==================== uart_tx_arb
**config.mk**
```make
export PLATFORM = sky130hd
export DESIGN_NAME = uart_tx_arb
export DESIGN_NICKNAME = d
export VERILOG_FILES = /design/src/rtl/uart_tx_arb.sv
export SDC_FILE = /design/constraint.sdc
export NUM_CORES = 1
export LEC_CHECK = 0
export ABC_AREA = 1
export CAP_MARGIN = 20
export CORE_ASPECT_RATIO = 1.75
export CORE_MARGIN = 2
export CORE_UTILIZATION = 49
export CTS_CLUSTER_SIZE = 25
export DETAILED_ROUTE_END_ITERATION = 8
export PLACE_DENSITY = 0.93
export SYNTH_ARGS = -nofsm -noshare
export SYNTH_HDL_FRONTEND = slang
export SYNTH_SLANG_ARGS = --single-unit
```
**constraint.sdc**
```tcl
create_clock -name clk -period 3.38 [get_ports clk]
set_input_delay 0.676 -clock clk [delete_from_list [all_inputs] [get_ports clk]]
set_output_delay 0.676 -clock clk [all_outputs]
set_load 0.01 [all_outputs]
```
**src/rtl/uart_tx_arb.sv**
```systemverilog
// Round-robin arbiter granting one UART transmitter to NUM_REQ packet sources; grant one cycle after request.
// Owner's valid/data pass straight through, tx_ready backpressures only the owner; idle owners are evicted after IDLE_TIMEOUT.
module uart_tx_arb #(
  parameter int NUM_REQ      = 4,
  parameter int DATA_BITS    = 8,
  parameter int IDLE_TIMEOUT = 1024
) (
  input  logic                           clk,
  input  logic                           reset,
  input  logic [NUM_REQ-1:0]             req_valid,
  input  logic [NUM_REQ*DATA_BITS-1:0]   req_data,
  input  logic [NUM_REQ-1:0]             req_last,
  output logic [NUM_REQ-1:0]             req_ready,
  output logic                           tx_valid,
  output logic [DATA_BITS-1:0]           tx_data,
  input  logic                           tx_ready,
  output logic [NUM_REQ-1:0]             grant,
  output logic                           busy,
  output logic                           timeout_pulse
);

  localparam int          IDX_W   = $clog2(NUM_REQ);
  localparam logic [0:0]  ST_IDLE = 1'b0;
  localparam logic [0:0]  ST_OWN  = 1'b1;
  localparam logic [15:0] TO_LAST = 16'(IDLE_TIMEOUT - 1);

  logic [0:0]       state_q, state_d;
  logic [IDX_W-1:0] owner_q, owner_d;
  logic [15:0]      idle_cnt_q, idle_cnt_d;

  logic             own, own_vld, own_last, xfer, expire;
  logic [IDX_W-1:0] winner, cand_idx;
  logic             found;
  int               cand;

  // owner_q doubles as last_owner: it is loaded at grant time and kept after release
  assign own      = (state_q == ST_OWN);
  assign own_vld  = req_valid[owner_q];
  assign own_last = req_last[owner_q];
  assign xfer     = own & own_vld & tx_ready;
  assign expire   = own & ~own_vld & (idle_cnt_q == TO_LAST);

  assign busy          = own;
  assign tx_valid      = own & own_vld;
  assign tx_data       = own ? req_data[owner_q*DATA_BITS +: DATA_BITS] : '0;
  assign req_ready     = grant & {NUM_REQ{tx_ready}};
  assign timeout_pulse = expire;

  always_comb begin
    grant = '0;
    if (own) grant[owner_q] = 1'b1;
  end

  // search begins one past the previous owner so every requester gets a turn
  always_comb begin
    winner   = '0;
    found    = 1'b0;
    cand     = 0;
    cand_idx = '0;
    for (int i = 1; i <= NUM_REQ; i++) begin
      cand     = (int'(owner_q) + i) % NUM_REQ;
      cand_idx = IDX_W'(cand);
      if (!found && req_valid[cand_idx]) begin
        found  = 1'b1;
        winner = cand_idx;
      end
    end
  end

  always_comb begin
    state_d    = state_q;
    owner_d    = owner_q;
    idle_cnt_d = idle_cnt_q;
    case (state_q)
      ST_IDLE: begin
        idle_cnt_d = '0;
        if (|req_valid) begin
          state_d = ST_OWN;
          owner_d = winner;
        end
      end
      ST_OWN: begin
        if (xfer) begin
          idle_cnt_d = '0;
          if (own_last) state_d = ST_IDLE;
        end else if (!own_vld) begin
          // stalled-by-transmitter cycles fall through here untouched
          if (expire) begin
            state_d    = ST_IDLE;
            idle_cnt_d = '0;
          end else if (idle_cnt_q != 16'hFFFF) begin
            idle_cnt_d = idle_cnt_q + 16'd1;
          end
        end
      end
      default: state_d = ST_IDLE;
    endcase
  end

  always_ff @(posedge clk or negedge reset) begin
    if (!reset) begin
      state_q    <= ST_IDLE;
      owner_q    <= IDX_W'(NUM_REQ - 1);
      idle_cnt_q <= '0;
    end else begin
      state_q    <= state_d;
      owner_q    <= owner_d;
      idle_cnt_q <= idle_cnt_d;
    end
  end

endmodule

```
==================== mod_frame_sequencer_flat
===== src/rtl/mod_seq_pkg.sv =====
// ============================================================================
//  Module      : mod_seq_pkg
//  Description : Shared types and helpers for the frame sequencer. Holds the
//                sequencer state enumeration and the CRC8 constants and
//                byte-update function (poly 0x07, MSB-first, no reflection).
//                The CRC state is only declared when MOD_SEQ_CRC8_EN is
//                defined.
//  Revision    : 1.0 - initial release
// ============================================================================
`default_nettype none

package mod_seq_pkg;

    typedef enum logic [2:0] {
        ST_IDLE     = 3'd0,
        ST_PREAMBLE = 3'd1,
        ST_HEADER   = 3'd2,
        ST_PAYLOAD  = 3'd3,
        ST_GAP      = 3'd4
`ifdef MOD_SEQ_CRC8_EN
        ,
        ST_CRC      = 3'd5
`endif
    } seq_state_t;

    localparam logic [7:0] CRC8_POLY = 8'h07;
    localparam logic [7:0] CRC8_INIT = 8'h00;

    // One byte of CRC8, processed MSB first.
    function automatic logic [7:0] crc8_byte(input logic [7:0] crc,
                                             input logic [7:0] data);
        logic [7:0] c;
        c = crc ^ data;
        for (int i = 0; i < 8; i++) begin
            if (c[7]) begin
                c = {c[6:0], 1'b0} ^ CRC8_POLY;
            end else begin
                c = {c[6:0], 1'b0};
            end
        end
        return c;
    endfunction

endpackage

`default_nettype wire


===== src/rtl/mod_frame_sequencer_if.sv =====
// ============================================================================
//  Module      : mod_frame_sequencer_if
//  Description : Byte-stream bundle around the frame sequencer.
//                Upstream side : i_data, i_valid_input (to sequencer), o_ready
//                Modulator side: o_mod_data, o_mod_valid (from sequencer),
//                                i_mod_ready
//                Modport slave is the sequencer's view, master the view of
//                the surrounding logic (byte source + modulator).
//  Revision    : 1.0 - initial release
// ============================================================================
`default_nettype none

interface mod_frame_sequencer_if #(
    parameter int SIZE_INPUT_BIT = 8
);
    logic [SIZE_INPUT_BIT-1:0] i_data;
    logic                      i_valid_input;
    logic                      o_ready;
    logic [SIZE_INPUT_BIT-1:0] o_mod_data;
    logic                      o_mod_valid;
    logic                      i_mod_ready;

    modport slave (
        input  i_data,
        input  i_valid_input,
        input  i_mod_ready,
        output o_ready,
        output o_mod_data,
        output o_mod_valid
    );

    modport master (
        output i_data,
        output i_valid_input,
        output i_mod_ready,
        input  o_ready,
        input  o_mod_data,
        input  o_mod_valid
    );
endinterface

`default_nettype wire


===== src/rtl/mod_frame_sequencer.sv =====
// ============================================================================
//  Module      : mod_frame_sequencer
//  Description : Frame-level controller in front of the modulator. Each frame
//                is PREAMBLE_LEN preamble bytes, one length byte, len payload
//                bytes pulled from upstream, (optional CRC8 byte), then an
//                idle gap of GAP_CYCLES cycles. Output is a single register
//                stage with a valid/ready handshake.
//  Ports       : i_clk, i_reset (sync, active-high)
//                i_start, i_len  - frame request, sampled in IDLE only
//                o_busy          - state is not IDLE
//                o_frame_done    - one-cycle pulse on the GAP->IDLE step
//                o_err_len       - one-cycle pulse on a start with len==0
//                bus (slave)     - upstream byte stream + modulator byte port
//  Config      : define MOD_SEQ_CRC8_EN to append a CRC8 byte computed over
//                the header and payload bytes.
//  Revision    : 1.0 - initial release
// ============================================================================
`default_nettype none

module mod_frame_sequencer
    import mod_seq_pkg::*;
#(
    parameter int                        SIZE_INPUT_BIT = 8,
    parameter int                        PREAMBLE_LEN   = 4,
    parameter logic [SIZE_INPUT_BIT-1:0] PREAMBLE_BYTE  = 8'h55,
    parameter int                        GAP_CYCLES     = 16
) (
    input  wire logic              i_clk,
    input  wire logic              i_reset,
    input  wire logic              i_start,
    input  wire logic [7:0]        i_len,
    output logic                   o_busy,
    output logic                   o_frame_done,
    output logic                   o_err_len,
    mod_frame_sequencer_if.slave   bus
);

    localparam int c_pre_w = $clog2(PREAMBLE_LEN + 1);
    localparam int c_gap_w = $clog2(GAP_CYCLES + 1);
    localparam logic [c_pre_w-1:0] c_pre_last = c_pre_w'(PREAMBLE_LEN - 1);
    localparam logic [c_gap_w-1:0] c_gap_last = c_gap_w'(GAP_CYCLES - 1);

    seq_state_t                r_state_q,     w_state_d;
    logic [7:0]                r_len_q,       w_len_d;
    logic [c_pre_w-1:0]        r_pre_cnt_q,   w_pre_cnt_d;
    logic [7:0]                r_pay_cnt_q,   w_pay_cnt_d;
    logic [c_gap_w-1:0]        r_gap_cnt_q,   w_gap_cnt_d;
    logic [SIZE_INPUT_BIT-1:0] r_mod_data_q,  w_mod_data_d;
    logic                      r_mod_valid_q, w_mod_valid_d;
`ifdef MOD_SEQ_CRC8_EN
    logic [7:0]                r_crc_q,       w_crc_d;
`endif

    logic w_can_load;
    logic w_ready;
    logic w_frame_done;
    logic w_err_len;

    // The output register can take a new byte when empty or being drained.
    assign w_can_load = !r_mod_valid_q || bus.i_mod_ready;

    always_comb begin
        w_state_d     = r_state_q;
        w_len_d       = r_len_q;
        w_pre_cnt_d   = r_pre_cnt_q;
        w_pay_cnt_d   = r_pay_cnt_q;
        w_gap_cnt_d   = r_gap_cnt_q;
        w_mod_data_d  = r_mod_data_q;
        // A held byte disappears once the modulator takes it; any load below
        // overrides this, otherwise the register bubbles.
        w_mod_valid_d = r_mod_valid_q && !bus.i_mod_ready;
`ifdef MOD_SEQ_CRC8_EN
        w_crc_d       = r_crc_q;
`endif
        w_ready       = 1'b0;
        w_frame_done  = 1'b0;
        w_err_len     = 1'b0;

        case (r_state_q)
            ST_IDLE: begin
                if (i_start) begin
                    if (i_len != 8'd0) begin
                        w_len_d     = i_len;
                        w_pre_cnt_d = '0;
                        w_pay_cnt_d = '0;
                        w_gap_cnt_d = '0;
`ifdef MOD_SEQ_CRC8_EN
                        w_crc_d     = CRC8_INIT;
`endif
                        w_state_d   = ST_PREAMBLE;
                    end else begin
                        w_err_len = 1'b1;
                    end
                end
            end

            ST_PREAMBLE: begin
                if (w_can_load) begin
                    w_mod_data_d  = PREAMBLE_BYTE;
                    w_mod_valid_d = 1'b1;
                    w_pre_cnt_d   = r_pre_cnt_q + c_pre_w'(1);
                    if (r_pre_cnt_q == c_pre_last) begin
                        w_state_d = ST_HEADER;
                    end
                end
            end

            ST_HEADER: begin
                if (w_can_load) begin
                    w_mod_data_d  = SIZE_INPUT_BIT'(r_len_q);
                    w_mod_valid_d = 1'b1;
`ifdef MOD_SEQ_CRC8_EN
                    w_crc_d       = crc8_byte(r_crc_q, r_len_q);
`endif
                    w_state_d     = ST_PAYLOAD;
                end
            end

            ST_PAYLOAD: begin
                // Upstream is only offered a slot when the output register
                // can accept the byte in the same cycle.
                w_ready = w_can_load;
                if (w_can_load && bus.i_valid_input) begin
                    w_mod_data_d  = bus.i_data;
                    w_mod_valid_d = 1'b1;
                    w_pay_cnt_d   = r_pay_cnt_q + 8'd1;
`ifdef MOD_SEQ_CRC8_EN
                    w_crc_d       = crc8_byte(r_crc_q, 8'(bus.i_data));
`endif
                    if (r_pay_cnt_q == (r_len_q - 8'd1)) begin
`ifdef MOD_SEQ_CRC8_EN
                        w_state_d = ST_CRC;
`else
                        w_state_d = ST_GAP;
`endif
                    end
                end
            end

`ifdef MOD_SEQ_CRC8_EN
            ST_CRC: begin
                if (w_can_load) begin
                    w_mod_data_d  = SIZE_INPUT_BIT'(r_crc_q);
                    w_mod_valid_d = 1'b1;
                    w_state_d     = ST_GAP;
                end
            end
`endif

            ST_GAP: begin
                // Gap cycles only count once the last byte has left.
                if (!r_mod_valid_q) begin
                    if (r_gap_cnt_q == c_gap_last) begin
                        w_gap_cnt_d  = '0;
                        w_frame_done = 1'b1;
                        w_state_d    = ST_IDLE;
                    end else begin
                        w_gap_cnt_d = r_gap_cnt_q + c_gap_w'(1);
                    end
                end
            end

            default: begin
                w_state_d = ST_IDLE;
            end
        endcase
    end

    always_ff @(posedge i_clk) begin
        if (i_reset) begin
            r_state_q     <= ST_IDLE;
            r_len_q       <= '0;
            r_pre_cnt_q   <= '0;
            r_pay_cnt_q   <= '0;
            r_gap_cnt_q   <= '0;
            r_mod_data_q  <= '0;
            r_mod_valid_q <= 1'b0;
`ifdef MOD_SEQ_CRC8_EN
            r_crc_q       <= CRC8_INIT;
`endif
        end else begin
            r_state_q     <= w_state_d;
            r_len_q       <= w_len_d;
            r_pre_cnt_q   <= w_pre_cnt_d;
            r_pay_cnt_q   <= w_pay_cnt_d;
            r_gap_cnt_q   <= w_gap_cnt_d;
            r_mod_data_q  <= w_mod_data_d;
            r_mod_valid_q <= w_mod_valid_d;
`ifdef MOD_SEQ_CRC8_EN
            r_crc_q       <= w_crc_d;
`endif
        end
    end

    // Combinational pulses are masked during reset so an aborted frame can
    // never report completion and reset-time outputs read as zero.
    assign o_busy          = (r_state_q != ST_IDLE);
    assign o_frame_done    = w_frame_done && !i_reset;
    assign o_err_len       = w_err_len && !i_reset;
    assign bus.o_ready     = w_ready && !i_reset;
    assign bus.o_mod_data  = r_mod_data_q;
    assign bus.o_mod_valid = r_mod_valid_q;

endmodule

`default_nettype wire

===== src/flat_wrapper.sv =====
// flat-port wrapper written by rule: the top's interface ports become plain ports
module mod_frame_sequencer_flat import mod_seq_pkg::*;
#(
    parameter int                        SIZE_INPUT_BIT = 8,
    parameter int                        PREAMBLE_LEN   = 4,
    parameter logic [SIZE_INPUT_BIT-1:0] PREAMBLE_BYTE  = 8'h55,
    parameter int                        GAP_CYCLES     = 16
)
  (i_clk, i_reset, i_start, i_len, o_busy, o_frame_done, o_err_len, bus_i_data, bus_i_valid_input, bus_i_mod_ready, bus_o_ready, bus_o_mod_data, bus_o_mod_valid);
  mod_frame_sequencer_if #(.SIZE_INPUT_BIT(SIZE_INPUT_BIT)) bus_i ();
  input  wire logic i_clk;
  input  wire logic i_reset;
  input  wire logic i_start;
  input  wire logic [7:0] i_len;
  output logic o_busy;
  output logic o_frame_done;
  output logic o_err_len;
  input wire logic [$bits(bus_i.i_data)-1:0] bus_i_data;
  input wire logic [$bits(bus_i.i_valid_input)-1:0] bus_i_valid_input;
  input wire logic [$bits(bus_i.i_mod_ready)-1:0] bus_i_mod_ready;
  output wire logic [$bits(bus_i.o_ready)-1:0] bus_o_ready;
  output wire logic [$bits(bus_i.o_mod_data)-1:0] bus_o_mod_data;
  output wire logic [$bits(bus_i.o_mod_valid)-1:0] bus_o_mod_valid;
  assign bus_i.i_data = bus_i_data;
  assign bus_i.i_valid_input = bus_i_valid_input;
  assign bus_i.i_mod_ready = bus_i_mod_ready;
  assign bus_o_ready = bus_i.o_ready;
  assign bus_o_mod_data = bus_i.o_mod_data;
  assign bus_o_mod_valid = bus_i.o_mod_valid;
  mod_frame_sequencer #(.SIZE_INPUT_BIT(SIZE_INPUT_BIT), .PREAMBLE_LEN(PREAMBLE_LEN), .PREAMBLE_BYTE(PREAMBLE_BYTE), .GAP_CYCLES(GAP_CYCLES)) u_core (.i_clk(i_clk), .i_reset(i_reset), .i_start(i_start), .i_len(i_len), .o_busy(o_busy), .o_frame_done(o_frame_done), .o_err_len(o_err_len), .bus(bus_i));
endmodule

===== config.mk =====
export PLATFORM = sky130hd
export DESIGN_NAME = mod_frame_sequencer_flat
export DESIGN_NICKNAME = d
export VERILOG_FILES = /design/src/rtl/mod_seq_pkg.sv /design/src/rtl/mod_frame_sequencer_if.sv /design/src/rtl/mod_frame_sequencer.sv /design/src/flat_wrapper.sv
export SDC_FILE = /design/constraint.sdc
export NUM_CORES = 1
export LEC_CHECK = 0
export CORE_MARGIN = 4
export CORE_UTILIZATION = 35
export CTS_BUF_LIST = sky130_fd_sc_hd__clkbuf_16
export CTS_CLUSTER_SIZE = 28
export DETAILED_ROUTE_END_ITERATION = 10
export SLEW_MARGIN = 0
export SYNTH_ARGS = -nofsm -noshare
export SYNTH_HDL_FRONTEND = slang
export SYNTH_SLANG_ARGS = --single-unit

===== constraint.sdc =====
create_clock -name i_clk -period 6.34 [get_ports i_clk]
set_input_delay 1.902 -clock i_clk [delete_from_list [all_inputs] [get_ports i_clk]]
set_output_delay 1.902 -clock i_clk [all_outputs]
set_load 0.1 [all_outputs]

Figure 1. Routed metal, one colour a layer (mod_frame_sequencer_flat).
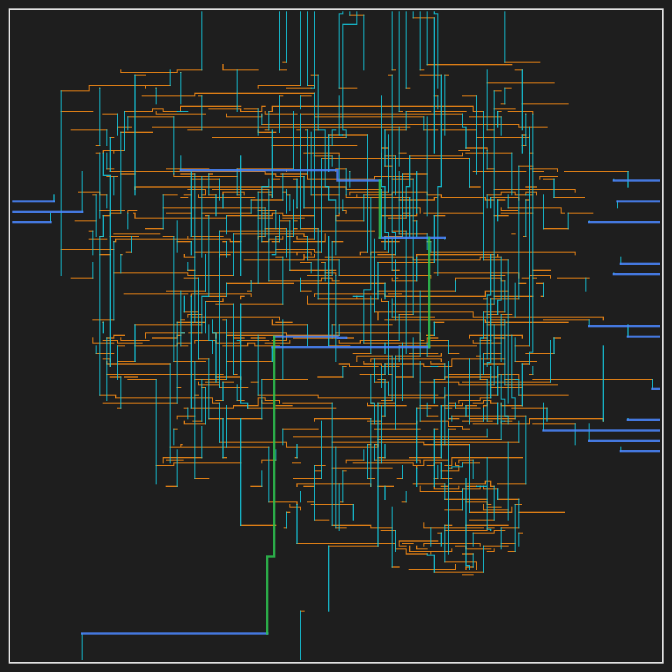
[met1] orange | wire length: 2490 um
[met2] cyan | wire length: 2160 um
[met4] green | wire length: 61.4 um
[met3] blue | wire length: 188 um

Figure 2. Cell classes on the final placement (mod_frame_sequencer_flat).
Fill, decap, tap and diode cells in grey.
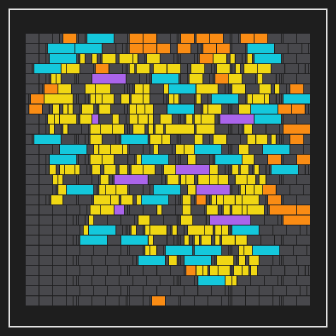
[clock drivers and dummy loads] purple | cells: 8 | share of their area: 6.5%
[other buffers and delay cells] orange | cells: 35 | share of their area: 15%
[all other logic] yellow | cells: 193 | share of their area: 51%
[flip-flops] cyan | cells: 36 | share of their area: 28%

==> flow_summary.yaml, mod_frame_sequencer_flat <==
# physical design summary
outcome:
  status: "complete, no violations"
floorplan:
  core_area_um2: 5640
  num_tap_cells: 72
clock_tree:
  htree_num_levels: 2
  postCtsHoldBufs: 0
  cts_setup_buffers: 0
grt:
  antenna_found_initial: 0
  grt_overflow: 0
  track_usage_pct: 14.5
yosys:
  ys_ff: 36
  simple_gate_area_share_pct: 28.5
  synth_nets: 271
  edf_count: 0
final_timing:
  finalCriticalPeriod_ps: 5350
  slew_headroom_pct: 32.6
min_path:
  worstHoldPathCells: 1
route:
  num_vias: 1778
finish:
  buf_share_pct: 14.1
  layout_top_cell: "nor2_1"
setup_path:
  critPathBufInv: 2
-- mod_frame_sequencer_flat: power by group --
group	total [uW]	switching (uW)	internal, uW	leakage (uW)
combinational	480	321	159	0.000600
sequential	313	52.9	260	0.000293
clock	282	97.1	185	0.0000798
total	1070	471	604	0.000973
-- mod_frame_sequencer_flat: through the flow --
stage,power (uW),instance area (um^2),hold slack [ps],instances,setup slack (ps)
after floorplan,691,2100,449,245,392
after global placement,797,2500,465,336,1010
after detailed placement,799,2500,466,336,984
after CTS,1080,2670,474,344,986
after global routing,1140,2670,498,344,918
final,1070,2670,476,344,992
-- mod_frame_sequencer_flat: per-layer routing --
layer | part of all wire, % | GRT usage, %
met1 | 51 | 20.0
met2 | 44 | 21.7
met3 | 3.8 | 4.27
met4 | 1.2 | 4.32
met5 | 0 | 0
-- mod_frame_sequencer_flat: how the worst max path moves through the flow --
stage               cells after the start  slack, ps      endpoint
finish                                  5        990     o_err_len
global route                            5        920     o_err_len
CTS                                     5        990     o_err_len
detailed placement                      5        980     o_err_len
global placement                        5       1010     o_err_len
floorplan                               3        390  o_frame_done
Figure 3. Routed metal, one colour a layer (uart_tx_arb).
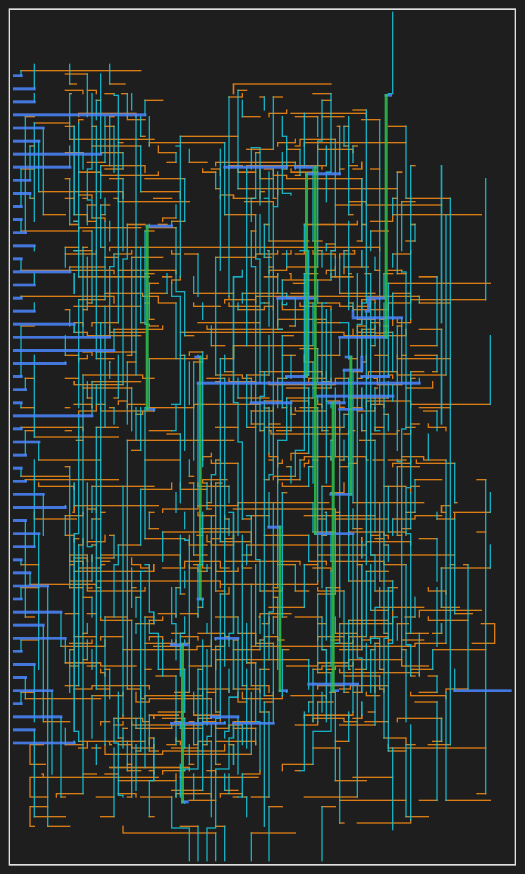
[met1] orange | wire length: 2130 um
[met3] blue | wire length: 277 um
[met4] green | wire length: 206 um
[met2] cyan | wire length: 3340 um

==> flow_summary.yaml, uart_tx_arb <==
# physical design summary
outcome:
  status: "complete, no violations"
setup_path:
  startpoint_type: "primary input"
  cp-startpoint: "req_valid[3]"
  regToRegSetupSlack_ps: 1170
  worstRegToRegCells: 12
  crit_required_ps: 2700
grt:
  grt_pass1_wl_um: 10000
  grt_pass1_vias: 2366
clock_tree:
  htree_num_levels: 1
  cts_buffer_depth: 2
power:
  pwr-share-seq_pct: 19.5
  pg_clk_uw: 163
  comb-power_uw: 1200
yosys:
  synthAoiAreaFrac_pct: 11.8
  netlist_area_um2: 2010
  syn_inst: 333
  ff_type: "dfrtp_1"
  adder_share_pct: 3.11
job:
  cap_violations: 0
final_timing:
  rsz0062_at_grt: "false"
floorplan:
  die_area_um2: 4650
min_path:
  holdPathEnd: "idle_cnt_q[1]$_DFFE_PN0P_"
## uart_tx_arb: worst register-to-register path: cells and delay by family (launching register included)
kind	cells	cell delay (ps)
adders and majority gates	1	360
and+or+nand+nor	7	530
DFF	1	720
buffers and inverters	4	540
## uart_tx_arb: final cells by class
type	instances	area share [%]
multi-input combinational	269	49.6
tap	48	2.23
inverter	34	5.01
sequential	19	17.7
timing repair buffer	65	23.8
clock buffer	3	1.53
clock inverter	1	0.186
## uart_tx_arb: through the flow
stage / hold WS [ps] / cells / area, um^2 / total power (uW) / setup slack [ps]
6_report: 529 / 439 / 2700 / 1700 / 236
5_1_grt: 554 / 439 / 2700 / 1840 / 120
4_1_cts: 532 / 439 / 2700 / 1700 / 229
3_5_place_dp: 513 / 435 / 2650 / 1530 / 236
3_3_place_gp: 498 / 435 / 2650 / 1510 / 299
2_1_floorplan: 380 / 333 / 2010 / 1110 / 1240
## uart_tx_arb: metal layers
| layer | wire [um] | GRT usage, % | vias up |
|---|---|---|---|
| met1 | 2130 | 27.9 | 1046 |
| met3 | 277 | 2.70 | 19 |
| met5 | 0 | 0 | - |
| li1 | - | - | 1181 |
| met2 | 3340 | 55.2 | 105 |
| met4 | 206 | 12.6 | 0 |

==> layout pictures side by side <==
Placed standard cells.
panel A
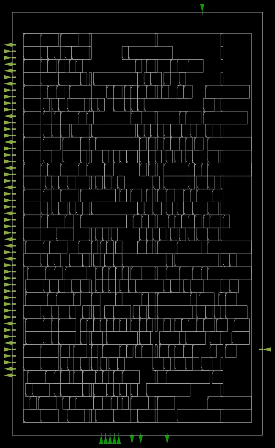
panel B
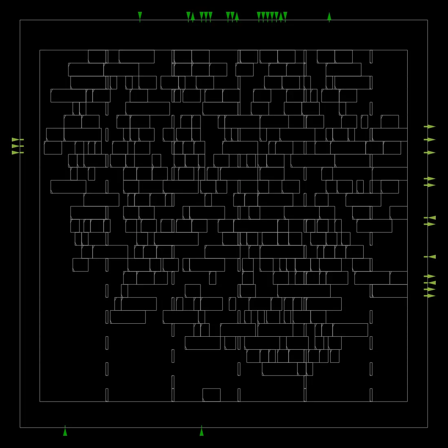
panel B -> mod_frame_sequencer_flat
panel A -> uart_tx_arb


==================== irq_event_source
Figure 4. Placed standard cells (irq_event_source).
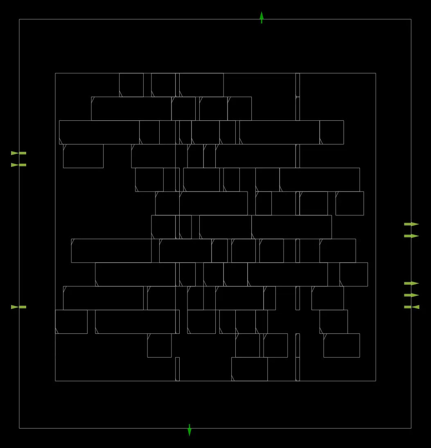

===== src/rtl/irq_event_source.sv =====
// Peripheral end of the raw-interrupt handshake: event rising edges become level
// interrupts, cleared or re-armed by toggles on irq_rearm, with coalesced-event counting.
module irq_event_source #(
  parameter int DATAWIDTH  = 1,
  parameter int CNTWIDTH   = 4,
  parameter bit SYNC_REARM = 1'b1
) (
  input  logic                          bus_clk,
  input  logic                          bus_reset_l,
  // 'event' is a reserved word in SystemVerilog, hence 'evt'.
  input  logic [DATAWIDTH-1:0]          evt,
  input  logic [DATAWIDTH-1:0]          irq_rearm,
  output logic [DATAWIDTH-1:0]          irq,
  output logic [DATAWIDTH*CNTWIDTH-1:0] missed,
  output logic [DATAWIDTH-1:0]          ovf
);

  typedef enum logic {
    ARMED = 1'b0,
    PEND  = 1'b1
  } state_e;

  localparam logic [CNTWIDTH-1:0] CNT_MAX = '1;

  state_e              state_q [DATAWIDTH];
  state_e              state_d [DATAWIDTH];
  logic [CNTWIDTH-1:0] cnt_q   [DATAWIDTH];
  logic [CNTWIDTH-1:0] cnt_d   [DATAWIDTH];
  logic [DATAWIDTH-1:0] ovf_q, ovf_d;
  logic [DATAWIDTH-1:0] ev_q, rise, rearm;

  assign rise = evt & ~ev_q;

  // History flops reset to 0, the rearm source's own reset value, so no toggle
  // is seen coming out of reset.
  if (SYNC_REARM) begin : g_sync_rearm
    logic [DATAWIDTH-1:0] s1, s2, r_q;

    always_ff @(posedge bus_clk or negedge bus_reset_l) begin
      if (!bus_reset_l) begin
        s1  <= '0;
        s2  <= '0;
        r_q <= '0;
      end else begin
        s1  <= irq_rearm;
        s2  <= s1;
        r_q <= s2;
      end
    end

    assign rearm = s2 ^ r_q;
  end else begin : g_direct_rearm
    logic [DATAWIDTH-1:0] r_q;

    always_ff @(posedge bus_clk or negedge bus_reset_l) begin
      if (!bus_reset_l) r_q <= '0;
      else              r_q <= irq_rearm;
    end

    assign rearm = irq_rearm ^ r_q;
  end

  // NOTE: state flops use non-blocking assignments so every flop samples the
  // pre-edge values regardless of statement order.
  always_ff @(posedge bus_clk or negedge bus_reset_l) begin
    if (!bus_reset_l) begin
      ev_q  <= '0;
      ovf_q <= '0;
      for (int i = 0; i < DATAWIDTH; i++) begin
        state_q[i] <= ARMED;
        cnt_q[i]   <= '0;
      end
    end else begin
      ev_q  <= evt;
      ovf_q <= ovf_d;
      for (int i = 0; i < DATAWIDTH; i++) begin
        state_q[i] <= state_d[i];
        cnt_q[i]   <= cnt_d[i];
      end
    end
  end

  // NOTE: every next-state variable gets its hold value first, so no path
  // through the branches below can infer a latch.
  always_comb begin
    ovf_d = ovf_q;
    for (int i = 0; i < DATAWIDTH; i++) begin
      state_d[i] = state_q[i];
      cnt_d[i]   = cnt_q[i];
      if (state_q[i] == ARMED) begin
        // A rearm while armed is spurious and ignored.
        if (rise[i]) state_d[i] = PEND;
      end else if (rise[i] && rearm[i]) begin
        // The fresh event replaces whatever was coalesced before.
        cnt_d[i] = '0;
        ovf_d[i] = 1'b0;
      end else if (rise[i]) begin
        if (cnt_q[i] == CNT_MAX) ovf_d[i] = 1'b1;
        else                     cnt_d[i] = cnt_q[i] + 1'b1;
      end else if (rearm[i]) begin
        // Coalesced events, if any, become the next interrupt.
        if (cnt_q[i] == '0) begin
          state_d[i] = ARMED;
        end else begin
          cnt_d[i] = '0;
          ovf_d[i] = 1'b0;
        end
      end
    end
  end

  for (genvar i = 0; i < DATAWIDTH; i++) begin : g_out
    assign irq[i]                          = (state_q[i] == PEND);
    assign missed[i*CNTWIDTH +: CNTWIDTH]  = cnt_q[i];
  end

  assign ovf = ovf_q;

endmodule


===== config.mk =====
export PLATFORM = sky130hd
export DESIGN_NAME = irq_event_source
export DESIGN_NICKNAME = d
export VERILOG_FILES = /design/src/rtl/irq_event_source.sv
export SDC_FILE = /design/constraint.sdc
export NUM_CORES = 1
export LEC_CHECK = 0
export CAP_MARGIN = 20
export CORE_AREA = 4 4 41 43
export CTS_CLUSTER_DIAMETER = 50
export DETAILED_ROUTE_END_ITERATION = 8
export DIE_AREA = 0 0 45 47
export PLACE_DENSITY_LB_ADDON = 0.12
export SLEW_MARGIN = 20
export SYNTH_ARGS = -nofsm -noshare
export SYNTH_HDL_FRONTEND = slang
export SYNTH_SLANG_ARGS = --single-unit

===== constraint.sdc =====
create_clock -name bus_clk -period 1.3 [get_ports bus_clk]
set_input_delay 0.325 -clock bus_clk [delete_from_list [all_inputs] [get_ports bus_clk]]
set_output_delay 0.325 -clock bus_clk [all_outputs]
set_load 0.005 [all_outputs]

==================== life_engine
File: config.mk
export PLATFORM = sky130hd
export DESIGN_NAME = life_engine
export DESIGN_NICKNAME = d
export VERILOG_FILES = /design/src/rtl/life_engine.sv
export SDC_FILE = /design/constraint.sdc
export NUM_CORES = 1
export LEC_CHECK = 0
export ABC_AREA = 1
export CAP_MARGIN = 30
export CELL_PAD_IN_SITES_DETAIL_PLACEMENT = 1
export CELL_PAD_IN_SITES_GLOBAL_PLACEMENT = 2
export CORE_MARGIN = 1
export CORE_UTILIZATION = 32
export CTS_CLUSTER_DIAMETER = 60
export DETAILED_ROUTE_END_ITERATION = 8
export GPL_TIMING_DRIVEN = 1
export PLACE_DENSITY_LB_ADDON = 0.1
export SKIP_CTS_REPAIR_TIMING = 1
export SYNTH_ARGS = -nofsm -noshare
export SYNTH_HDL_FRONTEND = slang
export SYNTH_SLANG_ARGS = --single-unit
File: constraint.sdc
create_clock -name clk -period 7.1 [get_ports clk]
set_clock_uncertainty 0.1 [all_clocks]
set_input_delay 1.42 -clock clk [delete_from_list [all_inputs] [get_ports clk]]
set_output_delay 1.42 -clock clk [all_outputs]
set_load 0.005 [all_outputs]
File: src/rtl/life_engine.sv
// life_engine: row-parallel Game of Life engine with programmable rules,
// torus/dead-border edges, run-rate divider, generation counter and status flags.
// Ports: clk, reset (async, active-high); key_* debounced key pulses (key_run is a level);
// wrap selects torus edges; birth_mask/survive_mask index by neighbour count;
// grid holds cell (x,y) at bit y*X+x; cursor_x/cursor_y edit cursor; busy while computing;
// gen_cnt completed generations; extinct/stable describe the last completed generation.
module life_engine #(
    parameter int X       = 8,
    parameter int Y       = 8,
    parameter int LOG2X   = 3,
    parameter int LOG2Y   = 3,
    parameter int GEN_W   = 16,
    parameter int RUN_DIV = 4
) (
    input  logic               clk,
    input  logic               reset,
    input  logic               key_step,
    input  logic               key_run,
    input  logic               key_flip,
    input  logic               key_up,
    input  logic               key_down,
    input  logic               key_left,
    input  logic               key_right,
    input  logic               wrap,
    input  logic [8:0]         birth_mask,
    input  logic [8:0]         survive_mask,
    output logic [X*Y-1:0]     grid,
    output logic [LOG2X-1:0]   cursor_x,
    output logic [LOG2Y-1:0]   cursor_y,
    output logic               busy,
    output logic [GEN_W-1:0]   gen_cnt,
    output logic               extinct,
    output logic               stable
);
    localparam int DW = RUN_DIV > 1 ? $clog2(RUN_DIV) : 1;
    localparam int GW = $clog2(X*Y);

    typedef enum logic {IDLE, COMPUTE} state_t;

    state_t             state_q, state_d;
    logic [X*Y-1:0]     grid_q, grid_d;
    logic [LOG2X-1:0]   cx_q, cx_d;
    logic [LOG2Y-1:0]   cy_q, cy_d;
    logic [LOG2Y-1:0]   row_q, row_d;
    logic [DW-1:0]      div_q, div_d;
    logic [GEN_W-1:0]   gen_q, gen_d;
    logic [X-1:0]       prev_q, prev_d;
    logic [X-1:0]       row0_q, row0_d;
    logic               wrap_q, wrap_d;
    logic [8:0]         birth_q, birth_d;
    logic [8:0]         surv_q, surv_d;
    logic               change_q, change_d;
    logic               alive_q, alive_d;
    logic               extinct_q, extinct_d;
    logic               stable_q, stable_d;

    logic [GW-1:0]      rb, nb, cidx;
    logic [X-1:0]       cur_row, up_row, dn_row, new_row;
    logic [X+1:0]       up_p, cur_p, dn_p;
    logic [3:0]         n;
    logic               start;

    // Neighbourhood of the row being processed. The row above comes from the
    // saved original (the grid copy is already overwritten); the row below is
    // still original in the grid except for the last row, whose torus
    // neighbour is the saved copy of original row 0.
    always_comb begin
        rb      = GW'(row_q * X);
        nb      = GW'((row_q + 1) * X);
        cur_row = grid_q[rb +: X];
        up_row  = (row_q == '0) ? (wrap_q ? grid_q[(Y-1)*X +: X] : '0) : prev_q;
        dn_row  = (row_q == LOG2Y'(Y-1)) ? (wrap_q ? row0_q : '0) : grid_q[nb +: X];
        // Pad each row by one column on each side: wrapped cells or zeros.
        up_p    = {wrap_q & up_row[0], up_row, wrap_q & up_row[X-1]};
        cur_p   = {wrap_q & cur_row[0], cur_row, wrap_q & cur_row[X-1]};
        dn_p    = {wrap_q & dn_row[0], dn_row, wrap_q & dn_row[X-1]};
        n       = '0;
        new_row = '0;
        for (int i = 0; i < X; i++) begin
            n = 4'(up_p[i]) + 4'(up_p[i+1]) + 4'(up_p[i+2]) + 4'(cur_p[i]) + 4'(cur_p[i+2])
              + 4'(dn_p[i]) + 4'(dn_p[i+1]) + 4'(dn_p[i+2]);
            new_row[i] = cur_row[i] ? surv_q[n] : birth_q[n];
        end
    end

    always_comb begin
        state_d   = state_q;
        grid_d    = grid_q;
        cx_d      = cx_q;
        cy_d      = cy_q;
        row_d     = row_q;
        div_d     = div_q;
        gen_d     = gen_q;
        prev_d    = prev_q;
        row0_d    = row0_q;
        wrap_d    = wrap_q;
        birth_d   = birth_q;
        surv_d    = surv_q;
        change_d  = change_q;
        alive_d   = alive_q;
        extinct_d = extinct_q;
        stable_d  = stable_q;
        start     = 1'b0;
        cidx      = GW'(cy_q * X + cx_q);
        if (state_q == IDLE) begin
            // Flip uses the cursor before this cycle's movement.
            if (key_flip) grid_d[cidx] = ~grid_q[cidx];
            cx_d = (key_left == key_right) ? cx_q
                 : key_right ? ((cx_q == LOG2X'(X-1)) ? '0 : cx_q + 1'b1)
                 : ((cx_q == '0) ? LOG2X'(X-1) : cx_q - 1'b1);
            cy_d = (key_up == key_down) ? cy_q
                 : key_down ? ((cy_q == LOG2Y'(Y-1)) ? '0 : cy_q + 1'b1)
                 : ((cy_q == '0) ? LOG2Y'(Y-1) : cy_q - 1'b1);
            start = key_step | (key_run & (div_q == DW'(RUN_DIV-1)));
            div_d = (key_run & !start) ? div_q + 1'b1 : '0;
            if (start) begin
                state_d  = COMPUTE;
                row_d    = '0;
                wrap_d   = wrap;
                birth_d  = birth_mask;
                surv_d   = survive_mask;
                change_d = 1'b0;
                alive_d  = 1'b0;
            end
        end else begin
            grid_d[rb +: X] = new_row;
            prev_d   = cur_row;
            row0_d   = (row_q == '0) ? cur_row : row0_q;
            change_d = change_q | (new_row != cur_row);
            alive_d  = alive_q | (|new_row);
            row_d    = row_q + 1'b1;
            if (row_q == LOG2Y'(Y-1)) begin
                state_d   = IDLE;
                row_d     = '0;
                gen_d     = gen_q + 1'b1;
                extinct_d = !alive_d;
                stable_d  = !change_d;
            end
        end
    end

    always_ff @(posedge clk or posedge reset) begin
        if (reset) begin
            state_q   <= IDLE;
            grid_q    <= '0;
            cx_q      <= '0;
            cy_q      <= '0;
            row_q     <= '0;
            div_q     <= '0;
            gen_q     <= '0;
            prev_q    <= '0;
            row0_q    <= '0;
            wrap_q    <= 1'b0;
            birth_q   <= '0;
            surv_q    <= '0;
            change_q  <= 1'b0;
            alive_q   <= 1'b0;
            extinct_q <= 1'b0;
            stable_q  <= 1'b0;
        end else begin
            state_q   <= state_d;
            grid_q    <= grid_d;
            cx_q      <= cx_d;
            cy_q      <= cy_d;
            row_q     <= row_d;
            div_q     <= div_d;
            gen_q     <= gen_d;
            prev_q    <= prev_d;
            row0_q    <= row0_d;
            wrap_q    <= wrap_d;
            birth_q   <= birth_d;
            surv_q    <= surv_d;
            change_q  <= change_d;
            alive_q   <= alive_d;
            extinct_q <= extinct_d;
            stable_q  <= stable_d;
        end
    end

    assign grid     = grid_q;
    assign cursor_x = cx_q;
    assign cursor_y = cy_q;
    assign busy     = (state_q == COMPUTE);
    assign gen_cnt  = gen_q;
    assign extinct  = extinct_q;
    assign stable   = stable_q;
endmodule
Figure 5. Routed metal, one colour a layer (irq_event_source).
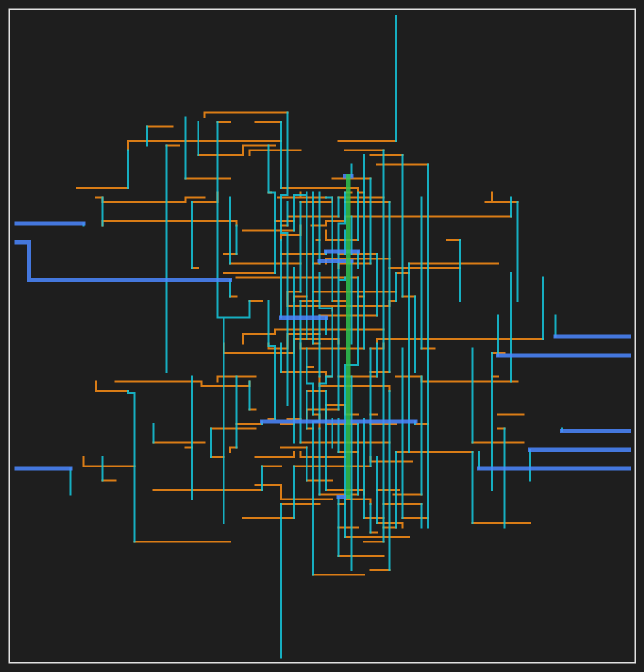
[met2] cyan | wire length: 651 um
[met3] blue | wire length: 84.1 um
[met1] orange | wire length: 434 um
[met4] green | wire length: 23.1 um

Figure 6. Cell sizes after repair (irq_event_source).
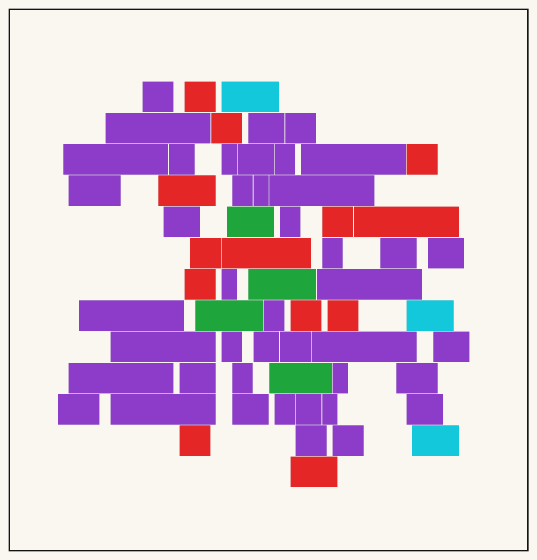
[drive 1 or less] purple | cells: 43 | most used: dfrtp_1
[drive 2] green | cells: 4
[drive 6 and up] cyan | cells: 3 | most used: buf_6
[drive 3 to 4] red | cells: 13 | most used: buf_4

Notes on Figure 4 above:
Seq area share: 34.3%
cell row count: 13
flop count: 10
post-layout util: 56.1%

==> flow_summary.yaml, irq_event_source <==
# physical design summary
setup_path:
  cp-startpoint: "missed[1]$_DFFE_PN0P_"
  rr_startpoint: "missed[1]$_DFFE_PN0P_"
  cp-end-kind: "register"
route:
  routedWlPerCell_um: 15.3
yosys:
  syn_inst: 42
  synthAoiAreaFrac_pct: 20.4
  xor_area_share_pct: 5.22
finish:
  largest_class: "combinational gates"
final_timing:
  fin_ws_ps: -14.9
  max_freq_mhz: 761
  setup_viol: 1
  rsz0062_at_grt: "true"
floorplan:
  core_area_um2: 1300
clock_tree:
  cts_tree: "done"
outcome:
  violations: "negative setup slack"
  status: "complete, but fails checks"
irq_event_source: worst min-delay path by stage:
stage                                end  slack [ps]
2_1_floorplan             ev_q$_DFF_PN0_          30
3_3_place_gp   g_sync_rearm.s2$_DFF_PN0_         340
3_5_place_dp   g_sync_rearm.s2$_DFF_PN0_         340
4_1_cts        g_sync_rearm.s2$_DFF_PN0_         360
5_1_grt                   ev_q$_DFF_PN0_         300
6_report                  ev_q$_DFF_PN0_         300
irq_event_source: critical path, stage by stage (launching register included):
cell and delay (ps):
dfrtp_1 390, buf_6 130, ha_4 170, and3_4 160, o211ai_1 200, o211ai_1 130
irq_event_source: stage by stage:
step                      hold WS (ps)  area (um^2)
after floorplan                   29.4          479
after global placement             344          626
after detailed placement           340          626
after CTS                          358          716
after global routing               296          729
final                              296          729
irq_event_source: repair_timing:
item | in CTS | in global routing
setup endpoints to repair | 9 | 4
gates resized | 13 | 3
setup buffers | 3 | 0
pin swaps | 3 | 4
Figure 7. Cell sizes after repair (life_engine).
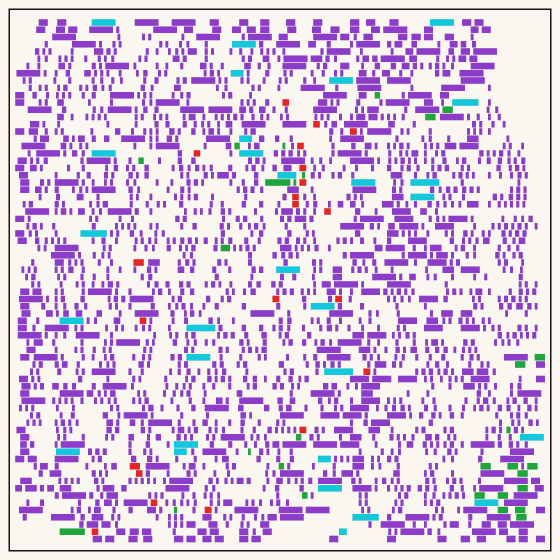
[drive 3 to 4] red | cells: 21 | most used: buf_4
[drive 1 or less] purple | cells: 2102 | most used: nand2_1
[drive 6 and up] cyan | cells: 29 | most used: clkbuf_16
[drive 2] green | cells: 29 | most used: mux2_2

Figure 8. Routed metal, one colour a layer (life_engine).
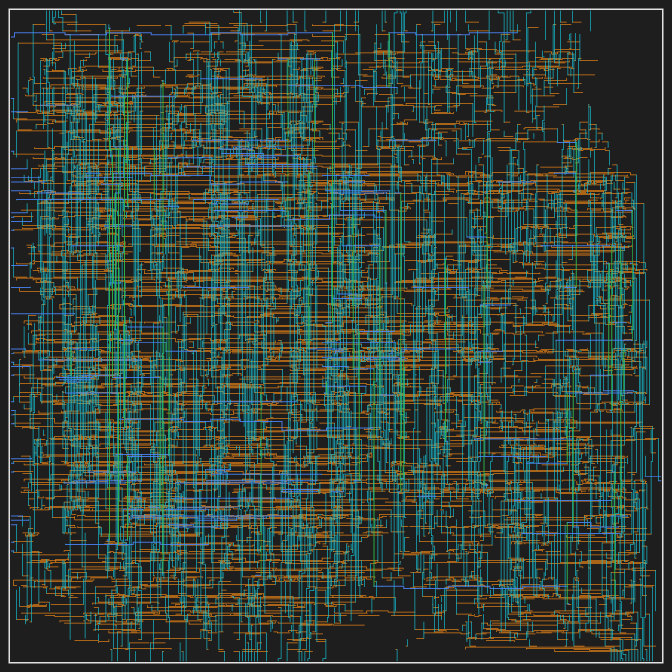
[met3] blue | wire length: 2210 um
[met1] orange | wire length: 25.9 mm
[met2] cyan | wire length: 28.1 mm
[met4] green | wire length: 1970 um
routed wire length: 58100 um
GRT Total Usage: 29.2%
drt wl/cell: 21.5 um

==> flow_summary.yaml, life_engine <==
# physical design summary
setup_path:
  crit_required_ps: 7420
  critPathBufInv: 5
  cp_slowest_stage_delay_ps: 620
  cp-startpoint: "row_q[1]$_DFFE_PP0P_"
  crit_type: "reg -> reg"
  crit_arrival_ps: 6700
  path_cells: "buf_4, ha_1, ha_1, clkinv_1, nand3_1, nand3_1, nand2_1, fa_1, inv_1, fa_1, fa_1, inv_1, ha_1, fa_1, inv_1, nand3_1, nand2_1, a21boi_0, nand3_1, nand2_1, nand4_1, nor2_1, nor2_1, nor2_1"
finish:
  post-route-util_pct: 38.4
  drive_above_1_share_pct: 3.62
  comb.multi_input.count: 1645
  logic_area_um2: 8170
  comb_area_share_pct: 54.5
  final-clk-cell-share_pct: 3.99
  mostFrequentLayoutCells: "nand2_1 (641), nor2_1 (358), nand3_1 (243), inv_1 (218), dfrtp_1 (129)"
clock_tree:
  clkLatencyLatePin_ps: 490
  root_buffer: "clkbuf_16"
  cts_tree: "done"
  cts_buffer_depth: 2
final_timing:
  hold_slack_ps: 373
  setup_tns_ps: 0
  finalCriticalPeriod_ps: 6380
placement:
  placedInstanceArea_um2: 14400
  port_buffers: 116
  dp_slack_ps: 744
  hpwl_um: 43200
yosys:
  ys_sh_mux_pct: 1.31
  synth_nets: 2213
  yosys.area.top_type: "dfrtp_1"
  adder_share_pct: 8.87
  syn_inst: 2113
  seq_area_frac_synth_pct: 25.7
  edf_count: 0
floorplan:
  die_area_um2: 40700
job:
  tool_warnings: 33
route:
  num_vias: 14200
  drt_iter0_drc: 886
  top_layer: "met4"
  final_antenna_net_count: 0
  dr.pass1.iters: 5
  wl_met2_um: 28100
grt:
  grt_overflow: 0
  met1_usage_pct: 37.6
outcome:
  status: "complete, no violations"
[life_engine: Yosys cell counts, drive strengths merged, types with 2 or more instances]
library cell,number
a21boi,10
a21oi,57
a22oi,2
a31oi,4
a32o,5
buf,50
clkbuf,52
clkinv,11
dfrtp,131
fa,31
ha,41
inv,224
mux2,14
nand2,643
nand3,243
nand3b,6
nand4,44
nor2,362
nor3,20
o211ai,6
o21a,25
o21ai,99
o22ai,8
or2,2
xnor2,7
xor2,8
[life_engine: path summary, 6_finish.rpt]
path	depth (start not counted)	to	slack [ps]
setup reg to reg	24	grid[24]$_DFFE_PP0P_	720
hold reg to reg	2	alive_q$_DFFE_PP0P_	370
hold / removal	2	alive_q$_DFFE_PP0P_	370
setup / recovery	24	grid[24]$_DFFE_PP0P_	720
min in group asynchronous	2	surv_q[7]$_DFFE_PP0P_	1140
max in group asynchronous	4	row_q[0]$_DFFE_PP0P_	4450

==================== ad7606_frame_fifo
Figure 9. Placed standard cells (ad7606_frame_fifo).
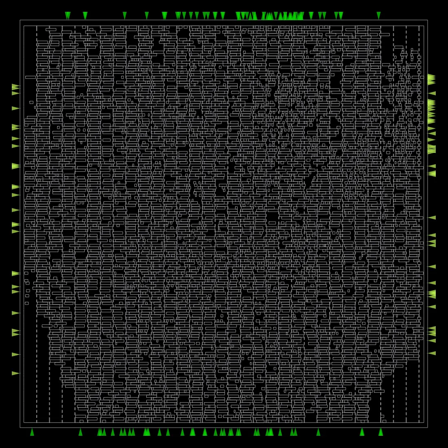

--- config.mk ---
export PLATFORM = sky130hd
export DESIGN_NAME = ad7606_frame_fifo
export DESIGN_NICKNAME = d
export VERILOG_FILES = /design/src/rtl/ad7606_frame_fifo.sv
export SDC_FILE = /design/constraint.sdc
export NUM_CORES = 2
export LEC_CHECK = 0
export CELL_PAD_IN_SITES_DETAIL_PLACEMENT = 2
export CELL_PAD_IN_SITES_GLOBAL_PLACEMENT = 2
export CORE_MARGIN = 4
export CORE_UTILIZATION = 45
export CTS_BUF_LIST = sky130_fd_sc_hd__clkbuf_16
export CTS_CLUSTER_DIAMETER = 100
export DETAILED_ROUTE_END_ITERATION = 16
export GPL_TIMING_DRIVEN = 1
export PLACE_DENSITY_LB_ADDON = 0.1
export SYNTH_ARGS = -nofsm -noshare
export SYNTH_HDL_FRONTEND = slang
export SYNTH_SLANG_ARGS = --single-unit
export TNS_END_PERCENT = 20
--- constraint.sdc ---
create_clock -name clk -period 12.8 [get_ports clk]
set_clock_uncertainty 0.1 [all_clocks]
set_input_delay 1.92 -clock clk [delete_from_list [all_inputs] [get_ports clk]]
set_output_delay 1.92 -clock clk [all_outputs]
set_load 0.005 [all_outputs]
--- src/rtl/ad7606_frame_fifo.sv ---
// Circular buffer of complete AD7606 frames, replayed one word per beat over valid/ready.
// The output stage holds one frame in a shadow register, outside the stored level.
module ad7606_frame_fifo #(
  parameter int DW    = 16,
  parameter int NCH   = 8,
  parameter int DEPTH = 16,
  parameter int AW    = 4
) (
  input  logic              clk,
  input  logic              rst,
  input  logic              frame_valid,
  input  logic [DW*NCH-1:0] ch_data,
  input  logic              flush,
  output logic              m_valid,
  input  logic              m_ready,
  output logic [DW-1:0]     m_data,
  output logic [2:0]        m_chan,
  output logic              m_sof,
  output logic              m_eof,
  output logic [AW:0]       level,
  output logic              overflow,
  output logic [15:0]       drop_cnt
);

  typedef enum logic [0:0] {ST_IDLE = 1'b0, ST_STREAM = 1'b1} state_t;

  logic [DW*NCH-1:0] r_mem [DEPTH];
  logic [DW*NCH-1:0] r_shadow;
  logic [AW-1:0]     r_wr_ptr;
  logic [AW-1:0]     r_rd_ptr;
  logic [AW:0]       r_level;
  state_t            r_state;
  logic [2:0]        r_idx;
  logic              r_m_valid;
  logic [DW-1:0]     r_m_data;
  logic [2:0]        r_m_chan;
  logic              r_m_sof;
  logic              r_m_eof;
  logic              r_overflow;
  logic [15:0]       r_drop_cnt;

  logic              w_full;
  logic              w_hs;
  logic              w_last;
  logic              w_wr;
  logic              w_drop;
  logic              w_load;
  logic [2:0]        w_idx_inc;
  logic [DW*NCH-1:0] w_rd_word;

  assign w_full    = (r_level == (AW+1)'(DEPTH));
  assign w_hs      = r_m_valid && m_ready;
  assign w_last    = (r_idx == 3'(NCH-1));
  assign w_wr      = frame_valid && !w_full;
  assign w_drop    = frame_valid && w_full;
  assign w_idx_inc = r_idx + 3'd1;
  assign w_rd_word = r_mem[r_rd_ptr];

  // A new frame enters the output stage from IDLE, or straight after the last word (no bubble).
  always_comb begin
    w_load = 1'b0;
    case (r_state)
      ST_IDLE: begin
        if (r_level != '0) w_load = 1'b1;
        else               w_load = 1'b0;
      end
      ST_STREAM: begin
        if (w_hs && w_last && (r_level != '0)) w_load = 1'b1;
        else                                   w_load = 1'b0;
      end
      default: w_load = 1'b0;
    endcase
  end

  // Frame storage kept reset-free so it maps onto a simple dual-port RAM.
  always_ff @(posedge clk) begin
    if (w_wr && !rst && !flush) r_mem[r_wr_ptr] <= ch_data;
  end

  // Pointers, level, read FSM, registered stream outputs and drop statistics.
  always_ff @(posedge clk) begin
    if (rst) begin
      r_wr_ptr   <= '0;
      r_rd_ptr   <= '0;
      r_level    <= '0;
      r_state    <= ST_IDLE;
      r_idx      <= 3'd0;
      r_shadow   <= '0;
      r_m_valid  <= 1'b0;
      r_m_data   <= '0;
      r_m_chan   <= 3'd0;
      r_m_sof    <= 1'b0;
      r_m_eof    <= 1'b0;
      r_overflow <= 1'b0;
      r_drop_cnt <= 16'd0;
    end else if (flush) begin
      r_wr_ptr  <= '0;
      r_rd_ptr  <= '0;
      r_level   <= '0;
      r_state   <= ST_IDLE;
      r_idx     <= 3'd0;
      r_m_valid <= 1'b0;
      r_m_data  <= '0;
      r_m_chan  <= 3'd0;
      r_m_sof   <= 1'b0;
      r_m_eof   <= 1'b0;
    end else begin
      if (w_wr) r_wr_ptr <= r_wr_ptr + AW'(1);

      if (w_drop) begin
        r_overflow <= 1'b1;
        if (r_drop_cnt != 16'hFFFF) r_drop_cnt <= r_drop_cnt + 16'd1;
      end

      // Full is judged on the pre-edge level, so a same-cycle load never frees a slot for the write.
      case ({w_wr, w_load})
        2'b10:   r_level <= r_level + (AW+1)'(1);
        2'b01:   r_level <= r_level - (AW+1)'(1);
        default: r_level <= r_level;
      endcase

      if (w_load) begin
        r_rd_ptr  <= r_rd_ptr + AW'(1);
        r_shadow  <= w_rd_word;
        r_idx     <= 3'd0;
        r_state   <= ST_STREAM;
        r_m_valid <= 1'b1;
        r_m_data  <= w_rd_word[DW-1:0];
        r_m_chan  <= 3'd0;
        r_m_sof   <= 1'b1;
        r_m_eof   <= (NCH == 1);
      end else if ((r_state == ST_STREAM) && w_hs) begin
        if (!w_last) begin
          r_idx    <= w_idx_inc;
          r_m_data <= r_shadow[int'(w_idx_inc)*DW +: DW];
          r_m_chan <= w_idx_inc;
          r_m_sof  <= 1'b0;
          r_m_eof  <= (w_idx_inc == 3'(NCH-1));
        end else begin
          r_state   <= ST_IDLE;
          r_idx     <= 3'd0;
          r_m_valid <= 1'b0;
          r_m_data  <= '0;
          r_m_chan  <= 3'd0;
          r_m_sof   <= 1'b0;
          r_m_eof   <= 1'b0;
        end
      end
    end
  end

  assign m_valid  = r_m_valid;
  assign m_data   = r_m_data;
  assign m_chan   = r_m_chan;
  assign m_sof    = r_m_sof;
  assign m_eof    = r_m_eof;
  assign level    = r_level;
  assign overflow = r_overflow;
  assign drop_cnt = r_drop_cnt;

endmodule

==================== fwd_hazard_scoreboard
--- src/rtl/fwd_hazard_scoreboard.sv ---
// fwd_hazard_scoreboard: operand forwarding select, load-use and scoreboard
// hazard detection, and a single ID-stage stall. Forwarding and hazard terms
// are combinational. The long-latency register scoreboard is registered.

// Per-operand lane: forwarding select and this operand's hazard terms.
module fwd_operand_lane #(
    parameter int NUM_STAGES = 2,
    parameter int SEL_W      = $clog2(NUM_STAGES + 1)
) (
    input  logic                        src_valid,
    input  logic [4:0]                  src_addr,
    input  logic [NUM_STAGES-1:0]       stg_we,
    input  logic [NUM_STAGES-1:0][4:0]  stg_rd,
    input  logic [NUM_STAGES-1:0]       stg_rdy,
    input  logic [31:0]                 busy,
    output logic [SEL_W-1:0]            fwd_sel,
    output logic                        load_use,
    output logic                        raw
);
    logic win_rdy;

    // Walk from the oldest stage to the youngest so the youngest match wins.
    // The winner's ready flag alone decides load-use: an older ready copy is
    // stale relative to the younger in-flight load.
    always_comb begin
        fwd_sel = '0;
        win_rdy = 1'b1;
        for (int j = NUM_STAGES - 1; j >= 0; j--) begin
            if (stg_we[j] && (stg_rd[j] != 5'd0) && (stg_rd[j] == src_addr)) begin
                fwd_sel = SEL_W'(j + 1);
                win_rdy = stg_rdy[j];
            end
        end
    end

    // Hazards count only when the operand is really read. busy[0] is always 0,
    // so x0 never raises RAW.
    always_comb begin
        load_use = src_valid && (fwd_sel != '0) && !win_rdy;
        raw      = src_valid && busy[src_addr];
    end
endmodule

// Top: lanes for each source operand plus the long-latency scoreboard.
module fwd_hazard_scoreboard #(
    parameter int NUM_SRC      = 2,
    parameter int NUM_STAGES   = 2,
    parameter int MAX_INFLIGHT = 4,
    parameter int SEL_W        = $clog2(NUM_STAGES + 1),
    parameter int CNT_W        = $clog2(MAX_INFLIGHT + 1)
) (
    input  logic                      clk,
    input  logic                      rst_n,
    input  logic [NUM_SRC-1:0]        src_valid,
    input  logic [NUM_SRC*5-1:0]      src_addr,
    input  logic [4:0]                id_rd,
    input  logic                      id_we,
    input  logic [NUM_STAGES-1:0]     stg_we,
    input  logic [NUM_STAGES*5-1:0]   stg_rd,
    input  logic [NUM_STAGES-1:0]     stg_rdy,
    input  logic                      ll_issue,
    input  logic                      ll_wb_valid,
    input  logic [4:0]                ll_wb_rd,
    output logic [NUM_SRC*SEL_W-1:0]  fwd_sel,
    output logic                      stall,
    output logic                      ll_accept,
    output logic [CNT_W-1:0]          inflight,
    output logic                      sb_err,
    output logic [31:0]               stall_cnt
);
    localparam logic [CNT_W-1:0] CAP = CNT_W'(MAX_INFLIGHT);

    logic [NUM_STAGES-1:0][4:0] stg_rd_a;
    logic [NUM_SRC-1:0]         lu_vec;
    logic [NUM_SRC-1:0]         raw_vec;

    logic [31:0]      busy_q, busy_nxt;
    logic [CNT_W-1:0] inflight_q, inflight_nxt;
    logic             sb_err_q;
    logic [31:0]      stall_cnt_q;

    logic waw, cap_full, wb_hit, wb_bad;

    assign stg_rd_a = stg_rd;

    for (genvar k = 0; k < NUM_SRC; k++) begin : g_lane
        fwd_operand_lane #(
            .NUM_STAGES(NUM_STAGES),
            .SEL_W     (SEL_W)
        ) u_lane (
            .src_valid(src_valid[k]),
            .src_addr (src_addr[5*k +: 5]),
            .stg_we   (stg_we),
            .stg_rd   (stg_rd_a),
            .stg_rdy  (stg_rdy),
            .busy     (busy_q),
            .fwd_sel  (fwd_sel[SEL_W*k +: SEL_W]),
            .load_use (lu_vec[k]),
            .raw      (raw_vec[k])
        );
    end

    // Stall/accept. Only registered busy is used, so a writeback in the same
    // cycle does not release a dependent instruction until the next cycle.
    always_comb begin
        waw       = id_we && busy_q[id_rd];
        cap_full  = ll_issue && (inflight_q == CAP);
        stall     = (|lu_vec) || (|raw_vec) || waw || cap_full;
        ll_accept = ll_issue && !stall;
        wb_hit    = ll_wb_valid && busy_q[ll_wb_rd];
        wb_bad    = ll_wb_valid && !busy_q[ll_wb_rd];
    end

    // Next scoreboard state. A same-cycle accept and writeback always target
    // different registers (WAW blocks the same one), so set and clear commute.
    always_comb begin
        busy_nxt = busy_q;
        if (wb_hit)
            busy_nxt[ll_wb_rd] = 1'b0;
        if (ll_accept && (id_rd != 5'd0))
            busy_nxt[id_rd] = 1'b1;
        busy_nxt[0] = 1'b0;

        inflight_nxt = inflight_q;
        if (ll_accept && !wb_hit && (inflight_q != CAP))
            inflight_nxt = inflight_q + CNT_W'(1);
        else if (wb_hit && !ll_accept && (inflight_q != '0))
            inflight_nxt = inflight_q - CNT_W'(1);
    end

    // Scoreboard, sticky error and saturating stall counter.
    always_ff @(posedge clk) begin
        if (!rst_n) begin
            busy_q      <= '0;
            inflight_q  <= '0;
            sb_err_q    <= 1'b0;
            stall_cnt_q <= '0;
        end else begin
            busy_q     <= busy_nxt;
            inflight_q <= inflight_nxt;
            if (wb_bad)
                sb_err_q <= 1'b1;
            if (stall && (stall_cnt_q != 32'hFFFF_FFFF))
                stall_cnt_q <= stall_cnt_q + 32'd1;
        end
    end

    assign inflight  = inflight_q;
    assign sb_err    = sb_err_q;
    assign stall_cnt = stall_cnt_q;
endmodule
--- config.mk ---
export PLATFORM = sky130hd
export DESIGN_NAME = fwd_hazard_scoreboard
export DESIGN_NICKNAME = d
export VERILOG_FILES = /design/src/rtl/fwd_hazard_scoreboard.sv
export SDC_FILE = /design/constraint.sdc
export NUM_CORES = 1
export LEC_CHECK = 0
export CAP_MARGIN = 40
export CORE_ASPECT_RATIO = 2
export CORE_UTILIZATION = 49
export CTS_BUF_LIST = sky130_fd_sc_hd__clkbuf_16
export CTS_CLUSTER_DIAMETER = 30
export DETAILED_ROUTE_END_ITERATION = 6
export GPL_TIMING_DRIVEN = 0
export HOLD_SLACK_MARGIN = 0.03
export PLACE_DENSITY = 0.79
export RECOVER_POWER = 50
export SYNTH_ARGS = -nofsm -noshare
export SYNTH_HDL_FRONTEND = slang
export SYNTH_SLANG_ARGS = --single-unit
--- constraint.sdc ---
create_clock -name clk -period 8.45 [get_ports clk]
set_input_delay 1.2675 -clock clk [delete_from_list [all_inputs] [get_ports clk]]
set_output_delay 1.2675 -clock clk [all_outputs]
set_load 0.05 [all_outputs]
==================== soc_input_pio_slave
### src/rtl/soc_pio_pkg.sv
// Shared register map and field positions for the input PIO slave.
package soc_pio_pkg;

  localparam logic [1:0] ADDR_DATA = 2'd0;
  localparam logic [1:0] ADDR_EDGE = 2'd1;
  localparam logic [1:0] ADDR_MASK = 2'd2;
  localparam logic [1:0] ADDR_LED  = 2'd3;

  localparam int KEY_CLEAR_BIT = 0;
  localparam int KEY_ACC_BIT   = 1;

  localparam int DATA_SW_LSB    = 0;
  localparam int DATA_CLEAR_BIT = 8;
  localparam int DATA_ACC_BIT   = 9;

endpackage

### src/rtl/debounce_bit.sv
// One input bit: 2-FF synchroniser, stability counter, debounced level and rise pulse.
module debounce_bit
  import soc_pio_pkg::*;
#(
  parameter bit          RESET_VAL       = 1'b0,
  parameter bit          INVERT          = 1'b0,
  parameter int unsigned DEBOUNCE_CYCLES = 500000
) (
  input  logic clk,
  input  logic reset_n,
  input  logic raw,
  output logic level,
  output logic rise
);

  localparam int CNT_W = (DEBOUNCE_CYCLES > 2) ? $clog2(DEBOUNCE_CYCLES) : 1;
  localparam logic [CNT_W-1:0] CNT_MAX = CNT_W'(DEBOUNCE_CYCLES - 1);

  logic             sync1;
  logic             sync2;
  logic             synced;
  logic [CNT_W-1:0] cnt;

  // Inversion happens after the synchroniser so level is always "asserted = 1".
  assign synced = sync2 ^ INVERT;

  always_ff @(posedge clk or negedge reset_n) begin
    if (!reset_n) begin
      sync1 <= RESET_VAL;
      sync2 <= RESET_VAL;
      level <= RESET_VAL ^ INVERT;
      cnt   <= '0;
      rise  <= 1'b0;
    end else begin
      sync1 <= raw;
      sync2 <= sync1;
      rise  <= 1'b0;
      if (synced == level) begin
        cnt <= '0;
      end else if (cnt == CNT_MAX) begin
        level <= synced;
        rise  <= synced;
        cnt   <= '0;
      end else begin
        cnt <= cnt + 1'b1;
      end
    end
  end

endmodule

### src/rtl/soc_input_pio_slave.sv
// Avalon-MM slave: debounced switches/keys, key-press edge capture with maskable IRQ, LED register.
module soc_input_pio_slave
  import soc_pio_pkg::*;
#(
  parameter int unsigned DEBOUNCE_CYCLES = 500000,
  parameter int          SW_W            = 8
) (
  input  logic            clk,
  input  logic            reset_n,
  input  logic [1:0]      address,
  input  logic            read,
  input  logic            write,
  input  logic [31:0]     writedata,
  output logic [31:0]     readdata,
  output logic            irq,
  input  logic [SW_W-1:0] sw_in,
  input  logic            key_clear_n,
  input  logic            key_acc_n,
  output logic [SW_W-1:0] led_out
);

  logic [SW_W-1:0] sw_db;
  logic [SW_W-1:0] sw_rise_unused;
  logic [1:0]      key_raw;
  logic [1:0]      key_db;
  logic [1:0]      key_rise;
  logic [1:0]      edge_q;
  logic [1:0]      mask_q;
  logic [1:0]      edge_w1c;
  logic [31:0]     rd_mux;
  logic            unused_wdata;

  assign key_raw[KEY_CLEAR_BIT] = key_clear_n;
  assign key_raw[KEY_ACC_BIT]   = key_acc_n;
  assign unused_wdata           = ^writedata[31:SW_W];

  for (genvar i = 0; i < SW_W; i++) begin : g_sw
    debounce_bit #(
      .RESET_VAL      (1'b0),
      .INVERT         (1'b0),
      .DEBOUNCE_CYCLES(DEBOUNCE_CYCLES)
    ) u_db (
      .clk    (clk),
      .reset_n(reset_n),
      .raw    (sw_in[i]),
      .level  (sw_db[i]),
      .rise   (sw_rise_unused[i])
    );
  end

  // Keys idle high; preset to released so reset release never looks like a press.
  for (genvar k = 0; k < 2; k++) begin : g_key
    debounce_bit #(
      .RESET_VAL      (1'b1),
      .INVERT         (1'b1),
      .DEBOUNCE_CYCLES(DEBOUNCE_CYCLES)
    ) u_db (
      .clk    (clk),
      .reset_n(reset_n),
      .raw    (key_raw[k]),
      .level  (key_db[k]),
      .rise   (key_rise[k])
    );
  end

  assign edge_w1c = (write && address == ADDR_EDGE) ? writedata[1:0] : 2'b00;

  always_comb begin
    rd_mux = '0;
    case (address)
      ADDR_DATA: begin
        rd_mux[DATA_SW_LSB +: SW_W] = sw_db;
        rd_mux[DATA_CLEAR_BIT]      = key_db[KEY_CLEAR_BIT];
        rd_mux[DATA_ACC_BIT]        = key_db[KEY_ACC_BIT];
      end
      ADDR_EDGE: rd_mux[1:0]      = edge_q;
      ADDR_MASK: rd_mux[1:0]      = mask_q;
      ADDR_LED:  rd_mux[SW_W-1:0] = led_out;
      default:   rd_mux = '0;
    endcase
  end

  always_ff @(posedge clk or negedge reset_n) begin
    if (!reset_n) begin
      readdata <= '0;
      edge_q   <= '0;
      mask_q   <= '0;
      led_out  <= '0;
      irq      <= 1'b0;
    end else begin
      if (read) readdata <= rd_mux;
      // A new press in the same cycle as its W1C keeps the bit set.
      edge_q <= (edge_q & ~edge_w1c) | key_rise;
      if (write && address == ADDR_MASK) mask_q  <= writedata[1:0];
      if (write && address == ADDR_LED)  led_out <= writedata[SW_W-1:0];
      irq <= |(edge_q & mask_q);
    end
  end

endmodule

### config.mk
export PLATFORM = sky130hd
export DESIGN_NAME = soc_input_pio_slave
export DESIGN_NICKNAME = d
export VERILOG_FILES = /design/src/rtl/soc_pio_pkg.sv /design/src/rtl/debounce_bit.sv /design/src/rtl/soc_input_pio_slave.sv
export SDC_FILE = /design/constraint.sdc
export NUM_CORES = 1
export LEC_CHECK = 0
export CAP_MARGIN = 20
export CORE_MARGIN = 1
export CORE_UTILIZATION = 63
export CTS_CLUSTER_DIAMETER = 200
export DETAILED_ROUTE_END_ITERATION = 10
export HOLD_SLACK_MARGIN = 0.05
export PLACE_DENSITY_LB_ADDON = 0.08
export SLEW_MARGIN = 5
export SYNTH_ARGS = -nofsm -noshare
export SYNTH_HDL_FRONTEND = slang
export SYNTH_SLANG_ARGS = --single-unit
### constraint.sdc
create_clock -name clk -period 3.7 [get_ports clk]
set_input_delay 0.74 -clock clk [delete_from_list [all_inputs] [get_ports clk]]
set_output_delay 0.74 -clock clk [all_outputs]
set_load 0.01 [all_outputs]

==> gallery <==
Routed metal, one colour a layer.
image #1
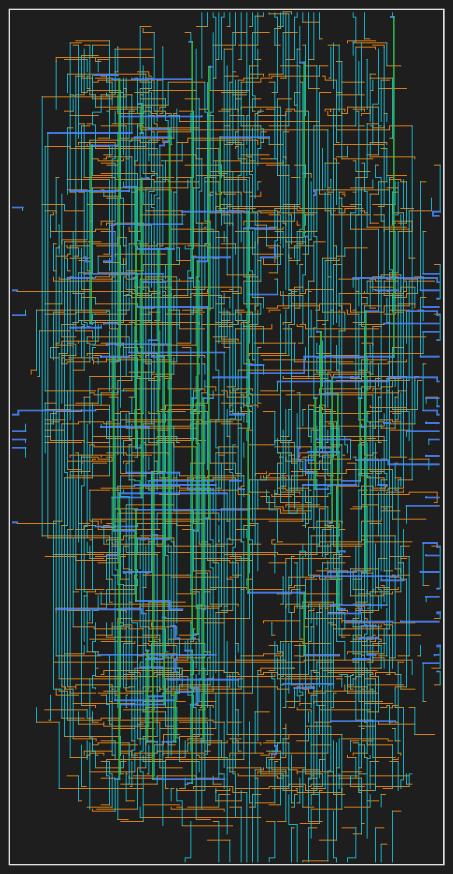
image #2
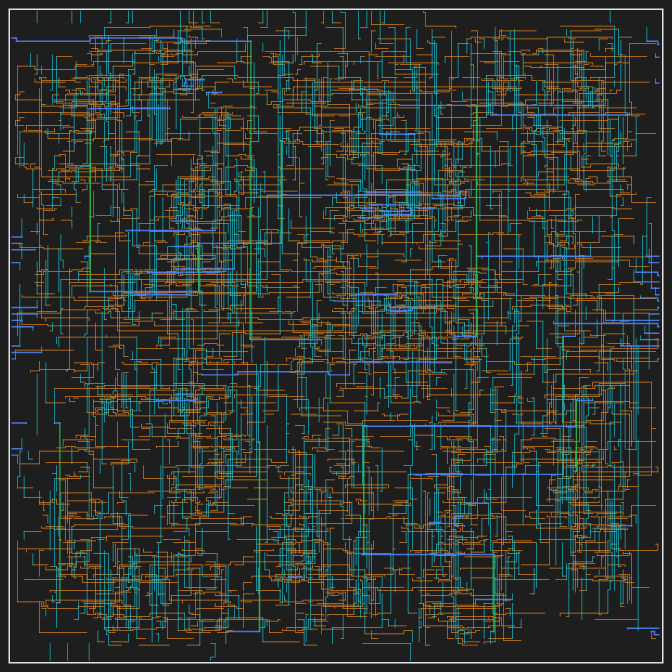
image #3
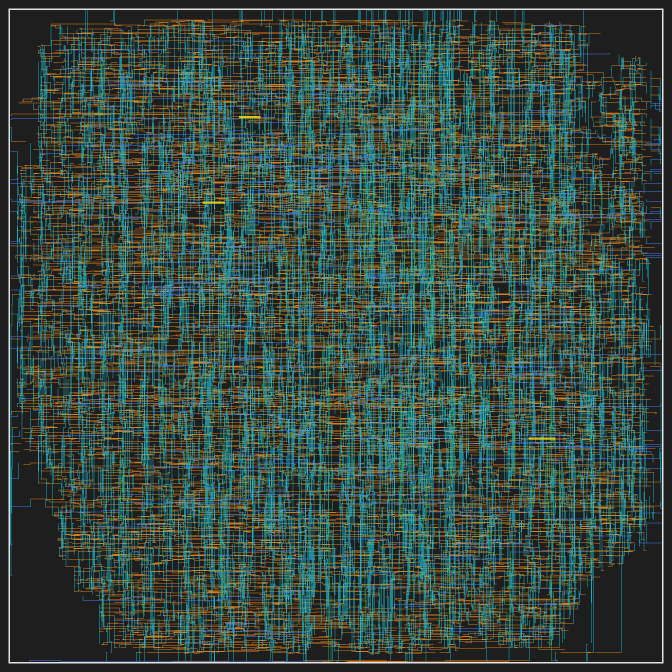
For soc_input_pio_slave, see image #2.
For ad7606_frame_fifo, see image #3.
For fwd_hazard_scoreboard, see image #1.
- least wire: image #1

Figure 10. Nets reached from selected ports (ad7606_frame_fifo).
Bar = 100 um.
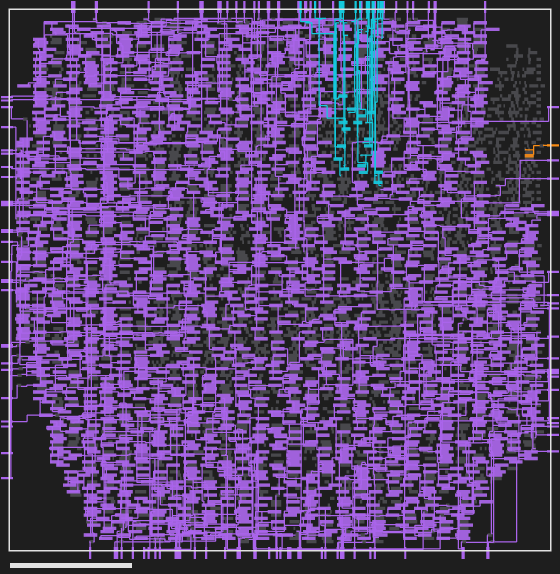
[`overflow`] orange | bits: 1 | direction: output | end cells: 1 | buffers: 1 | wire: 24.3 um
[`m_data`] cyan | bits: 16 | direction: output | end cells: 16 | buffers: 16 | wire: 1980 um
[`ch_data`] purple | bits: 128 | direction: input | end cells: 2048 | buffers: 128 | wire: 40.5 mm
number of port buffers: 176
I/O pins: 177

Notes on Figure 9 above:
cell row count: 158
Seq area share: 67.8%
flop count: 2232
n_taps: 2480

==> flow_summary.yaml, ad7606_frame_fifo <==
# physical design summary
placement:
  placedCellCount: 6415
  placedInstanceArea_um2: 89200
finish:
  largest_class: "registers"
  antenna_cells: 7
  final_cell_area_um2: 96200
  final-clk-cell-share_pct: 7.28
  nFillCells: 15900
  drive_above_1_share_pct: 22.3
min_path:
  worstHoldPathCells: 2
  worstHoldStart: "r_shadow[6]$_SDFFE_PP0P_"
  holdPathEnd: "r_shadow[6]$_SDFFE_PP0P_"
setup_path:
  regToRegSetupSlack_ps: 8280
  cp-end-kind: "register"
  crit_type: "in -> reg"
yosys:
  top_cell_area_share_pct: 72.7
  async_flop_share_pct: 0
  common_cells: "edfxtp_1 (2048), mux4_2 (521), dfxtp_1 (184)"
  ff_type: "edfxtp_1"
  ys_area_um2: 84600
  seq_area_frac_synth_pct: 77.1
  netlist_area_um2: 84600
  ys_ff: 2232
final_timing:
  finalHoldViolCount: 0
  fin_ws_ps: 7370
power:
  powerDensity_nw_per_um2: 164
  power_leader: "sequential cells"
  p_switching_uw: 3660
route:
  routedWlPerCell_um: 36.4
  wl_um: 249000
outcome:
  status: "complete, no violations"
## ad7606_frame_fifo: worst max-delay path, cell delays in order
cell             delay (ps)
clkdlybuf4s50_1         450
buf_4                   250
or2_2                   320
nor2_1                  250
nand2_1                 310
nor2_4                  830
buf_4                   740
buf_4                   690
## ad7606_frame_fifo: state kept, by name, summed over array words and instances, names as in the netlist, named ones only
name and cells:
r_mem 2048, r_rd_ptr 4, overflow 1, r_shadow 128, m_chan 3, level 5, m_eof 1, r_wr_ptr 4
m_valid 1, m_data 16, m_sof 1, drop_cnt 16
## ad7606_frame_fifo: cell families after synthesis
kind of cell	Yosys count
flip-flops	2232
buffers and inverters	235
multiplexers	678
AND-OR/OR-AND	491
adder cells (fa/ha/maj)	13
XOR/XNOR	18
AND/OR/NAND/NOR	227
## ad7606_frame_fifo: metal layers
metal	up-vias	routed length (um)	track usage [%]
met2	1375	125000	42.9
met4	6	5200	5.90
li1	17000	-	-
met5	-	43	0
met3	301	12600	3.69
met1	23600	106000	36.0
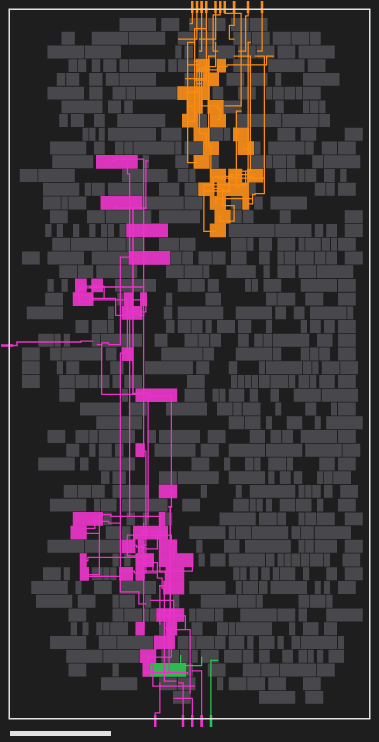
Figure 11: fwd_hazard_scoreboard, nets reached from selected ports.
Bar = 20 um.
[`stg_rd`] orange | bits: 10 | direction: input | end cells: 24 | buffers: 10 | wire: 434 um
[`id_rd`] magenta | bits: 5 | direction: input | end cells: 41 | buffers: 9 | wire: 784 um
[`sb_err`] green | bits: 1 | direction: output | end cells: 1 | buffers: 1 | wire: 20.3 um
number of port buffers: 75
I/O pins: 83

==> flow_summary.yaml, fwd_hazard_scoreboard <==
# physical design summary
setup_path:
  crit_required_ps: 7180
  cp_num_cells: 9
  cp-end-kind: "output pin"
  crit_fanout: 10
  critPathBufInv: 3
  crit_arrival_ps: 5850
clock_tree:
  cts_buffer_depth: 2
  ctsResizeCount: 0
  cts_buffers: 9
floorplan:
  fp-utilization_pct: 50.2
  num_tap_cells: 104
yosys:
  synth_nets: 564
  syn_inst: 521
  synthesis.area_per_instance_um2: 8.98
  yosys.area.top_type: "dfxtp_1"
  ys_area_um2: 4680
  netlist_area_um2: 4680
  top_cell_area_share_pct: 28.7
  ys_ff: 67
job:
  tool_warnings: 26
power:
  vdd.ir_drop.worst_v: 0.000101
  p_leak_uw: 0.00221
  finalPower_uw: 816
grt:
  grt_pass1_vias: 4858
finish:
  final_cells: 717
  comb_area_share_pct: 53.0
  antenna_cells: 0
  flop_area_um2: 1340
  layout_top_cell: "dfxtp_1"
  num-nonclk-buffers: 114
outcome:
  violations: "design-rule violations"
  status: "complete, but fails checks"
route:
  final_antenna_net_count: 0
  post-route-drc-count: 9
  wl_met1_um: 5120
final_timing:
  setup_tns_ps: 0
  final_max_slew_viol_count: 0
placement:
  hpwl_um: 12700
  placedCellCount: 701
  gp_congestion: 1.03
-- fwd_hazard_scoreboard: cells by family after synthesis --
group | after synthesis | synth area share [%]
mux | 57 | 19.0
xor+xnor | 31 | 5.80
buf+inv | 55 | 4.78
flops | 67 | 28.7
fa+ha+maj | 2 | 0.695
simple gates | 217 | 25.4
compound gates | 92 | 15.7
-- fwd_hazard_scoreboard: synth_stat cells (all sizes together), types with 4 or more instances --
cell and number:
nand3 23, and3b 4, or4 4, nand2b 20
mux2 4, buf 9, nand2 56, a31o 6
and4 4, nand4 15, mux4 24, xor2 4
a21oi 11, o211ai 17, clkbuf 29, or3b 5
o21ai 17, xnor2 27, nor3 13, nor2b 5
mux2i 29, dfxtp 67, nor4 6, a32o 16
and2 5, inv 17, nor2 29, nor3b 8
and3 9
-- fwd_hazard_scoreboard: layer usage --
metal / up-vias / GRT usage (%)
met5: - / 0
met4: 0 / 25.2
met3: 75 / 5.40
met2: 244 / 63.4
met1: 2314 / 29.8
li1: 2137 / -
-- fwd_hazard_scoreboard: report_power, final --
| part | switching, uW | total [uW] | internal [uW] |
|---|---|---|---|
| sequential | 6.90 | 328 | 321 |
| combinational | 89.2 | 146 | 56.4 |
| clock | 146 | 342 | 196 |
Figure 12. Cell sizes after repair (soc_input_pio_slave).
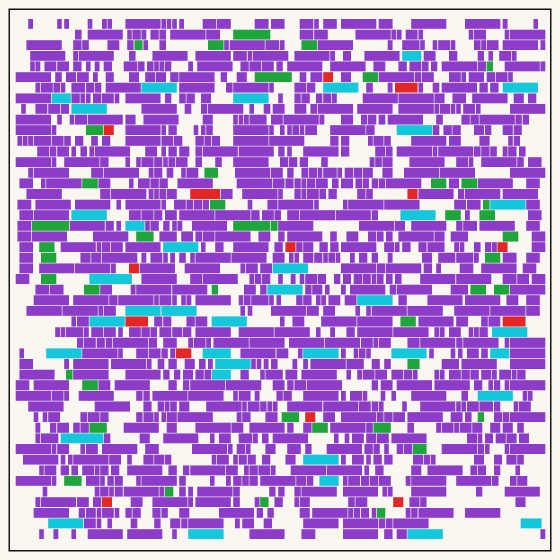
[drive 3 to 4] red | cells: 14 | most used: buf_4
[drive 2] green | cells: 43 | most used: mux2_2
[drive 6 and up] cyan | cells: 37 | most used: clkbuf_16
[drive 1 or less] purple | cells: 1126 | most used: dfrtp_1

==> flow_summary.yaml, soc_input_pio_slave <==
# physical design summary
outcome:
  status: "complete, but fails checks"
  violations: "design-rule violations"
yosys:
  edf_count: 0
  most_common_cell: "dfrtp_1"
  common_cells: "dfrtp_1 (241), nor2_1 (140), nand2_1 (76)"
  syn_inst: 1148
  netlist_area_um2: 11700
clock_tree:
  postCtsHoldBufs: 0
final_timing:
  fin_worst_skew_ps: 6.72
  setup_tns_ps: 0
  finalHoldViolCount: 0
finish:
  layout_top_cell: "dfrtp_1"
  syn_to_final_growth_pct: 12.5
  comb_area_share_pct: 39.5
setup_path:
  crit_required_ps: 4100
route:
  post-route-drc-count: 10
  routedWlPerCell_um: 15.3
floorplan:
  dieWidth_um: 138
  dieHeight_um: 138
-- soc_input_pio_slave: through the flow --
stage | instance area [um^2] | total power, uW | util (%) | setup slack, ps | hold WS [ps]
final | 13200 | 5710 | 72.7 | 1300 | 227
after global routing | 13200 | 5920 | 72.7 | 1250 | 307
after floorplan | 11800 | 3000 | - | 1660 | 331
after detailed placement | 12300 | 3160 | 67.9 | 777 | 337
after CTS | 13200 | 5770 | 72.7 | 1330 | 268
after global placement | 12300 | 3150 | 67.9 | 799 | 332
-- soc_input_pio_slave: where the power goes --
group          switching (uW)  internal, uW
clock network            1010          1580
logic                     178           129
registers                55.8          2750
-- soc_input_pio_slave: metal layers --
layer  share of wire (%)  track usage [%]
met1                  47             33.6
met2                  48             40.7
met3                 3.7             3.29
met4                 1.6             5.91
met5                   0                0
-- soc_input_pio_slave: logic make-up after synthesis --
family | count (synthesis) | synth area share, %
mux | 20 | 1.93
xor+xnor | 124 | 9.29
simple gates | 510 | 23.2
flops | 245 | 52.5
other cells | 1 | 0.0321
fa+ha+maj | 15 | 1.61
compound gates | 145 | 7.69
buf+inv | 88 | 3.71

==================== seq_alu
Figure 13. Nets reached from selected ports (seq_alu).
Bar = 50 um.
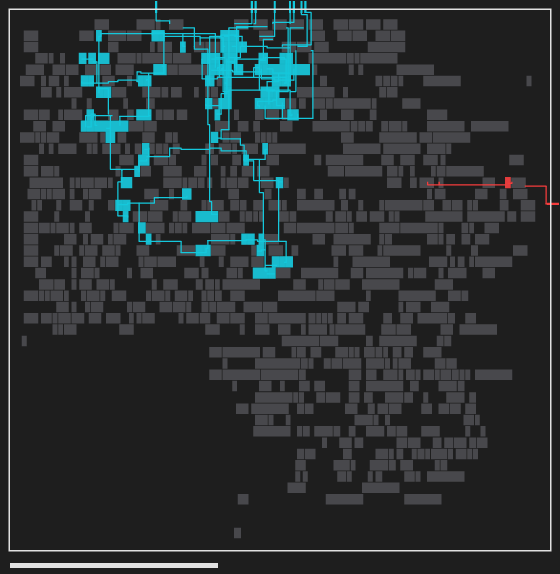

--- config.mk ---
export PLATFORM = sky130hd
export DESIGN_NAME = seq_alu
export DESIGN_NICKNAME = d
export VERILOG_FILES = /design/src/rtl/alu_pkg.sv /design/src/rtl/seq_alu_muldiv_iter.sv /design/src/rtl/seq_alu.sv
export SDC_FILE = /design/constraint.sdc
export NUM_CORES = 1
export LEC_CHECK = 0
export CORE_MARGIN = 2
export CORE_UTILIZATION = 35
export CTS_CLUSTER_DIAMETER = 50
export DETAILED_ROUTE_END_ITERATION = 8
export SYNTH_ARGS = -nofsm -noshare
export SYNTH_HDL_FRONTEND = slang
export SYNTH_SLANG_ARGS = --single-unit
--- constraint.sdc ---
create_clock -name clk -period 4.7 [get_ports clk]
set_clock_uncertainty 0.15 [all_clocks]
set_input_delay 0.705 -clock clk [delete_from_list [all_inputs] [get_ports clk]]
set_output_delay 0.705 -clock clk [all_outputs]
set_load 0.01 [all_outputs]
--- src/rtl/alu_pkg.sv ---
`default_nettype none
// +----------------------------------------------------------------+
// | alu_pkg: opcodes, flag indices, FSM states, CMP qualifier codes |
// | Revision: 1.0                                                   |
// +----------------------------------------------------------------+
package alu_pkg;

  localparam logic [4:0] OP_ADD    = 5'd0;
  localparam logic [4:0] OP_SUB    = 5'd1;
  localparam logic [4:0] OP_MUL    = 5'd2;
  localparam logic [4:0] OP_DIV    = 5'd3;
  localparam logic [4:0] OP_CMP    = 5'd4;
  localparam logic [4:0] OP_AND    = 5'd5;
  localparam logic [4:0] OP_OR     = 5'd6;
  localparam logic [4:0] OP_XOR    = 5'd7;
  localparam logic [4:0] OP_NOT    = 5'd8;
  localparam logic [4:0] OP_NAND   = 5'd9;
  localparam logic [4:0] OP_NOR    = 5'd10;
  localparam logic [4:0] OP_XNOR   = 5'd11;
  localparam logic [4:0] OP_CL_MUL = 5'd12;

  localparam int FLG_OVF  = 0;
  localparam int FLG_UNF  = 1;
  localparam int FLG_GT   = 2;
  localparam int FLG_EQ   = 3;
  localparam int FLG_DIV0 = 4;
  localparam int FLG_UNK  = 5;

  typedef enum logic [1:0] {
    ST_IDLE = 2'd0,
    ST_CALC = 2'd1,
    ST_DONE = 2'd2
  } state_t;

  localparam logic [2:0] CMPQ_NONE = 3'b000;
  localparam logic [2:0] CMPQ_GT   = 3'b001;
  localparam logic [2:0] CMPQ_LT   = 3'b010;
  localparam logic [2:0] CMPQ_NE   = 3'b011;
  localparam logic [2:0] CMPQ_EQ   = 3'b100;
  localparam logic [2:0] CMPQ_ALL  = 3'b111;

  localparam logic MD_MUL = 1'b0;
  localparam logic MD_DIV = 1'b1;

  // Qualifiers 000/011/111 always yield 0; others OR together the selected relations.
  function automatic logic cmp_select(input logic [2:0] qual, input logic gt,
                                      input logic lt, input logic eq);
    logic res;
    if (qual == CMPQ_NONE || qual == CMPQ_NE || qual == CMPQ_ALL) begin
      res = 1'b0;
    end else begin
      res = (qual[0] & gt) | (qual[1] & lt) | (qual[2] & eq);
    end
    return res;
  endfunction

endpackage
`default_nettype wire

--- src/rtl/seq_alu_muldiv_iter.sv ---
`default_nettype none
// +----------------------------------------------------------------+
// | seq_alu_muldiv_iter: shift-add multiply / restoring divide      |
// | Revision: 1.0                                                   |
// +----------------------------------------------------------------+
module seq_alu_muldiv_iter
  import alu_pkg::*;
#(
  parameter int WIDTH = 8,
  parameter int CNT_W = $clog2(WIDTH + 1)
) (
  input  logic             clk,
  input  logic             rst_n,
  input  logic             start,
  input  logic             mode,
  input  logic [WIDTH-1:0] a,
  input  logic [WIDTH-1:0] b,
  output logic             done,
  output logic [WIDTH-1:0] lo,
  output logic [WIDTH-1:0] hi
);

  logic [CNT_W-1:0] cnt;
  logic             mode_r;
  logic [WIDTH-1:0] hi_r;
  logic [WIDTH-1:0] lo_r;
  logic [WIDTH-1:0] opnd_r;
  logic [WIDTH-1:0] hi_nx;
  logic [WIDTH-1:0] lo_nx;
  logic [WIDTH:0]   sum;
  logic [WIDTH:0]   trial;

  always_ff @(posedge clk or negedge rst_n) begin
    if (!rst_n) begin
      cnt    <= '0;
      mode_r <= MD_MUL;
      hi_r   <= '0;
      lo_r   <= '0;
      opnd_r <= '0;
    end else if (start) begin
      cnt    <= CNT_W'(WIDTH);
      mode_r <= mode;
      hi_r   <= '0;
      lo_r   <= (mode == MD_MUL) ? b : a;
      opnd_r <= (mode == MD_MUL) ? a : b;
    end else if (cnt != '0) begin
      cnt  <= cnt - 1'b1;
      hi_r <= hi_nx;
      lo_r <= lo_nx;
    end
  end

  // {hi_r, lo_r} is the product/multiplier pair for MUL and remainder/dividend for DIV.
  always_comb begin
    sum   = {1'b0, hi_r} + (lo_r[0] ? {1'b0, opnd_r} : '0);
    trial = {hi_r, lo_r[WIDTH-1]};
    if (mode_r == MD_MUL) begin
      hi_nx = sum[WIDTH:1];
      lo_nx = {sum[0], lo_r[WIDTH-1:1]};
    end else if (trial >= {1'b0, opnd_r}) begin
      hi_nx = trial[WIDTH-1:0] - opnd_r;
      lo_nx = {lo_r[WIDTH-2:0], 1'b1};
    end else begin
      hi_nx = trial[WIDTH-1:0];
      lo_nx = {lo_r[WIDTH-2:0], 1'b0};
    end
  end

  // Outputs present the result of the step being taken, so the final step can be captured directly.
  assign done = (cnt == CNT_W'(1));
  assign lo   = lo_nx;
  assign hi   = hi_nx;

endmodule
`default_nettype wire

--- src/rtl/seq_alu.sv ---
`default_nettype none
// +----------------------------------------------------------------+
// | seq_alu: registered valid/ready ALU with iterative MUL/DIV      |
// | Optional z_hi port: SEQ_ALU_HIGH_RESULT_EN.  Revision: 1.0      |
// +----------------------------------------------------------------+
module seq_alu
  import alu_pkg::*;
#(
  parameter int WIDTH = 8,
  parameter int CNT_W = $clog2(WIDTH + 1)
) (
  input  logic             clk,
  input  logic             rst_n,
  input  logic             in_valid,
  output logic             in_ready,
  input  logic [WIDTH-1:0] a,
  input  logic [WIDTH-1:0] b,
  input  logic [7:0]       op,
  output logic             out_valid,
  input  logic             out_ready,
  output logic [WIDTH-1:0] z,
  output logic [7:0]       o_flags,
  output logic             busy
`ifdef SEQ_ALU_HIGH_RESULT_EN
  ,
  output logic [WIDTH-1:0] z_hi
`endif
);

  state_t             state;
  state_t             state_nx;
  logic [4:0]         opc;
  logic               accept;
  logic               is_iter;
  logic               calc_div;
  logic [WIDTH:0]     sum;
  logic [2*WIDTH-1:0] cl;
  logic [WIDTH-1:0]   sc_z;
  logic [WIDTH-1:0]   sc_hi;
  logic [7:0]         sc_flags;
  logic               iter_done;
  logic [WIDTH-1:0]   iter_lo;
  logic [WIDTH-1:0]   iter_hi;

  assign opc       = op[4:0];
  assign in_ready  = (state == ST_IDLE);
  assign out_valid = (state == ST_DONE);
  assign busy      = (state == ST_CALC);
  assign accept    = in_valid & in_ready;
  assign is_iter   = (opc == OP_MUL) | ((opc == OP_DIV) & (b != '0));

  seq_alu_muldiv_iter #(
    .WIDTH (WIDTH),
    .CNT_W (CNT_W)
  ) u_iter (
    .clk   (clk),
    .rst_n (rst_n),
    .start (accept & is_iter),
    .mode  ((opc == OP_DIV) ? MD_DIV : MD_MUL),
    .a     (a),
    .b     (b),
    .done  (iter_done),
    .lo    (iter_lo),
    .hi    (iter_hi)
  );

  always_comb begin
    sum = {1'b0, a} + {1'b0, b};
    cl  = '0;
    for (int i = 0; i < WIDTH; i++) begin
      if (b[i]) cl = cl ^ ({{WIDTH{1'b0}}, a} << i);
    end
    sc_z     = '0;
    sc_hi    = '0;
    sc_flags = '0;
    case (opc)
      OP_ADD: begin
        sc_z              = sum[WIDTH-1:0];
        sc_flags[FLG_OVF] = sum[WIDTH];
      end
      OP_SUB: begin
        sc_z              = a - b;
        sc_flags[FLG_UNF] = (a < b);
      end
      OP_MUL: ;
      // Only the b==0 case finishes in a single cycle.
      OP_DIV: sc_flags[FLG_DIV0] = 1'b1;
      OP_CMP: begin
        sc_flags[FLG_GT] = (a > b);
        sc_flags[FLG_EQ] = (a == b);
        sc_z[0]          = cmp_select(op[7:5], a > b, a < b, a == b);
      end
      OP_AND:  sc_z = a & b;
      OP_OR:   sc_z = a | b;
      OP_XOR:  sc_z = a ^ b;
      OP_NOT:  sc_z = ~a;
      OP_NAND: sc_z = ~(a & b);
      OP_NOR:  sc_z = ~(a | b);
      OP_XNOR: sc_z = ~(a ^ b);
      OP_CL_MUL: begin
        sc_z              = cl[WIDTH-1:0];
        sc_hi             = cl[2*WIDTH-1:WIDTH];
        sc_flags[FLG_OVF] = |sc_hi;
      end
      default: sc_flags[FLG_UNK] = 1'b1;
    endcase
  end

  always_ff @(posedge clk or negedge rst_n) begin
    if (!rst_n) state <= ST_IDLE;
    else        state <= state_nx;
  end

  always_comb begin
    state_nx = state;
    case (state)
      ST_IDLE: if (accept) state_nx = is_iter ? ST_CALC : ST_DONE;
      ST_CALC: if (iter_done) state_nx = ST_DONE;
      ST_DONE: if (out_ready) state_nx = ST_IDLE;
      default: state_nx = ST_IDLE;
    endcase
  end

  always_ff @(posedge clk or negedge rst_n) begin
    if (!rst_n) begin
      z        <= '0;
      o_flags  <= '0;
      calc_div <= 1'b0;
    end else if (accept && !is_iter) begin
      z       <= sc_z;
      o_flags <= sc_flags;
    end else if (accept) begin
      calc_div <= (opc == OP_DIV);
    end else if (state == ST_CALC && iter_done) begin
      z                <= iter_lo;
      o_flags          <= '0;
      o_flags[FLG_OVF] <= !calc_div && (|iter_hi);
    end
  end

`ifdef SEQ_ALU_HIGH_RESULT_EN
  always_ff @(posedge clk or negedge rst_n) begin
    if (!rst_n) begin
      z_hi <= '0;
    end else if (accept && !is_iter) begin
      z_hi <= sc_hi;
    end else if (state == ST_CALC && iter_done) begin
      z_hi <= iter_hi;
    end
  end
`endif

endmodule
`default_nettype wire

==================== div8u4_seq
[src/rtl/div8u4_pkg.sv]
// Shared types and constants for the 8-by-4 sequential restoring divider.
package div8u4_pkg;

  localparam int DIVIDEND_W = 8;
  localparam int DIVISOR_W  = 4;

  localparam logic [DIVIDEND_W-1:0] DBZ_QUOTIENT = 8'hFF;

  typedef enum logic [1:0] {
    IDLE = 2'd0,
    RUN  = 2'd1,
    DONE = 2'd2
  } state_t;

endpackage

[src/rtl/div8u4_step.sv]
// One combinational restoring-division step: trial-subtract the divisor
// from the 5-bit partial remainder, keep the difference if non-negative.
module div8u4_step
  import div8u4_pkg::*;
(
  input  logic [DIVISOR_W:0]   part_rem,
  input  logic [DIVISOR_W-1:0] divisor,
  output logic [DIVISOR_W-1:0] rem_out,
  output logic                 q_bit
);

  logic [DIVISOR_W+1:0] diff;
  logic                 unused_diff_bit;

  // The kept difference is always below the divisor, so bit DIVISOR_W is zero.
  always_comb begin
    diff    = {1'b0, part_rem} - {2'b00, divisor};
    q_bit   = ~diff[DIVISOR_W+1];
    rem_out = q_bit ? diff[DIVISOR_W-1:0] : part_rem[DIVISOR_W-1:0];
  end

  assign unused_diff_bit = diff[DIVISOR_W];

endmodule

[src/rtl/div8u4_seq.sv]
// Sequential 8-bit by 4-bit unsigned restoring divider, STEPS_PER_CYCLE steps per clock.
// Optional result self-check enabled by defining DIV8U4_RESIDUE_CHECK_EN.
module div8u4_seq
  import div8u4_pkg::*;
#(
  parameter int STEPS_PER_CYCLE = 1
)
(
  input  logic                  clk,
  input  logic                  rst_n,
  input  logic                  start,
  input  logic [DIVIDEND_W-1:0] dividend,
  input  logic [DIVISOR_W-1:0]  divisor,
  output logic                  busy,
  output logic                  done,
  output logic [DIVIDEND_W-1:0] quotient,
  output logic [DIVISOR_W-1:0]  remainder,
  output logic                  div_by_zero,
  output logic                  check_err
);

  if (STEPS_PER_CYCLE != 1 && STEPS_PER_CYCLE != 2 &&
      STEPS_PER_CYCLE != 4 && STEPS_PER_CYCLE != 8) begin : g_bad_steps
    $error("div8u4_seq: STEPS_PER_CYCLE must be 1, 2, 4 or 8");
  end

  localparam int              CYCLES   = DIVIDEND_W / STEPS_PER_CYCLE;
  localparam logic [3:0]      CNT_LAST = 4'(CYCLES - 1);

  state_t                  state_q, state_d;
  logic [DIVIDEND_W-1:0]   work_q, work_d;
  logic [DIVISOR_W-1:0]    rem_q, rem_d;
  logic [DIVISOR_W-1:0]    dvs_q, dvs_d;
  logic [3:0]              cnt_q, cnt_d;
  logic [DIVIDEND_W-1:0]   quotient_q, quotient_d;
  logic [DIVISOR_W-1:0]    remainder_q, remainder_d;
  logic                    dbz_q, dbz_d;

  logic [STEPS_PER_CYCLE-1:0] q_bits;
  logic [DIVIDEND_W-1:0]      work_next;
  logic [DIVISOR_W-1:0]       rem_last;

  // work_q shifts dividend bits out of the top while quotient bits enter at the bottom.
  for (genvar k = 0; k < STEPS_PER_CYCLE; k++) begin : g_step
    logic [DIVISOR_W-1:0] rem_in;
    logic [DIVISOR_W-1:0] rem_nxt;
    logic                 qb;

    if (k == 0) begin : g_first
      assign rem_in = rem_q;
    end else begin : g_next
      assign rem_in = g_step[k-1].rem_nxt;
    end

    div8u4_step u_step (
      .part_rem ({rem_in, work_q[DIVIDEND_W-1-k]}),
      .divisor  (dvs_q),
      .rem_out  (rem_nxt),
      .q_bit    (qb)
    );

    assign q_bits[STEPS_PER_CYCLE-1-k] = qb;
  end

  assign rem_last  = g_step[STEPS_PER_CYCLE-1].rem_nxt;
  assign work_next = (work_q << STEPS_PER_CYCLE) | DIVIDEND_W'(q_bits);

  always_ff @(posedge clk) begin
    if (!rst_n) state_q <= IDLE;
    else        state_q <= state_d;
  end

  always_comb begin
    state_d = state_q;
    case (state_q)
      IDLE, DONE: if (start) state_d = (divisor != '0) ? RUN : DONE;
      RUN:        if (cnt_q == '0) state_d = DONE;
      default:    state_d = IDLE;
    endcase
  end

  always_comb begin
    busy = 1'b0;
    done = 1'b0;
    case (state_q)
      RUN:     busy = 1'b1;
      DONE:    done = 1'b1;
      default: ;
    endcase
  end

`ifdef DIV8U4_RESIDUE_CHECK_EN
  logic [DIVIDEND_W-1:0] dvd_cap_q, dvd_cap_d;
  logic                  check_err_q, check_err_d;
  logic [11:0]           recon;
  logic                  res_bad;

  assign recon   = 12'(work_next) * 12'(dvs_q) + 12'(rem_last);
  assign res_bad = (recon != 12'(dvd_cap_q)) || (rem_last >= dvs_q);
`endif

  always_comb begin
    work_d      = work_q;
    rem_d       = rem_q;
    dvs_d       = dvs_q;
    cnt_d       = cnt_q;
    quotient_d  = quotient_q;
    remainder_d = remainder_q;
    dbz_d       = dbz_q;
`ifdef DIV8U4_RESIDUE_CHECK_EN
    dvd_cap_d   = dvd_cap_q;
    check_err_d = check_err_q;
`endif
    case (state_q)
      IDLE, DONE: begin
        if (start && divisor != '0) begin
          work_d    = dividend;
          rem_d     = '0;
          dvs_d     = divisor;
          cnt_d     = CNT_LAST;
`ifdef DIV8U4_RESIDUE_CHECK_EN
          dvd_cap_d = dividend;
`endif
        end else if (start) begin
          quotient_d  = DBZ_QUOTIENT;
          remainder_d = dividend[DIVISOR_W-1:0];
          dbz_d       = 1'b1;
`ifdef DIV8U4_RESIDUE_CHECK_EN
          check_err_d = 1'b0;
`endif
        end
      end
      RUN: begin
        work_d = work_next;
        rem_d  = rem_last;
        cnt_d  = cnt_q - 4'd1;
        if (cnt_q == '0) begin
          quotient_d  = work_next;
          remainder_d = rem_last;
          dbz_d       = 1'b0;
`ifdef DIV8U4_RESIDUE_CHECK_EN
          check_err_d = res_bad;
`endif
        end
      end
      default: ;
    endcase
  end

  always_ff @(posedge clk) begin
    if (!rst_n) begin
      work_q      <= '0;
      rem_q       <= '0;
      dvs_q       <= '0;
      cnt_q       <= '0;
      quotient_q  <= '0;
      remainder_q <= '0;
      dbz_q       <= 1'b0;
`ifdef DIV8U4_RESIDUE_CHECK_EN
      dvd_cap_q   <= '0;
      check_err_q <= 1'b0;
`endif
    end else begin
      work_q      <= work_d;
      rem_q       <= rem_d;
      dvs_q       <= dvs_d;
      cnt_q       <= cnt_d;
      quotient_q  <= quotient_d;
      remainder_q <= remainder_d;
      dbz_q       <= dbz_d;
`ifdef DIV8U4_RESIDUE_CHECK_EN
      dvd_cap_q   <= dvd_cap_d;
      check_err_q <= check_err_d;
`endif
    end
  end

  assign quotient    = quotient_q;
  assign remainder   = remainder_q;
  assign div_by_zero = dbz_q;
`ifdef DIV8U4_RESIDUE_CHECK_EN
  assign check_err   = check_err_q;
`else
  assign check_err   = 1'b0;
`endif

endmodule

[config.mk]
export PLATFORM = sky130hd
export DESIGN_NAME = div8u4_seq
export DESIGN_NICKNAME = d
export VERILOG_FILES = /design/src/rtl/div8u4_pkg.sv /design/src/rtl/div8u4_step.sv /design/src/rtl/div8u4_seq.sv
export SDC_FILE = /design/constraint.sdc
export NUM_CORES = 1
export LEC_CHECK = 0
export ABC_AREA = 1
export CORE_UTILIZATION = 65
export CTS_CLUSTER_DIAMETER = 100
export DETAILED_ROUTE_END_ITERATION = 10
export DONT_BUFFER_PORTS = 1
export MAX_ROUTING_LAYER = met4
export PLACE_DENSITY_LB_ADDON = 0.2
export SYNTH_ARGS = -nofsm -noshare
export SYNTH_HDL_FRONTEND = slang
export SYNTH_SLANG_ARGS = --single-unit
[constraint.sdc]
create_clock -name clk -period 4.2 [get_ports clk]
set_clock_uncertainty 0.05 [all_clocks]
set_input_delay 0.63 -clock clk [delete_from_list [all_inputs] [get_ports clk]]
set_output_delay 0.63 -clock clk [all_outputs]
set_load 0.1 [all_outputs]

## Gallery

Cell classes on the final placement.
Fill, decap, tap and diode cells in grey.
picture 1
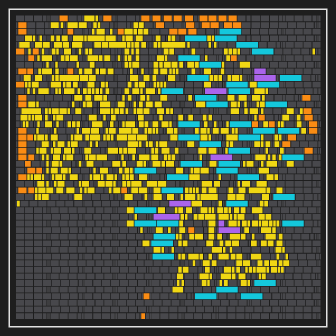
picture 2
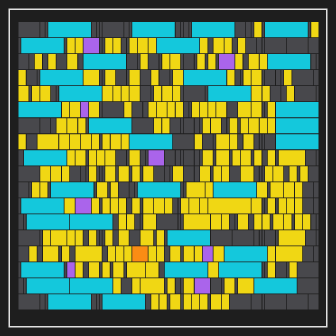
Of these, most cells: picture 1
Of these, most sequential cells: picture 1
picture 2: div8u4_seq
picture 1: seq_alu

Figure 14. Placed standard cells (seq_alu).
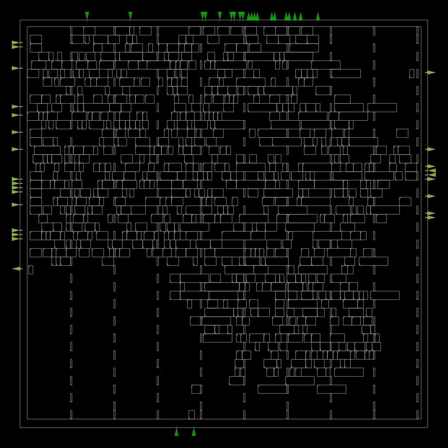
Core ar.: 15700 um^2
flop count: 45
post-layout util: 40.1%

## Picture notes: Figure 13
[`in_ready`] red | bits: 1 | direction: output | end cells: 1 | buffers: 1 | wire: 31.0 um
[`op`] cyan | bits: 8 | direction: input | end cells: 79 | buffers: 10 | wire: 881 um

==> flow_summary.yaml, seq_alu <==
# physical design summary
power:
  internal-power_uw: 1520
  power_leader: "combinational cells"
  pwr-share-comb_pct: 58.8
  comb-power_uw: 1600
  finalPower_uw: 2720
  pg_clk_uw: 422
floorplan:
  dieHeight_um: 130
  rows: 46
  num_tap_cells: 216
finish:
  antenna_cells: 0
  inv_count: 43
  final-clk-cell-share_pct: 2.80
  sh_seq_area_pct: 17.9
  num-nonclk-buffers: 62
  buf_share_pct: 9.05
  syn_to_final_growth_pct: 13.5
final_timing:
  finalCritPeriodShare_pct: 76.1
  final_max_slew_viol_count: 0
  finalHoldViolCount: 0
  rsz0062_at_grt: "false"
  slew_headroom_pct: 33.4
setup_path:
  critPathBufInv: 2
  cp_top_family: "AND-OR/OR-AND gates"
  crit_required_ps: 4780
  crit_type: "in -> reg"
yosys:
  ys_sh_mux_pct: 7.98
  yosys.area.top_type: "dfrtp_1"
  ys_area_um2: 5550
  adder_share_pct: 11.1
  xor_area_share_pct: 9.87
  edf_count: 0
  syn_inst: 723
job:
  tool_warnings: 44
route:
  wl_um: 15600
  routedWlPerCell_um: 16.3
clock_tree:
  cts_tree: "done"
  cts.sinks: 45
  clkLatencyLatePin_ps: 290
  postCtsHoldBufs: 0
grt:
  met3_usage_pct: 1.72
  grt_max_degree: 46
  grt_pass1_vias: 4791
  grt_pass1_wl_um: 25800
outcome:
  status: "complete, no violations"
placement:
  placedInstanceArea_um2: 6130
seq_alu: registers in the layout (all words and copies together) (netlist names):
register / cells
u_iter.lo_r: 8
u_iter.opnd_r: 8
u_iter.hi_r: 8
u_iter.mode_r: 1
u_iter.cnt: 4
state: 2
z: 8
o_flags: 6
seq_alu: stage by stage:
stage               setup WS (ps)  hold WS, ps  cells
floorplan                    1620          259    724
global placement              959          351    949
detailed placement            886          347    949
CTS                          1170          362    957
global route                  952          391    957
finish                       1120          344    957
seq_alu: path summary, 6_finish.rpt:
check / from / to / slack [ps] / cells past startpoint
max: b[6] / z[0]$_DFFE_PN0P_ / 1120 / 9
min: rst_n / u_iter.hi_r[6]$_DFFE_PN0P_ / 340 / 2
max reg2reg: u_iter.lo_r[0]$_DFFE_PN0P_ / o_flags[0]$_DFFE_PN0P_ / 1540 / 9
min reg2reg: z[1]$_DFFE_PN0P_ / z[1]$_DFFE_PN0P_ / 360 / 2
max in group asynchronous: rst_n / o_flags[5]$_DFFE_PN0P_ / 3630 / 2
min in group clk: z[1]$_DFFE_PN0P_ / z[1]$_DFFE_PN0P_ / 360 / 2
Figure 15. Cell sizes after repair (div8u4_seq).
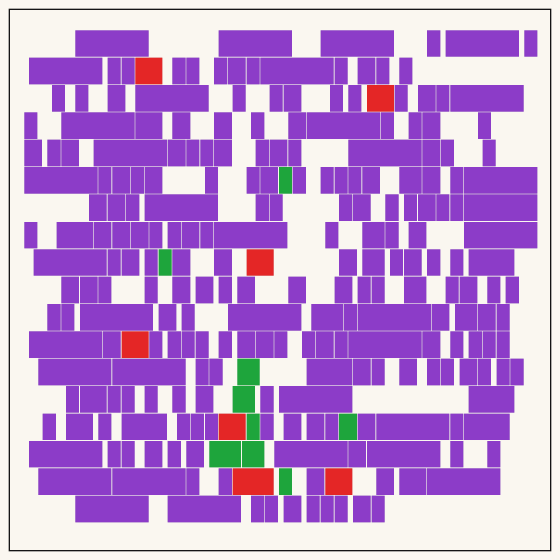
[drive 3 to 4] red | cells: 7 | most used: clkbuf_4
[drive 2] green | cells: 9 | most used: inv_2
[drive 1 or less] purple | cells: 235

==> flow_summary.yaml, div8u4_seq <==
# physical design summary
outcome:
  status: "complete, no violations"
yosys:
  syn_inst: 253
  synthesis.area_per_instance_um2: 6.85
  synth_cell_types: 25
  yosys.area.top_type: "dfxtp_1"
  ys_cells: 253
  xor_area_share_pct: 0.505
  async_flop_share_pct: 0
  common_cells: "inv_1 (42), nand2_1 (42), dfxtp_1 (35)"
  synth_nets: 274
  seq_area_frac_synth_pct: 40.4
setup_path:
  cp_top_family: "simple AND/OR/NAND/NOR gates"
  crit_type: "reg -> out"
  startpoint_type: "register"
finish:
  fin_nets: 271
  inv_count: 46
  drive_above_1_share_pct: 6.37
  nFillCells: 227
  clock_buffers: 7
  final_cells: 281
  final-clk-cell-share_pct: 2.82
  sh_seq_area_pct: 39.5
final_timing:
  setup_viol: 0
  setup_tns_ps: 0
  finalCriticalPeriod_ps: 2280
power:
  power_leader: "sequential cells"
  pg_clk_uw: 172
  comb-power_uw: 181
  vdd.ir_drop.worst_v: 0.000441
  finalPower_uw: 837
  internal-power_uw: 488
  pwr-share-comb_pct: 21.6
  p_switching_uw: 348
  netSwitchingFraction_pct: 41.6
floorplan:
  pin_count: 31
  core_area_um2: 2500
grt:
  grt_pass1_vias: 1252
route:
  vias_per_cell: 5.27
placement:
  gp_congestion: 0.861
  placedInstanceArea_um2: 1720
min_path:
  holdCritPathClass: "in -> reg"
clock_tree:
  cts_buffers: 5
  clkLatencyLatePin_ps: 340
[div8u4_seq: sequential cells by signal, indices dropped and copies added, names as in the netlist]
| name | cells |
|---|---|
| quotient | 8 |
| work_q | 8 |
| cnt_q | 4 |
| dvs_q | 4 |
| g_step.rem_in | 4 |
| remainder | 4 |
| state_q | 2 |
| div_by_zero | 1 |
[div8u4_seq: worst max-delay path by stage]
| stage | from | endpoint | slack, ps | cells after the start |
|---|---|---|---|---|
| 2_1_floorplan | state_q[1]$_SDFFE_PN0P_ | done | 1850 | 2 |
| 3_3_place_gp | divisor[3] | cnt_q[2]$_SDFFE_PN0P_ | 2200 | 7 |
| 3_5_place_dp | divisor[3] | work_q[7]$_SDFFE_PN0P_ | 2130 | 7 |
| 4_1_cts | state_q[1]$_SDFFE_PN0P_ | done | 1900 | 2 |
| 5_1_grt | state_q[1]$_SDFFE_PN0P_ | done | 1840 | 2 |
| 6_report | state_q[1]$_SDFFE_PN0P_ | done | 1920 | 2 |
[div8u4_seq: routing by layer]
layer  wire, um  up-vias  GRT usage (%)
met2       1620       29           45.4
met4         57        0           10.5
met1       1540      653           30.7
met5          0        -              -
li1           -      793              -
met3        167        7           9.60

==================== accum12_stream
Figure 16. Cell sizes after repair (accum12_stream).
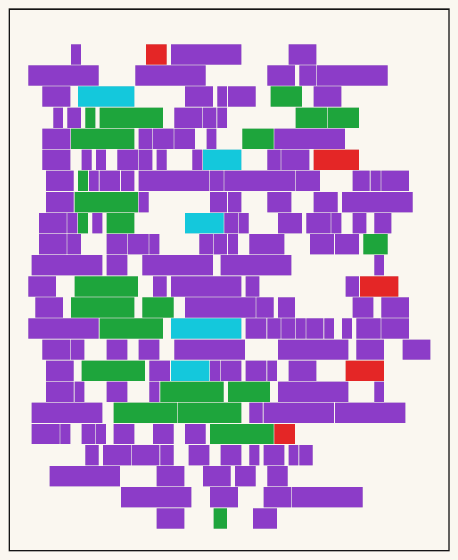
Figure 17. Routed metal, one colour a layer (accum12_stream).
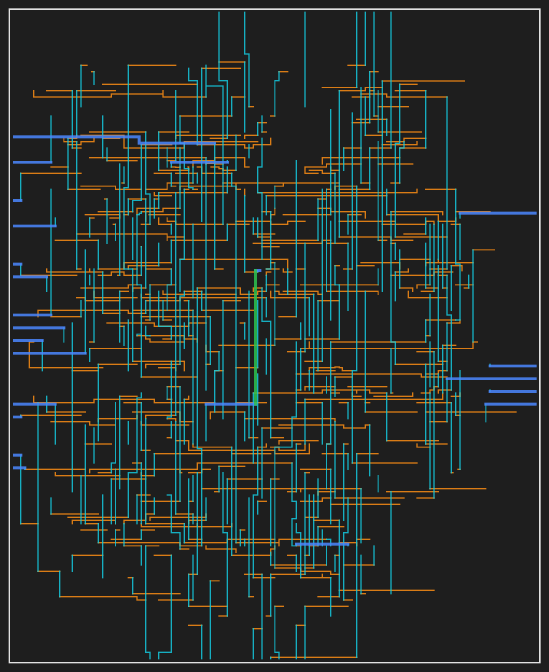
File: config.mk
export PLATFORM = sky130hd
export DESIGN_NAME = accum12_stream
export DESIGN_NICKNAME = d
export VERILOG_FILES = /design/src/rtl/accum12_stream.sv
export SDC_FILE = /design/constraint.sdc
export NUM_CORES = 1
export LEC_CHECK = 0
export ABC_CLOCK_PERIOD_IN_PS = 5010
export CORE_ASPECT_RATIO = 1.25
export CORE_MARGIN = 2
export CORE_UTILIZATION = 45
export CTS_CLUSTER_SIZE = 16
export DETAILED_ROUTE_END_ITERATION = 10
export PLACE_DENSITY = 0.73
export SYNTH_ARGS = -nofsm -noshare
export SYNTH_HDL_FRONTEND = slang
export SYNTH_SLANG_ARGS = --single-unit
File: constraint.sdc
create_clock -name clk -period 5.01 [get_ports clk]
set_input_delay 0.501 -clock clk [delete_from_list [all_inputs] [get_ports clk]]
set_output_delay 0.501 -clock clk [all_outputs]
set_load 0.005 [all_outputs]
File: src/rtl/accum12_stream.sv
// Streaming block accumulator: sums 1..16 unsigned 12-bit samples per block and
// emits the sum plus a sticky carry flag, holding the result until it is taken.

module rca12 (
  input  logic [11:0] a,
  input  logic [11:0] b,
  input  logic        cin,
  output logic [11:0] sum,
  output logic        cout
);
  logic carry;

  always_comb begin
    carry = cin;
    sum   = '0;
    for (int i = 0; i < 12; i++) begin
      sum[i] = a[i] ^ b[i] ^ carry;
      carry  = (a[i] & b[i]) | (carry & (a[i] ^ b[i]));
    end
    cout = carry;
  end
endmodule

// Handshake: a beat moves on a rising edge only when valid and ready are both 1.
// in_ready depends on state only; out_valid is exactly the HOLD state.
module accum12_stream #(
  parameter bit SAT_EN = 1'b1
) (
  input  logic        clk,
  input  logic        rst,
  input  logic        clr,
  input  logic [3:0]  len,
  input  logic        in_valid,
  input  logic [11:0] in_data,
  output logic        in_ready,
  output logic        out_valid,
  output logic [11:0] out_sum,
  output logic        out_ovf,
  input  logic        out_ready
);
  typedef enum logic [1:0] {IDLE, ACCUM, HOLD} state_t;

  state_t      state, state_nxt;
  logic [11:0] acc, acc_nxt;
  logic        ovf, ovf_nxt;
  logic [3:0]  cnt, cnt_nxt;
  logic [3:0]  lenq, lenq_nxt;
  logic [11:0] add_sum;
  logic        add_cout;
  logic        accept;
  logic [3:0]  cnt_inc;

  rca12 u_add (
    .a    (acc),
    .b    (in_data),
    .cin  (1'b0),
    .sum  (add_sum),
    .cout (add_cout)
  );

  assign accept  = in_valid & in_ready;
  assign cnt_inc = cnt + 4'd1;

  always_ff @(posedge clk or posedge rst) begin
    if (rst) begin
      state <= IDLE;
      acc   <= '0;
      ovf   <= 1'b0;
      cnt   <= '0;
      lenq  <= '0;
    end else begin
      state <= state_nxt;
      acc   <= acc_nxt;
      ovf   <= ovf_nxt;
      cnt   <= cnt_nxt;
      lenq  <= lenq_nxt;
    end
  end

  always_comb begin
    state_nxt = state;
    acc_nxt   = acc;
    ovf_nxt   = ovf;
    cnt_nxt   = cnt;
    lenq_nxt  = lenq;
    // clr wins over any acceptance or output handshake in the same cycle
    if (clr) begin
      state_nxt = IDLE;
      acc_nxt   = '0;
      ovf_nxt   = 1'b0;
      cnt_nxt   = '0;
    end else begin
      case (state)
        IDLE: begin
          if (accept) begin
            acc_nxt   = in_data;
            ovf_nxt   = 1'b0;
            cnt_nxt   = '0;
            lenq_nxt  = len;
            state_nxt = (len == 4'd0) ? HOLD : ACCUM;
          end
        end
        ACCUM: begin
          if (accept) begin
            // a saturated acc can only carry again, so it stays pinned at FFF
            acc_nxt = (SAT_EN && add_cout) ? 12'hFFF : add_sum;
            ovf_nxt = ovf | add_cout;
            cnt_nxt = cnt_inc;
            if (cnt_inc == lenq) state_nxt = HOLD;
          end
        end
        HOLD: begin
          if (out_ready) state_nxt = IDLE;
        end
        default: state_nxt = IDLE;
      endcase
    end
  end

  assign in_ready  = (state != HOLD);
  assign out_valid = (state == HOLD);
  assign out_sum   = acc;
  assign out_ovf   = ovf;
endmodule

==> flow_summary.yaml <==
# physical design summary
outcome:
  status: "complete, no violations"
grt:
  grt_pass1_wl_um: 5860
  grt_pass1_vias: 1314
  met3_usage_pct: 2.43
job:
  tool_warnings: 27
yosys:
  ys_ff: 23
  synth_nets: 185
  most_common_cell: "dfrtp_1"
  simple_gate_area_share_pct: 19.6
  synthesis.area_per_instance_um2: 10.3
  synthAoiAreaFrac_pct: 13.5
setup_path:
  cp-end-kind: "register"
  crit_fanout: 7
  worstRegToRegCells: 19
  rr_startpoint: "out_sum[0]$_DFFE_PP0P_"
  critPathBufInv: 4
  crit_arrival_ps: 4970
route:
  vias_per_cell: 5.63
  dr.pass1.iters: 4
placement:
  gp_congestion: 0.764
  port_buffers: 35
finish:
  fin_nets: 219
floorplan:
  fp-utilization_pct: 47.7
## Picture notes: Figure 16
[drive 3 to 4] red | cells: 5 | most used: buf_4
[drive 6 and up] cyan | cells: 5 | most used: clkbuf_8
[drive 1 or less] purple | cells: 151 | most used: clkdlybuf4s50_1
[drive 2] green | cells: 23 | most used: fa_2
buffers outside the clock class: 39
worst setup slack after layout: 151 ps
Area Growth Syn to Fin: 28.6%
fin area: 2000 um^2

## Picture notes: Figure 17
[met4] green | wire length: 14.3 um
[met1] orange | wire length: 1480 um
[met2] cyan | wire length: 1920 um
[met3] blue | wire length: 111 um
routed wire length: 3530 um
GRT Total Usage: 18.6%
via count: 1245
drt wl/cell: 16.0 um

[power groups by stage]
stage / clock network (uW) / registers, uW / logic (uW)
after global routing: 130 / 241 / 224
after CTS: 123 / 236 / 191
after global placement: 0 / 238 / 184
after detailed placement: 0 / 239 / 190
final: 119 / 236 / 202
after floorplan: 0 / 232 / 133
[timing repair]
item                       CTS  global route
buffers inserted             0             1
cloned                       0             1
gates resized                6             8
pin swaps                    1             2
setup endpoints to repair   13            13
hold endpoints to repair     0             0
[per-layer routing]
metal	vias to the layer above	share of wire (%)	routed length, um
li1	587	-	-
met1	631	42	1480
met2	25	54	1920
met3	2	3.1	111
met4	0	0.40	14
met5	-	0	0
[registers in the layout, indices dropped and copies added, names as in the netlist]
name and count:
cnt 4, lenq 4, out_ovf 1, out_sum 12, state 2
[metrics by stage]
| stage | instance area, um^2 | util [%] |
|---|---|---|
| 6_report | 2000 | 61.4 |
| 5_1_grt | 2000 | 61.4 |
| 4_1_cts | 1960 | 60.3 |
| 3_5_place_dp | 1910 | 58.6 |
| 3_3_place_gp | 1910 | 58.6 |
| 2_1_floorplan | 1570 | - |


==> gallery <==
Placed standard cells.
(a)
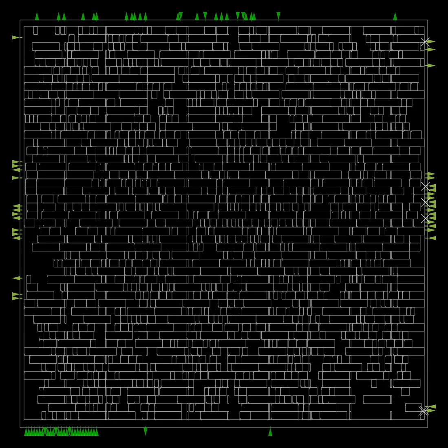
(b)
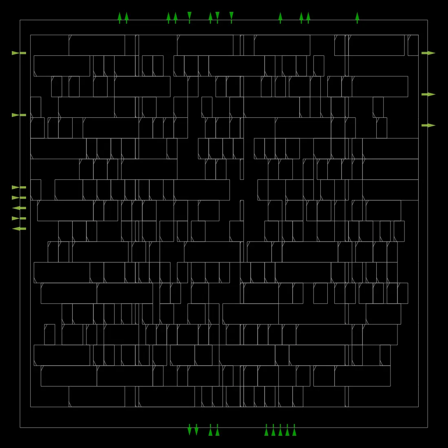
(c)
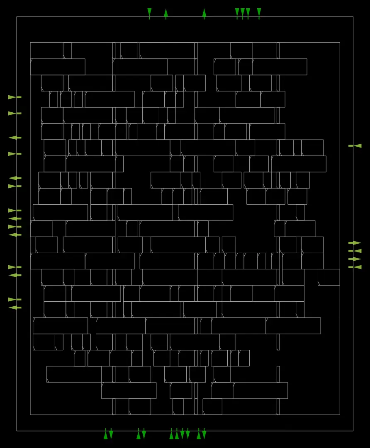
(d)
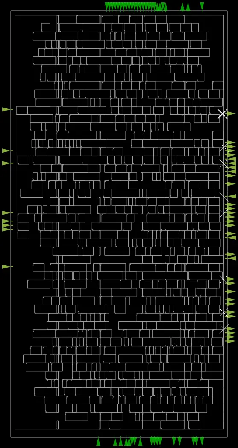
(e)
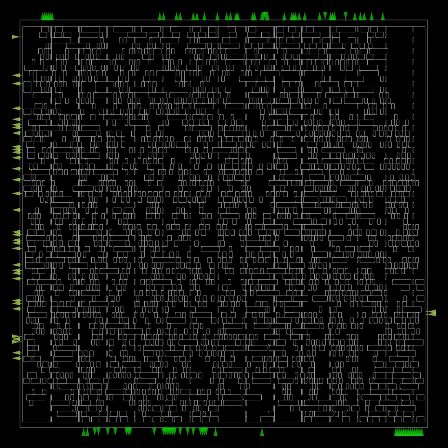
- lowest utilization: (e)
- most cells: (e)
- soc_input_pio_slave = (a)
- accum12_stream = (c)
- div8u4_seq = (b)
- life_engine = (e)
- fwd_hazard_scoreboard = (d)


==> notes/layouts.md <==
Pictures saved along the way, in no particular order.

Cell sizes after repair.
Plate I
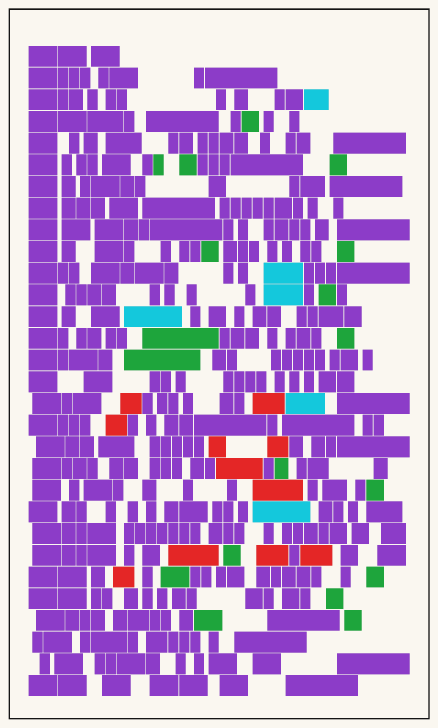
Plate II
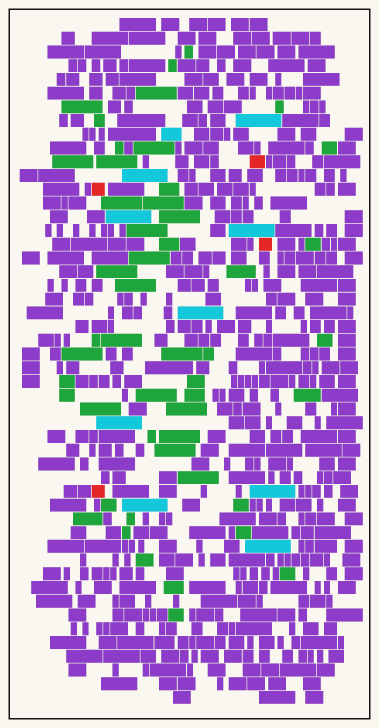
Plate III
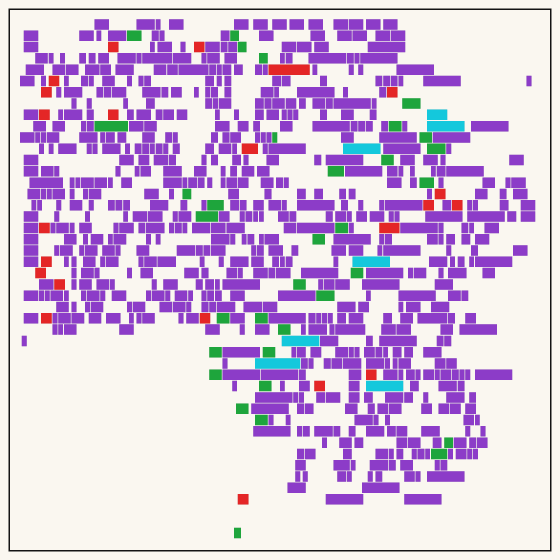
Plate IV
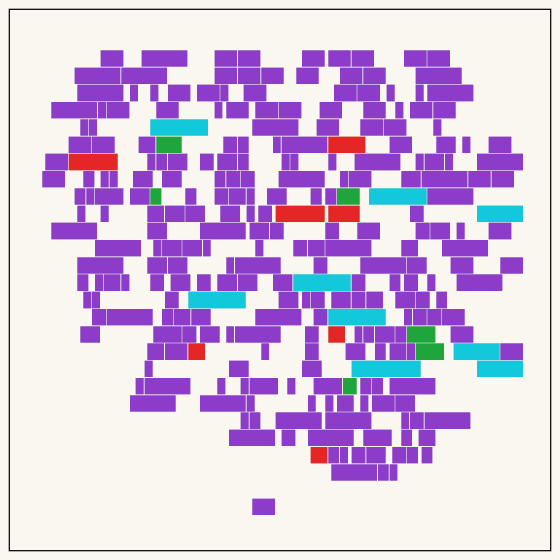
- Plate II = fwd_hazard_scoreboard
- Plate III = seq_alu
- Plate I = uart_tx_arb
- Plate IV = mod_frame_sequencer_flat
- most cells: Plate III
- fewest cells: Plate IV

Key to Plate I:
[drive 3 to 4] red | cells: 11 | most used: buf_4
[drive 6 and up] cyan | cells: 6 | most used: clkbuf_8
[drive 1 or less] purple | cells: 356 | most used: nand2_1
[drive 2] green | cells: 18 | most used: nand2_2

Power figures rest on the tool's default switching activity, not on a simulated workload.
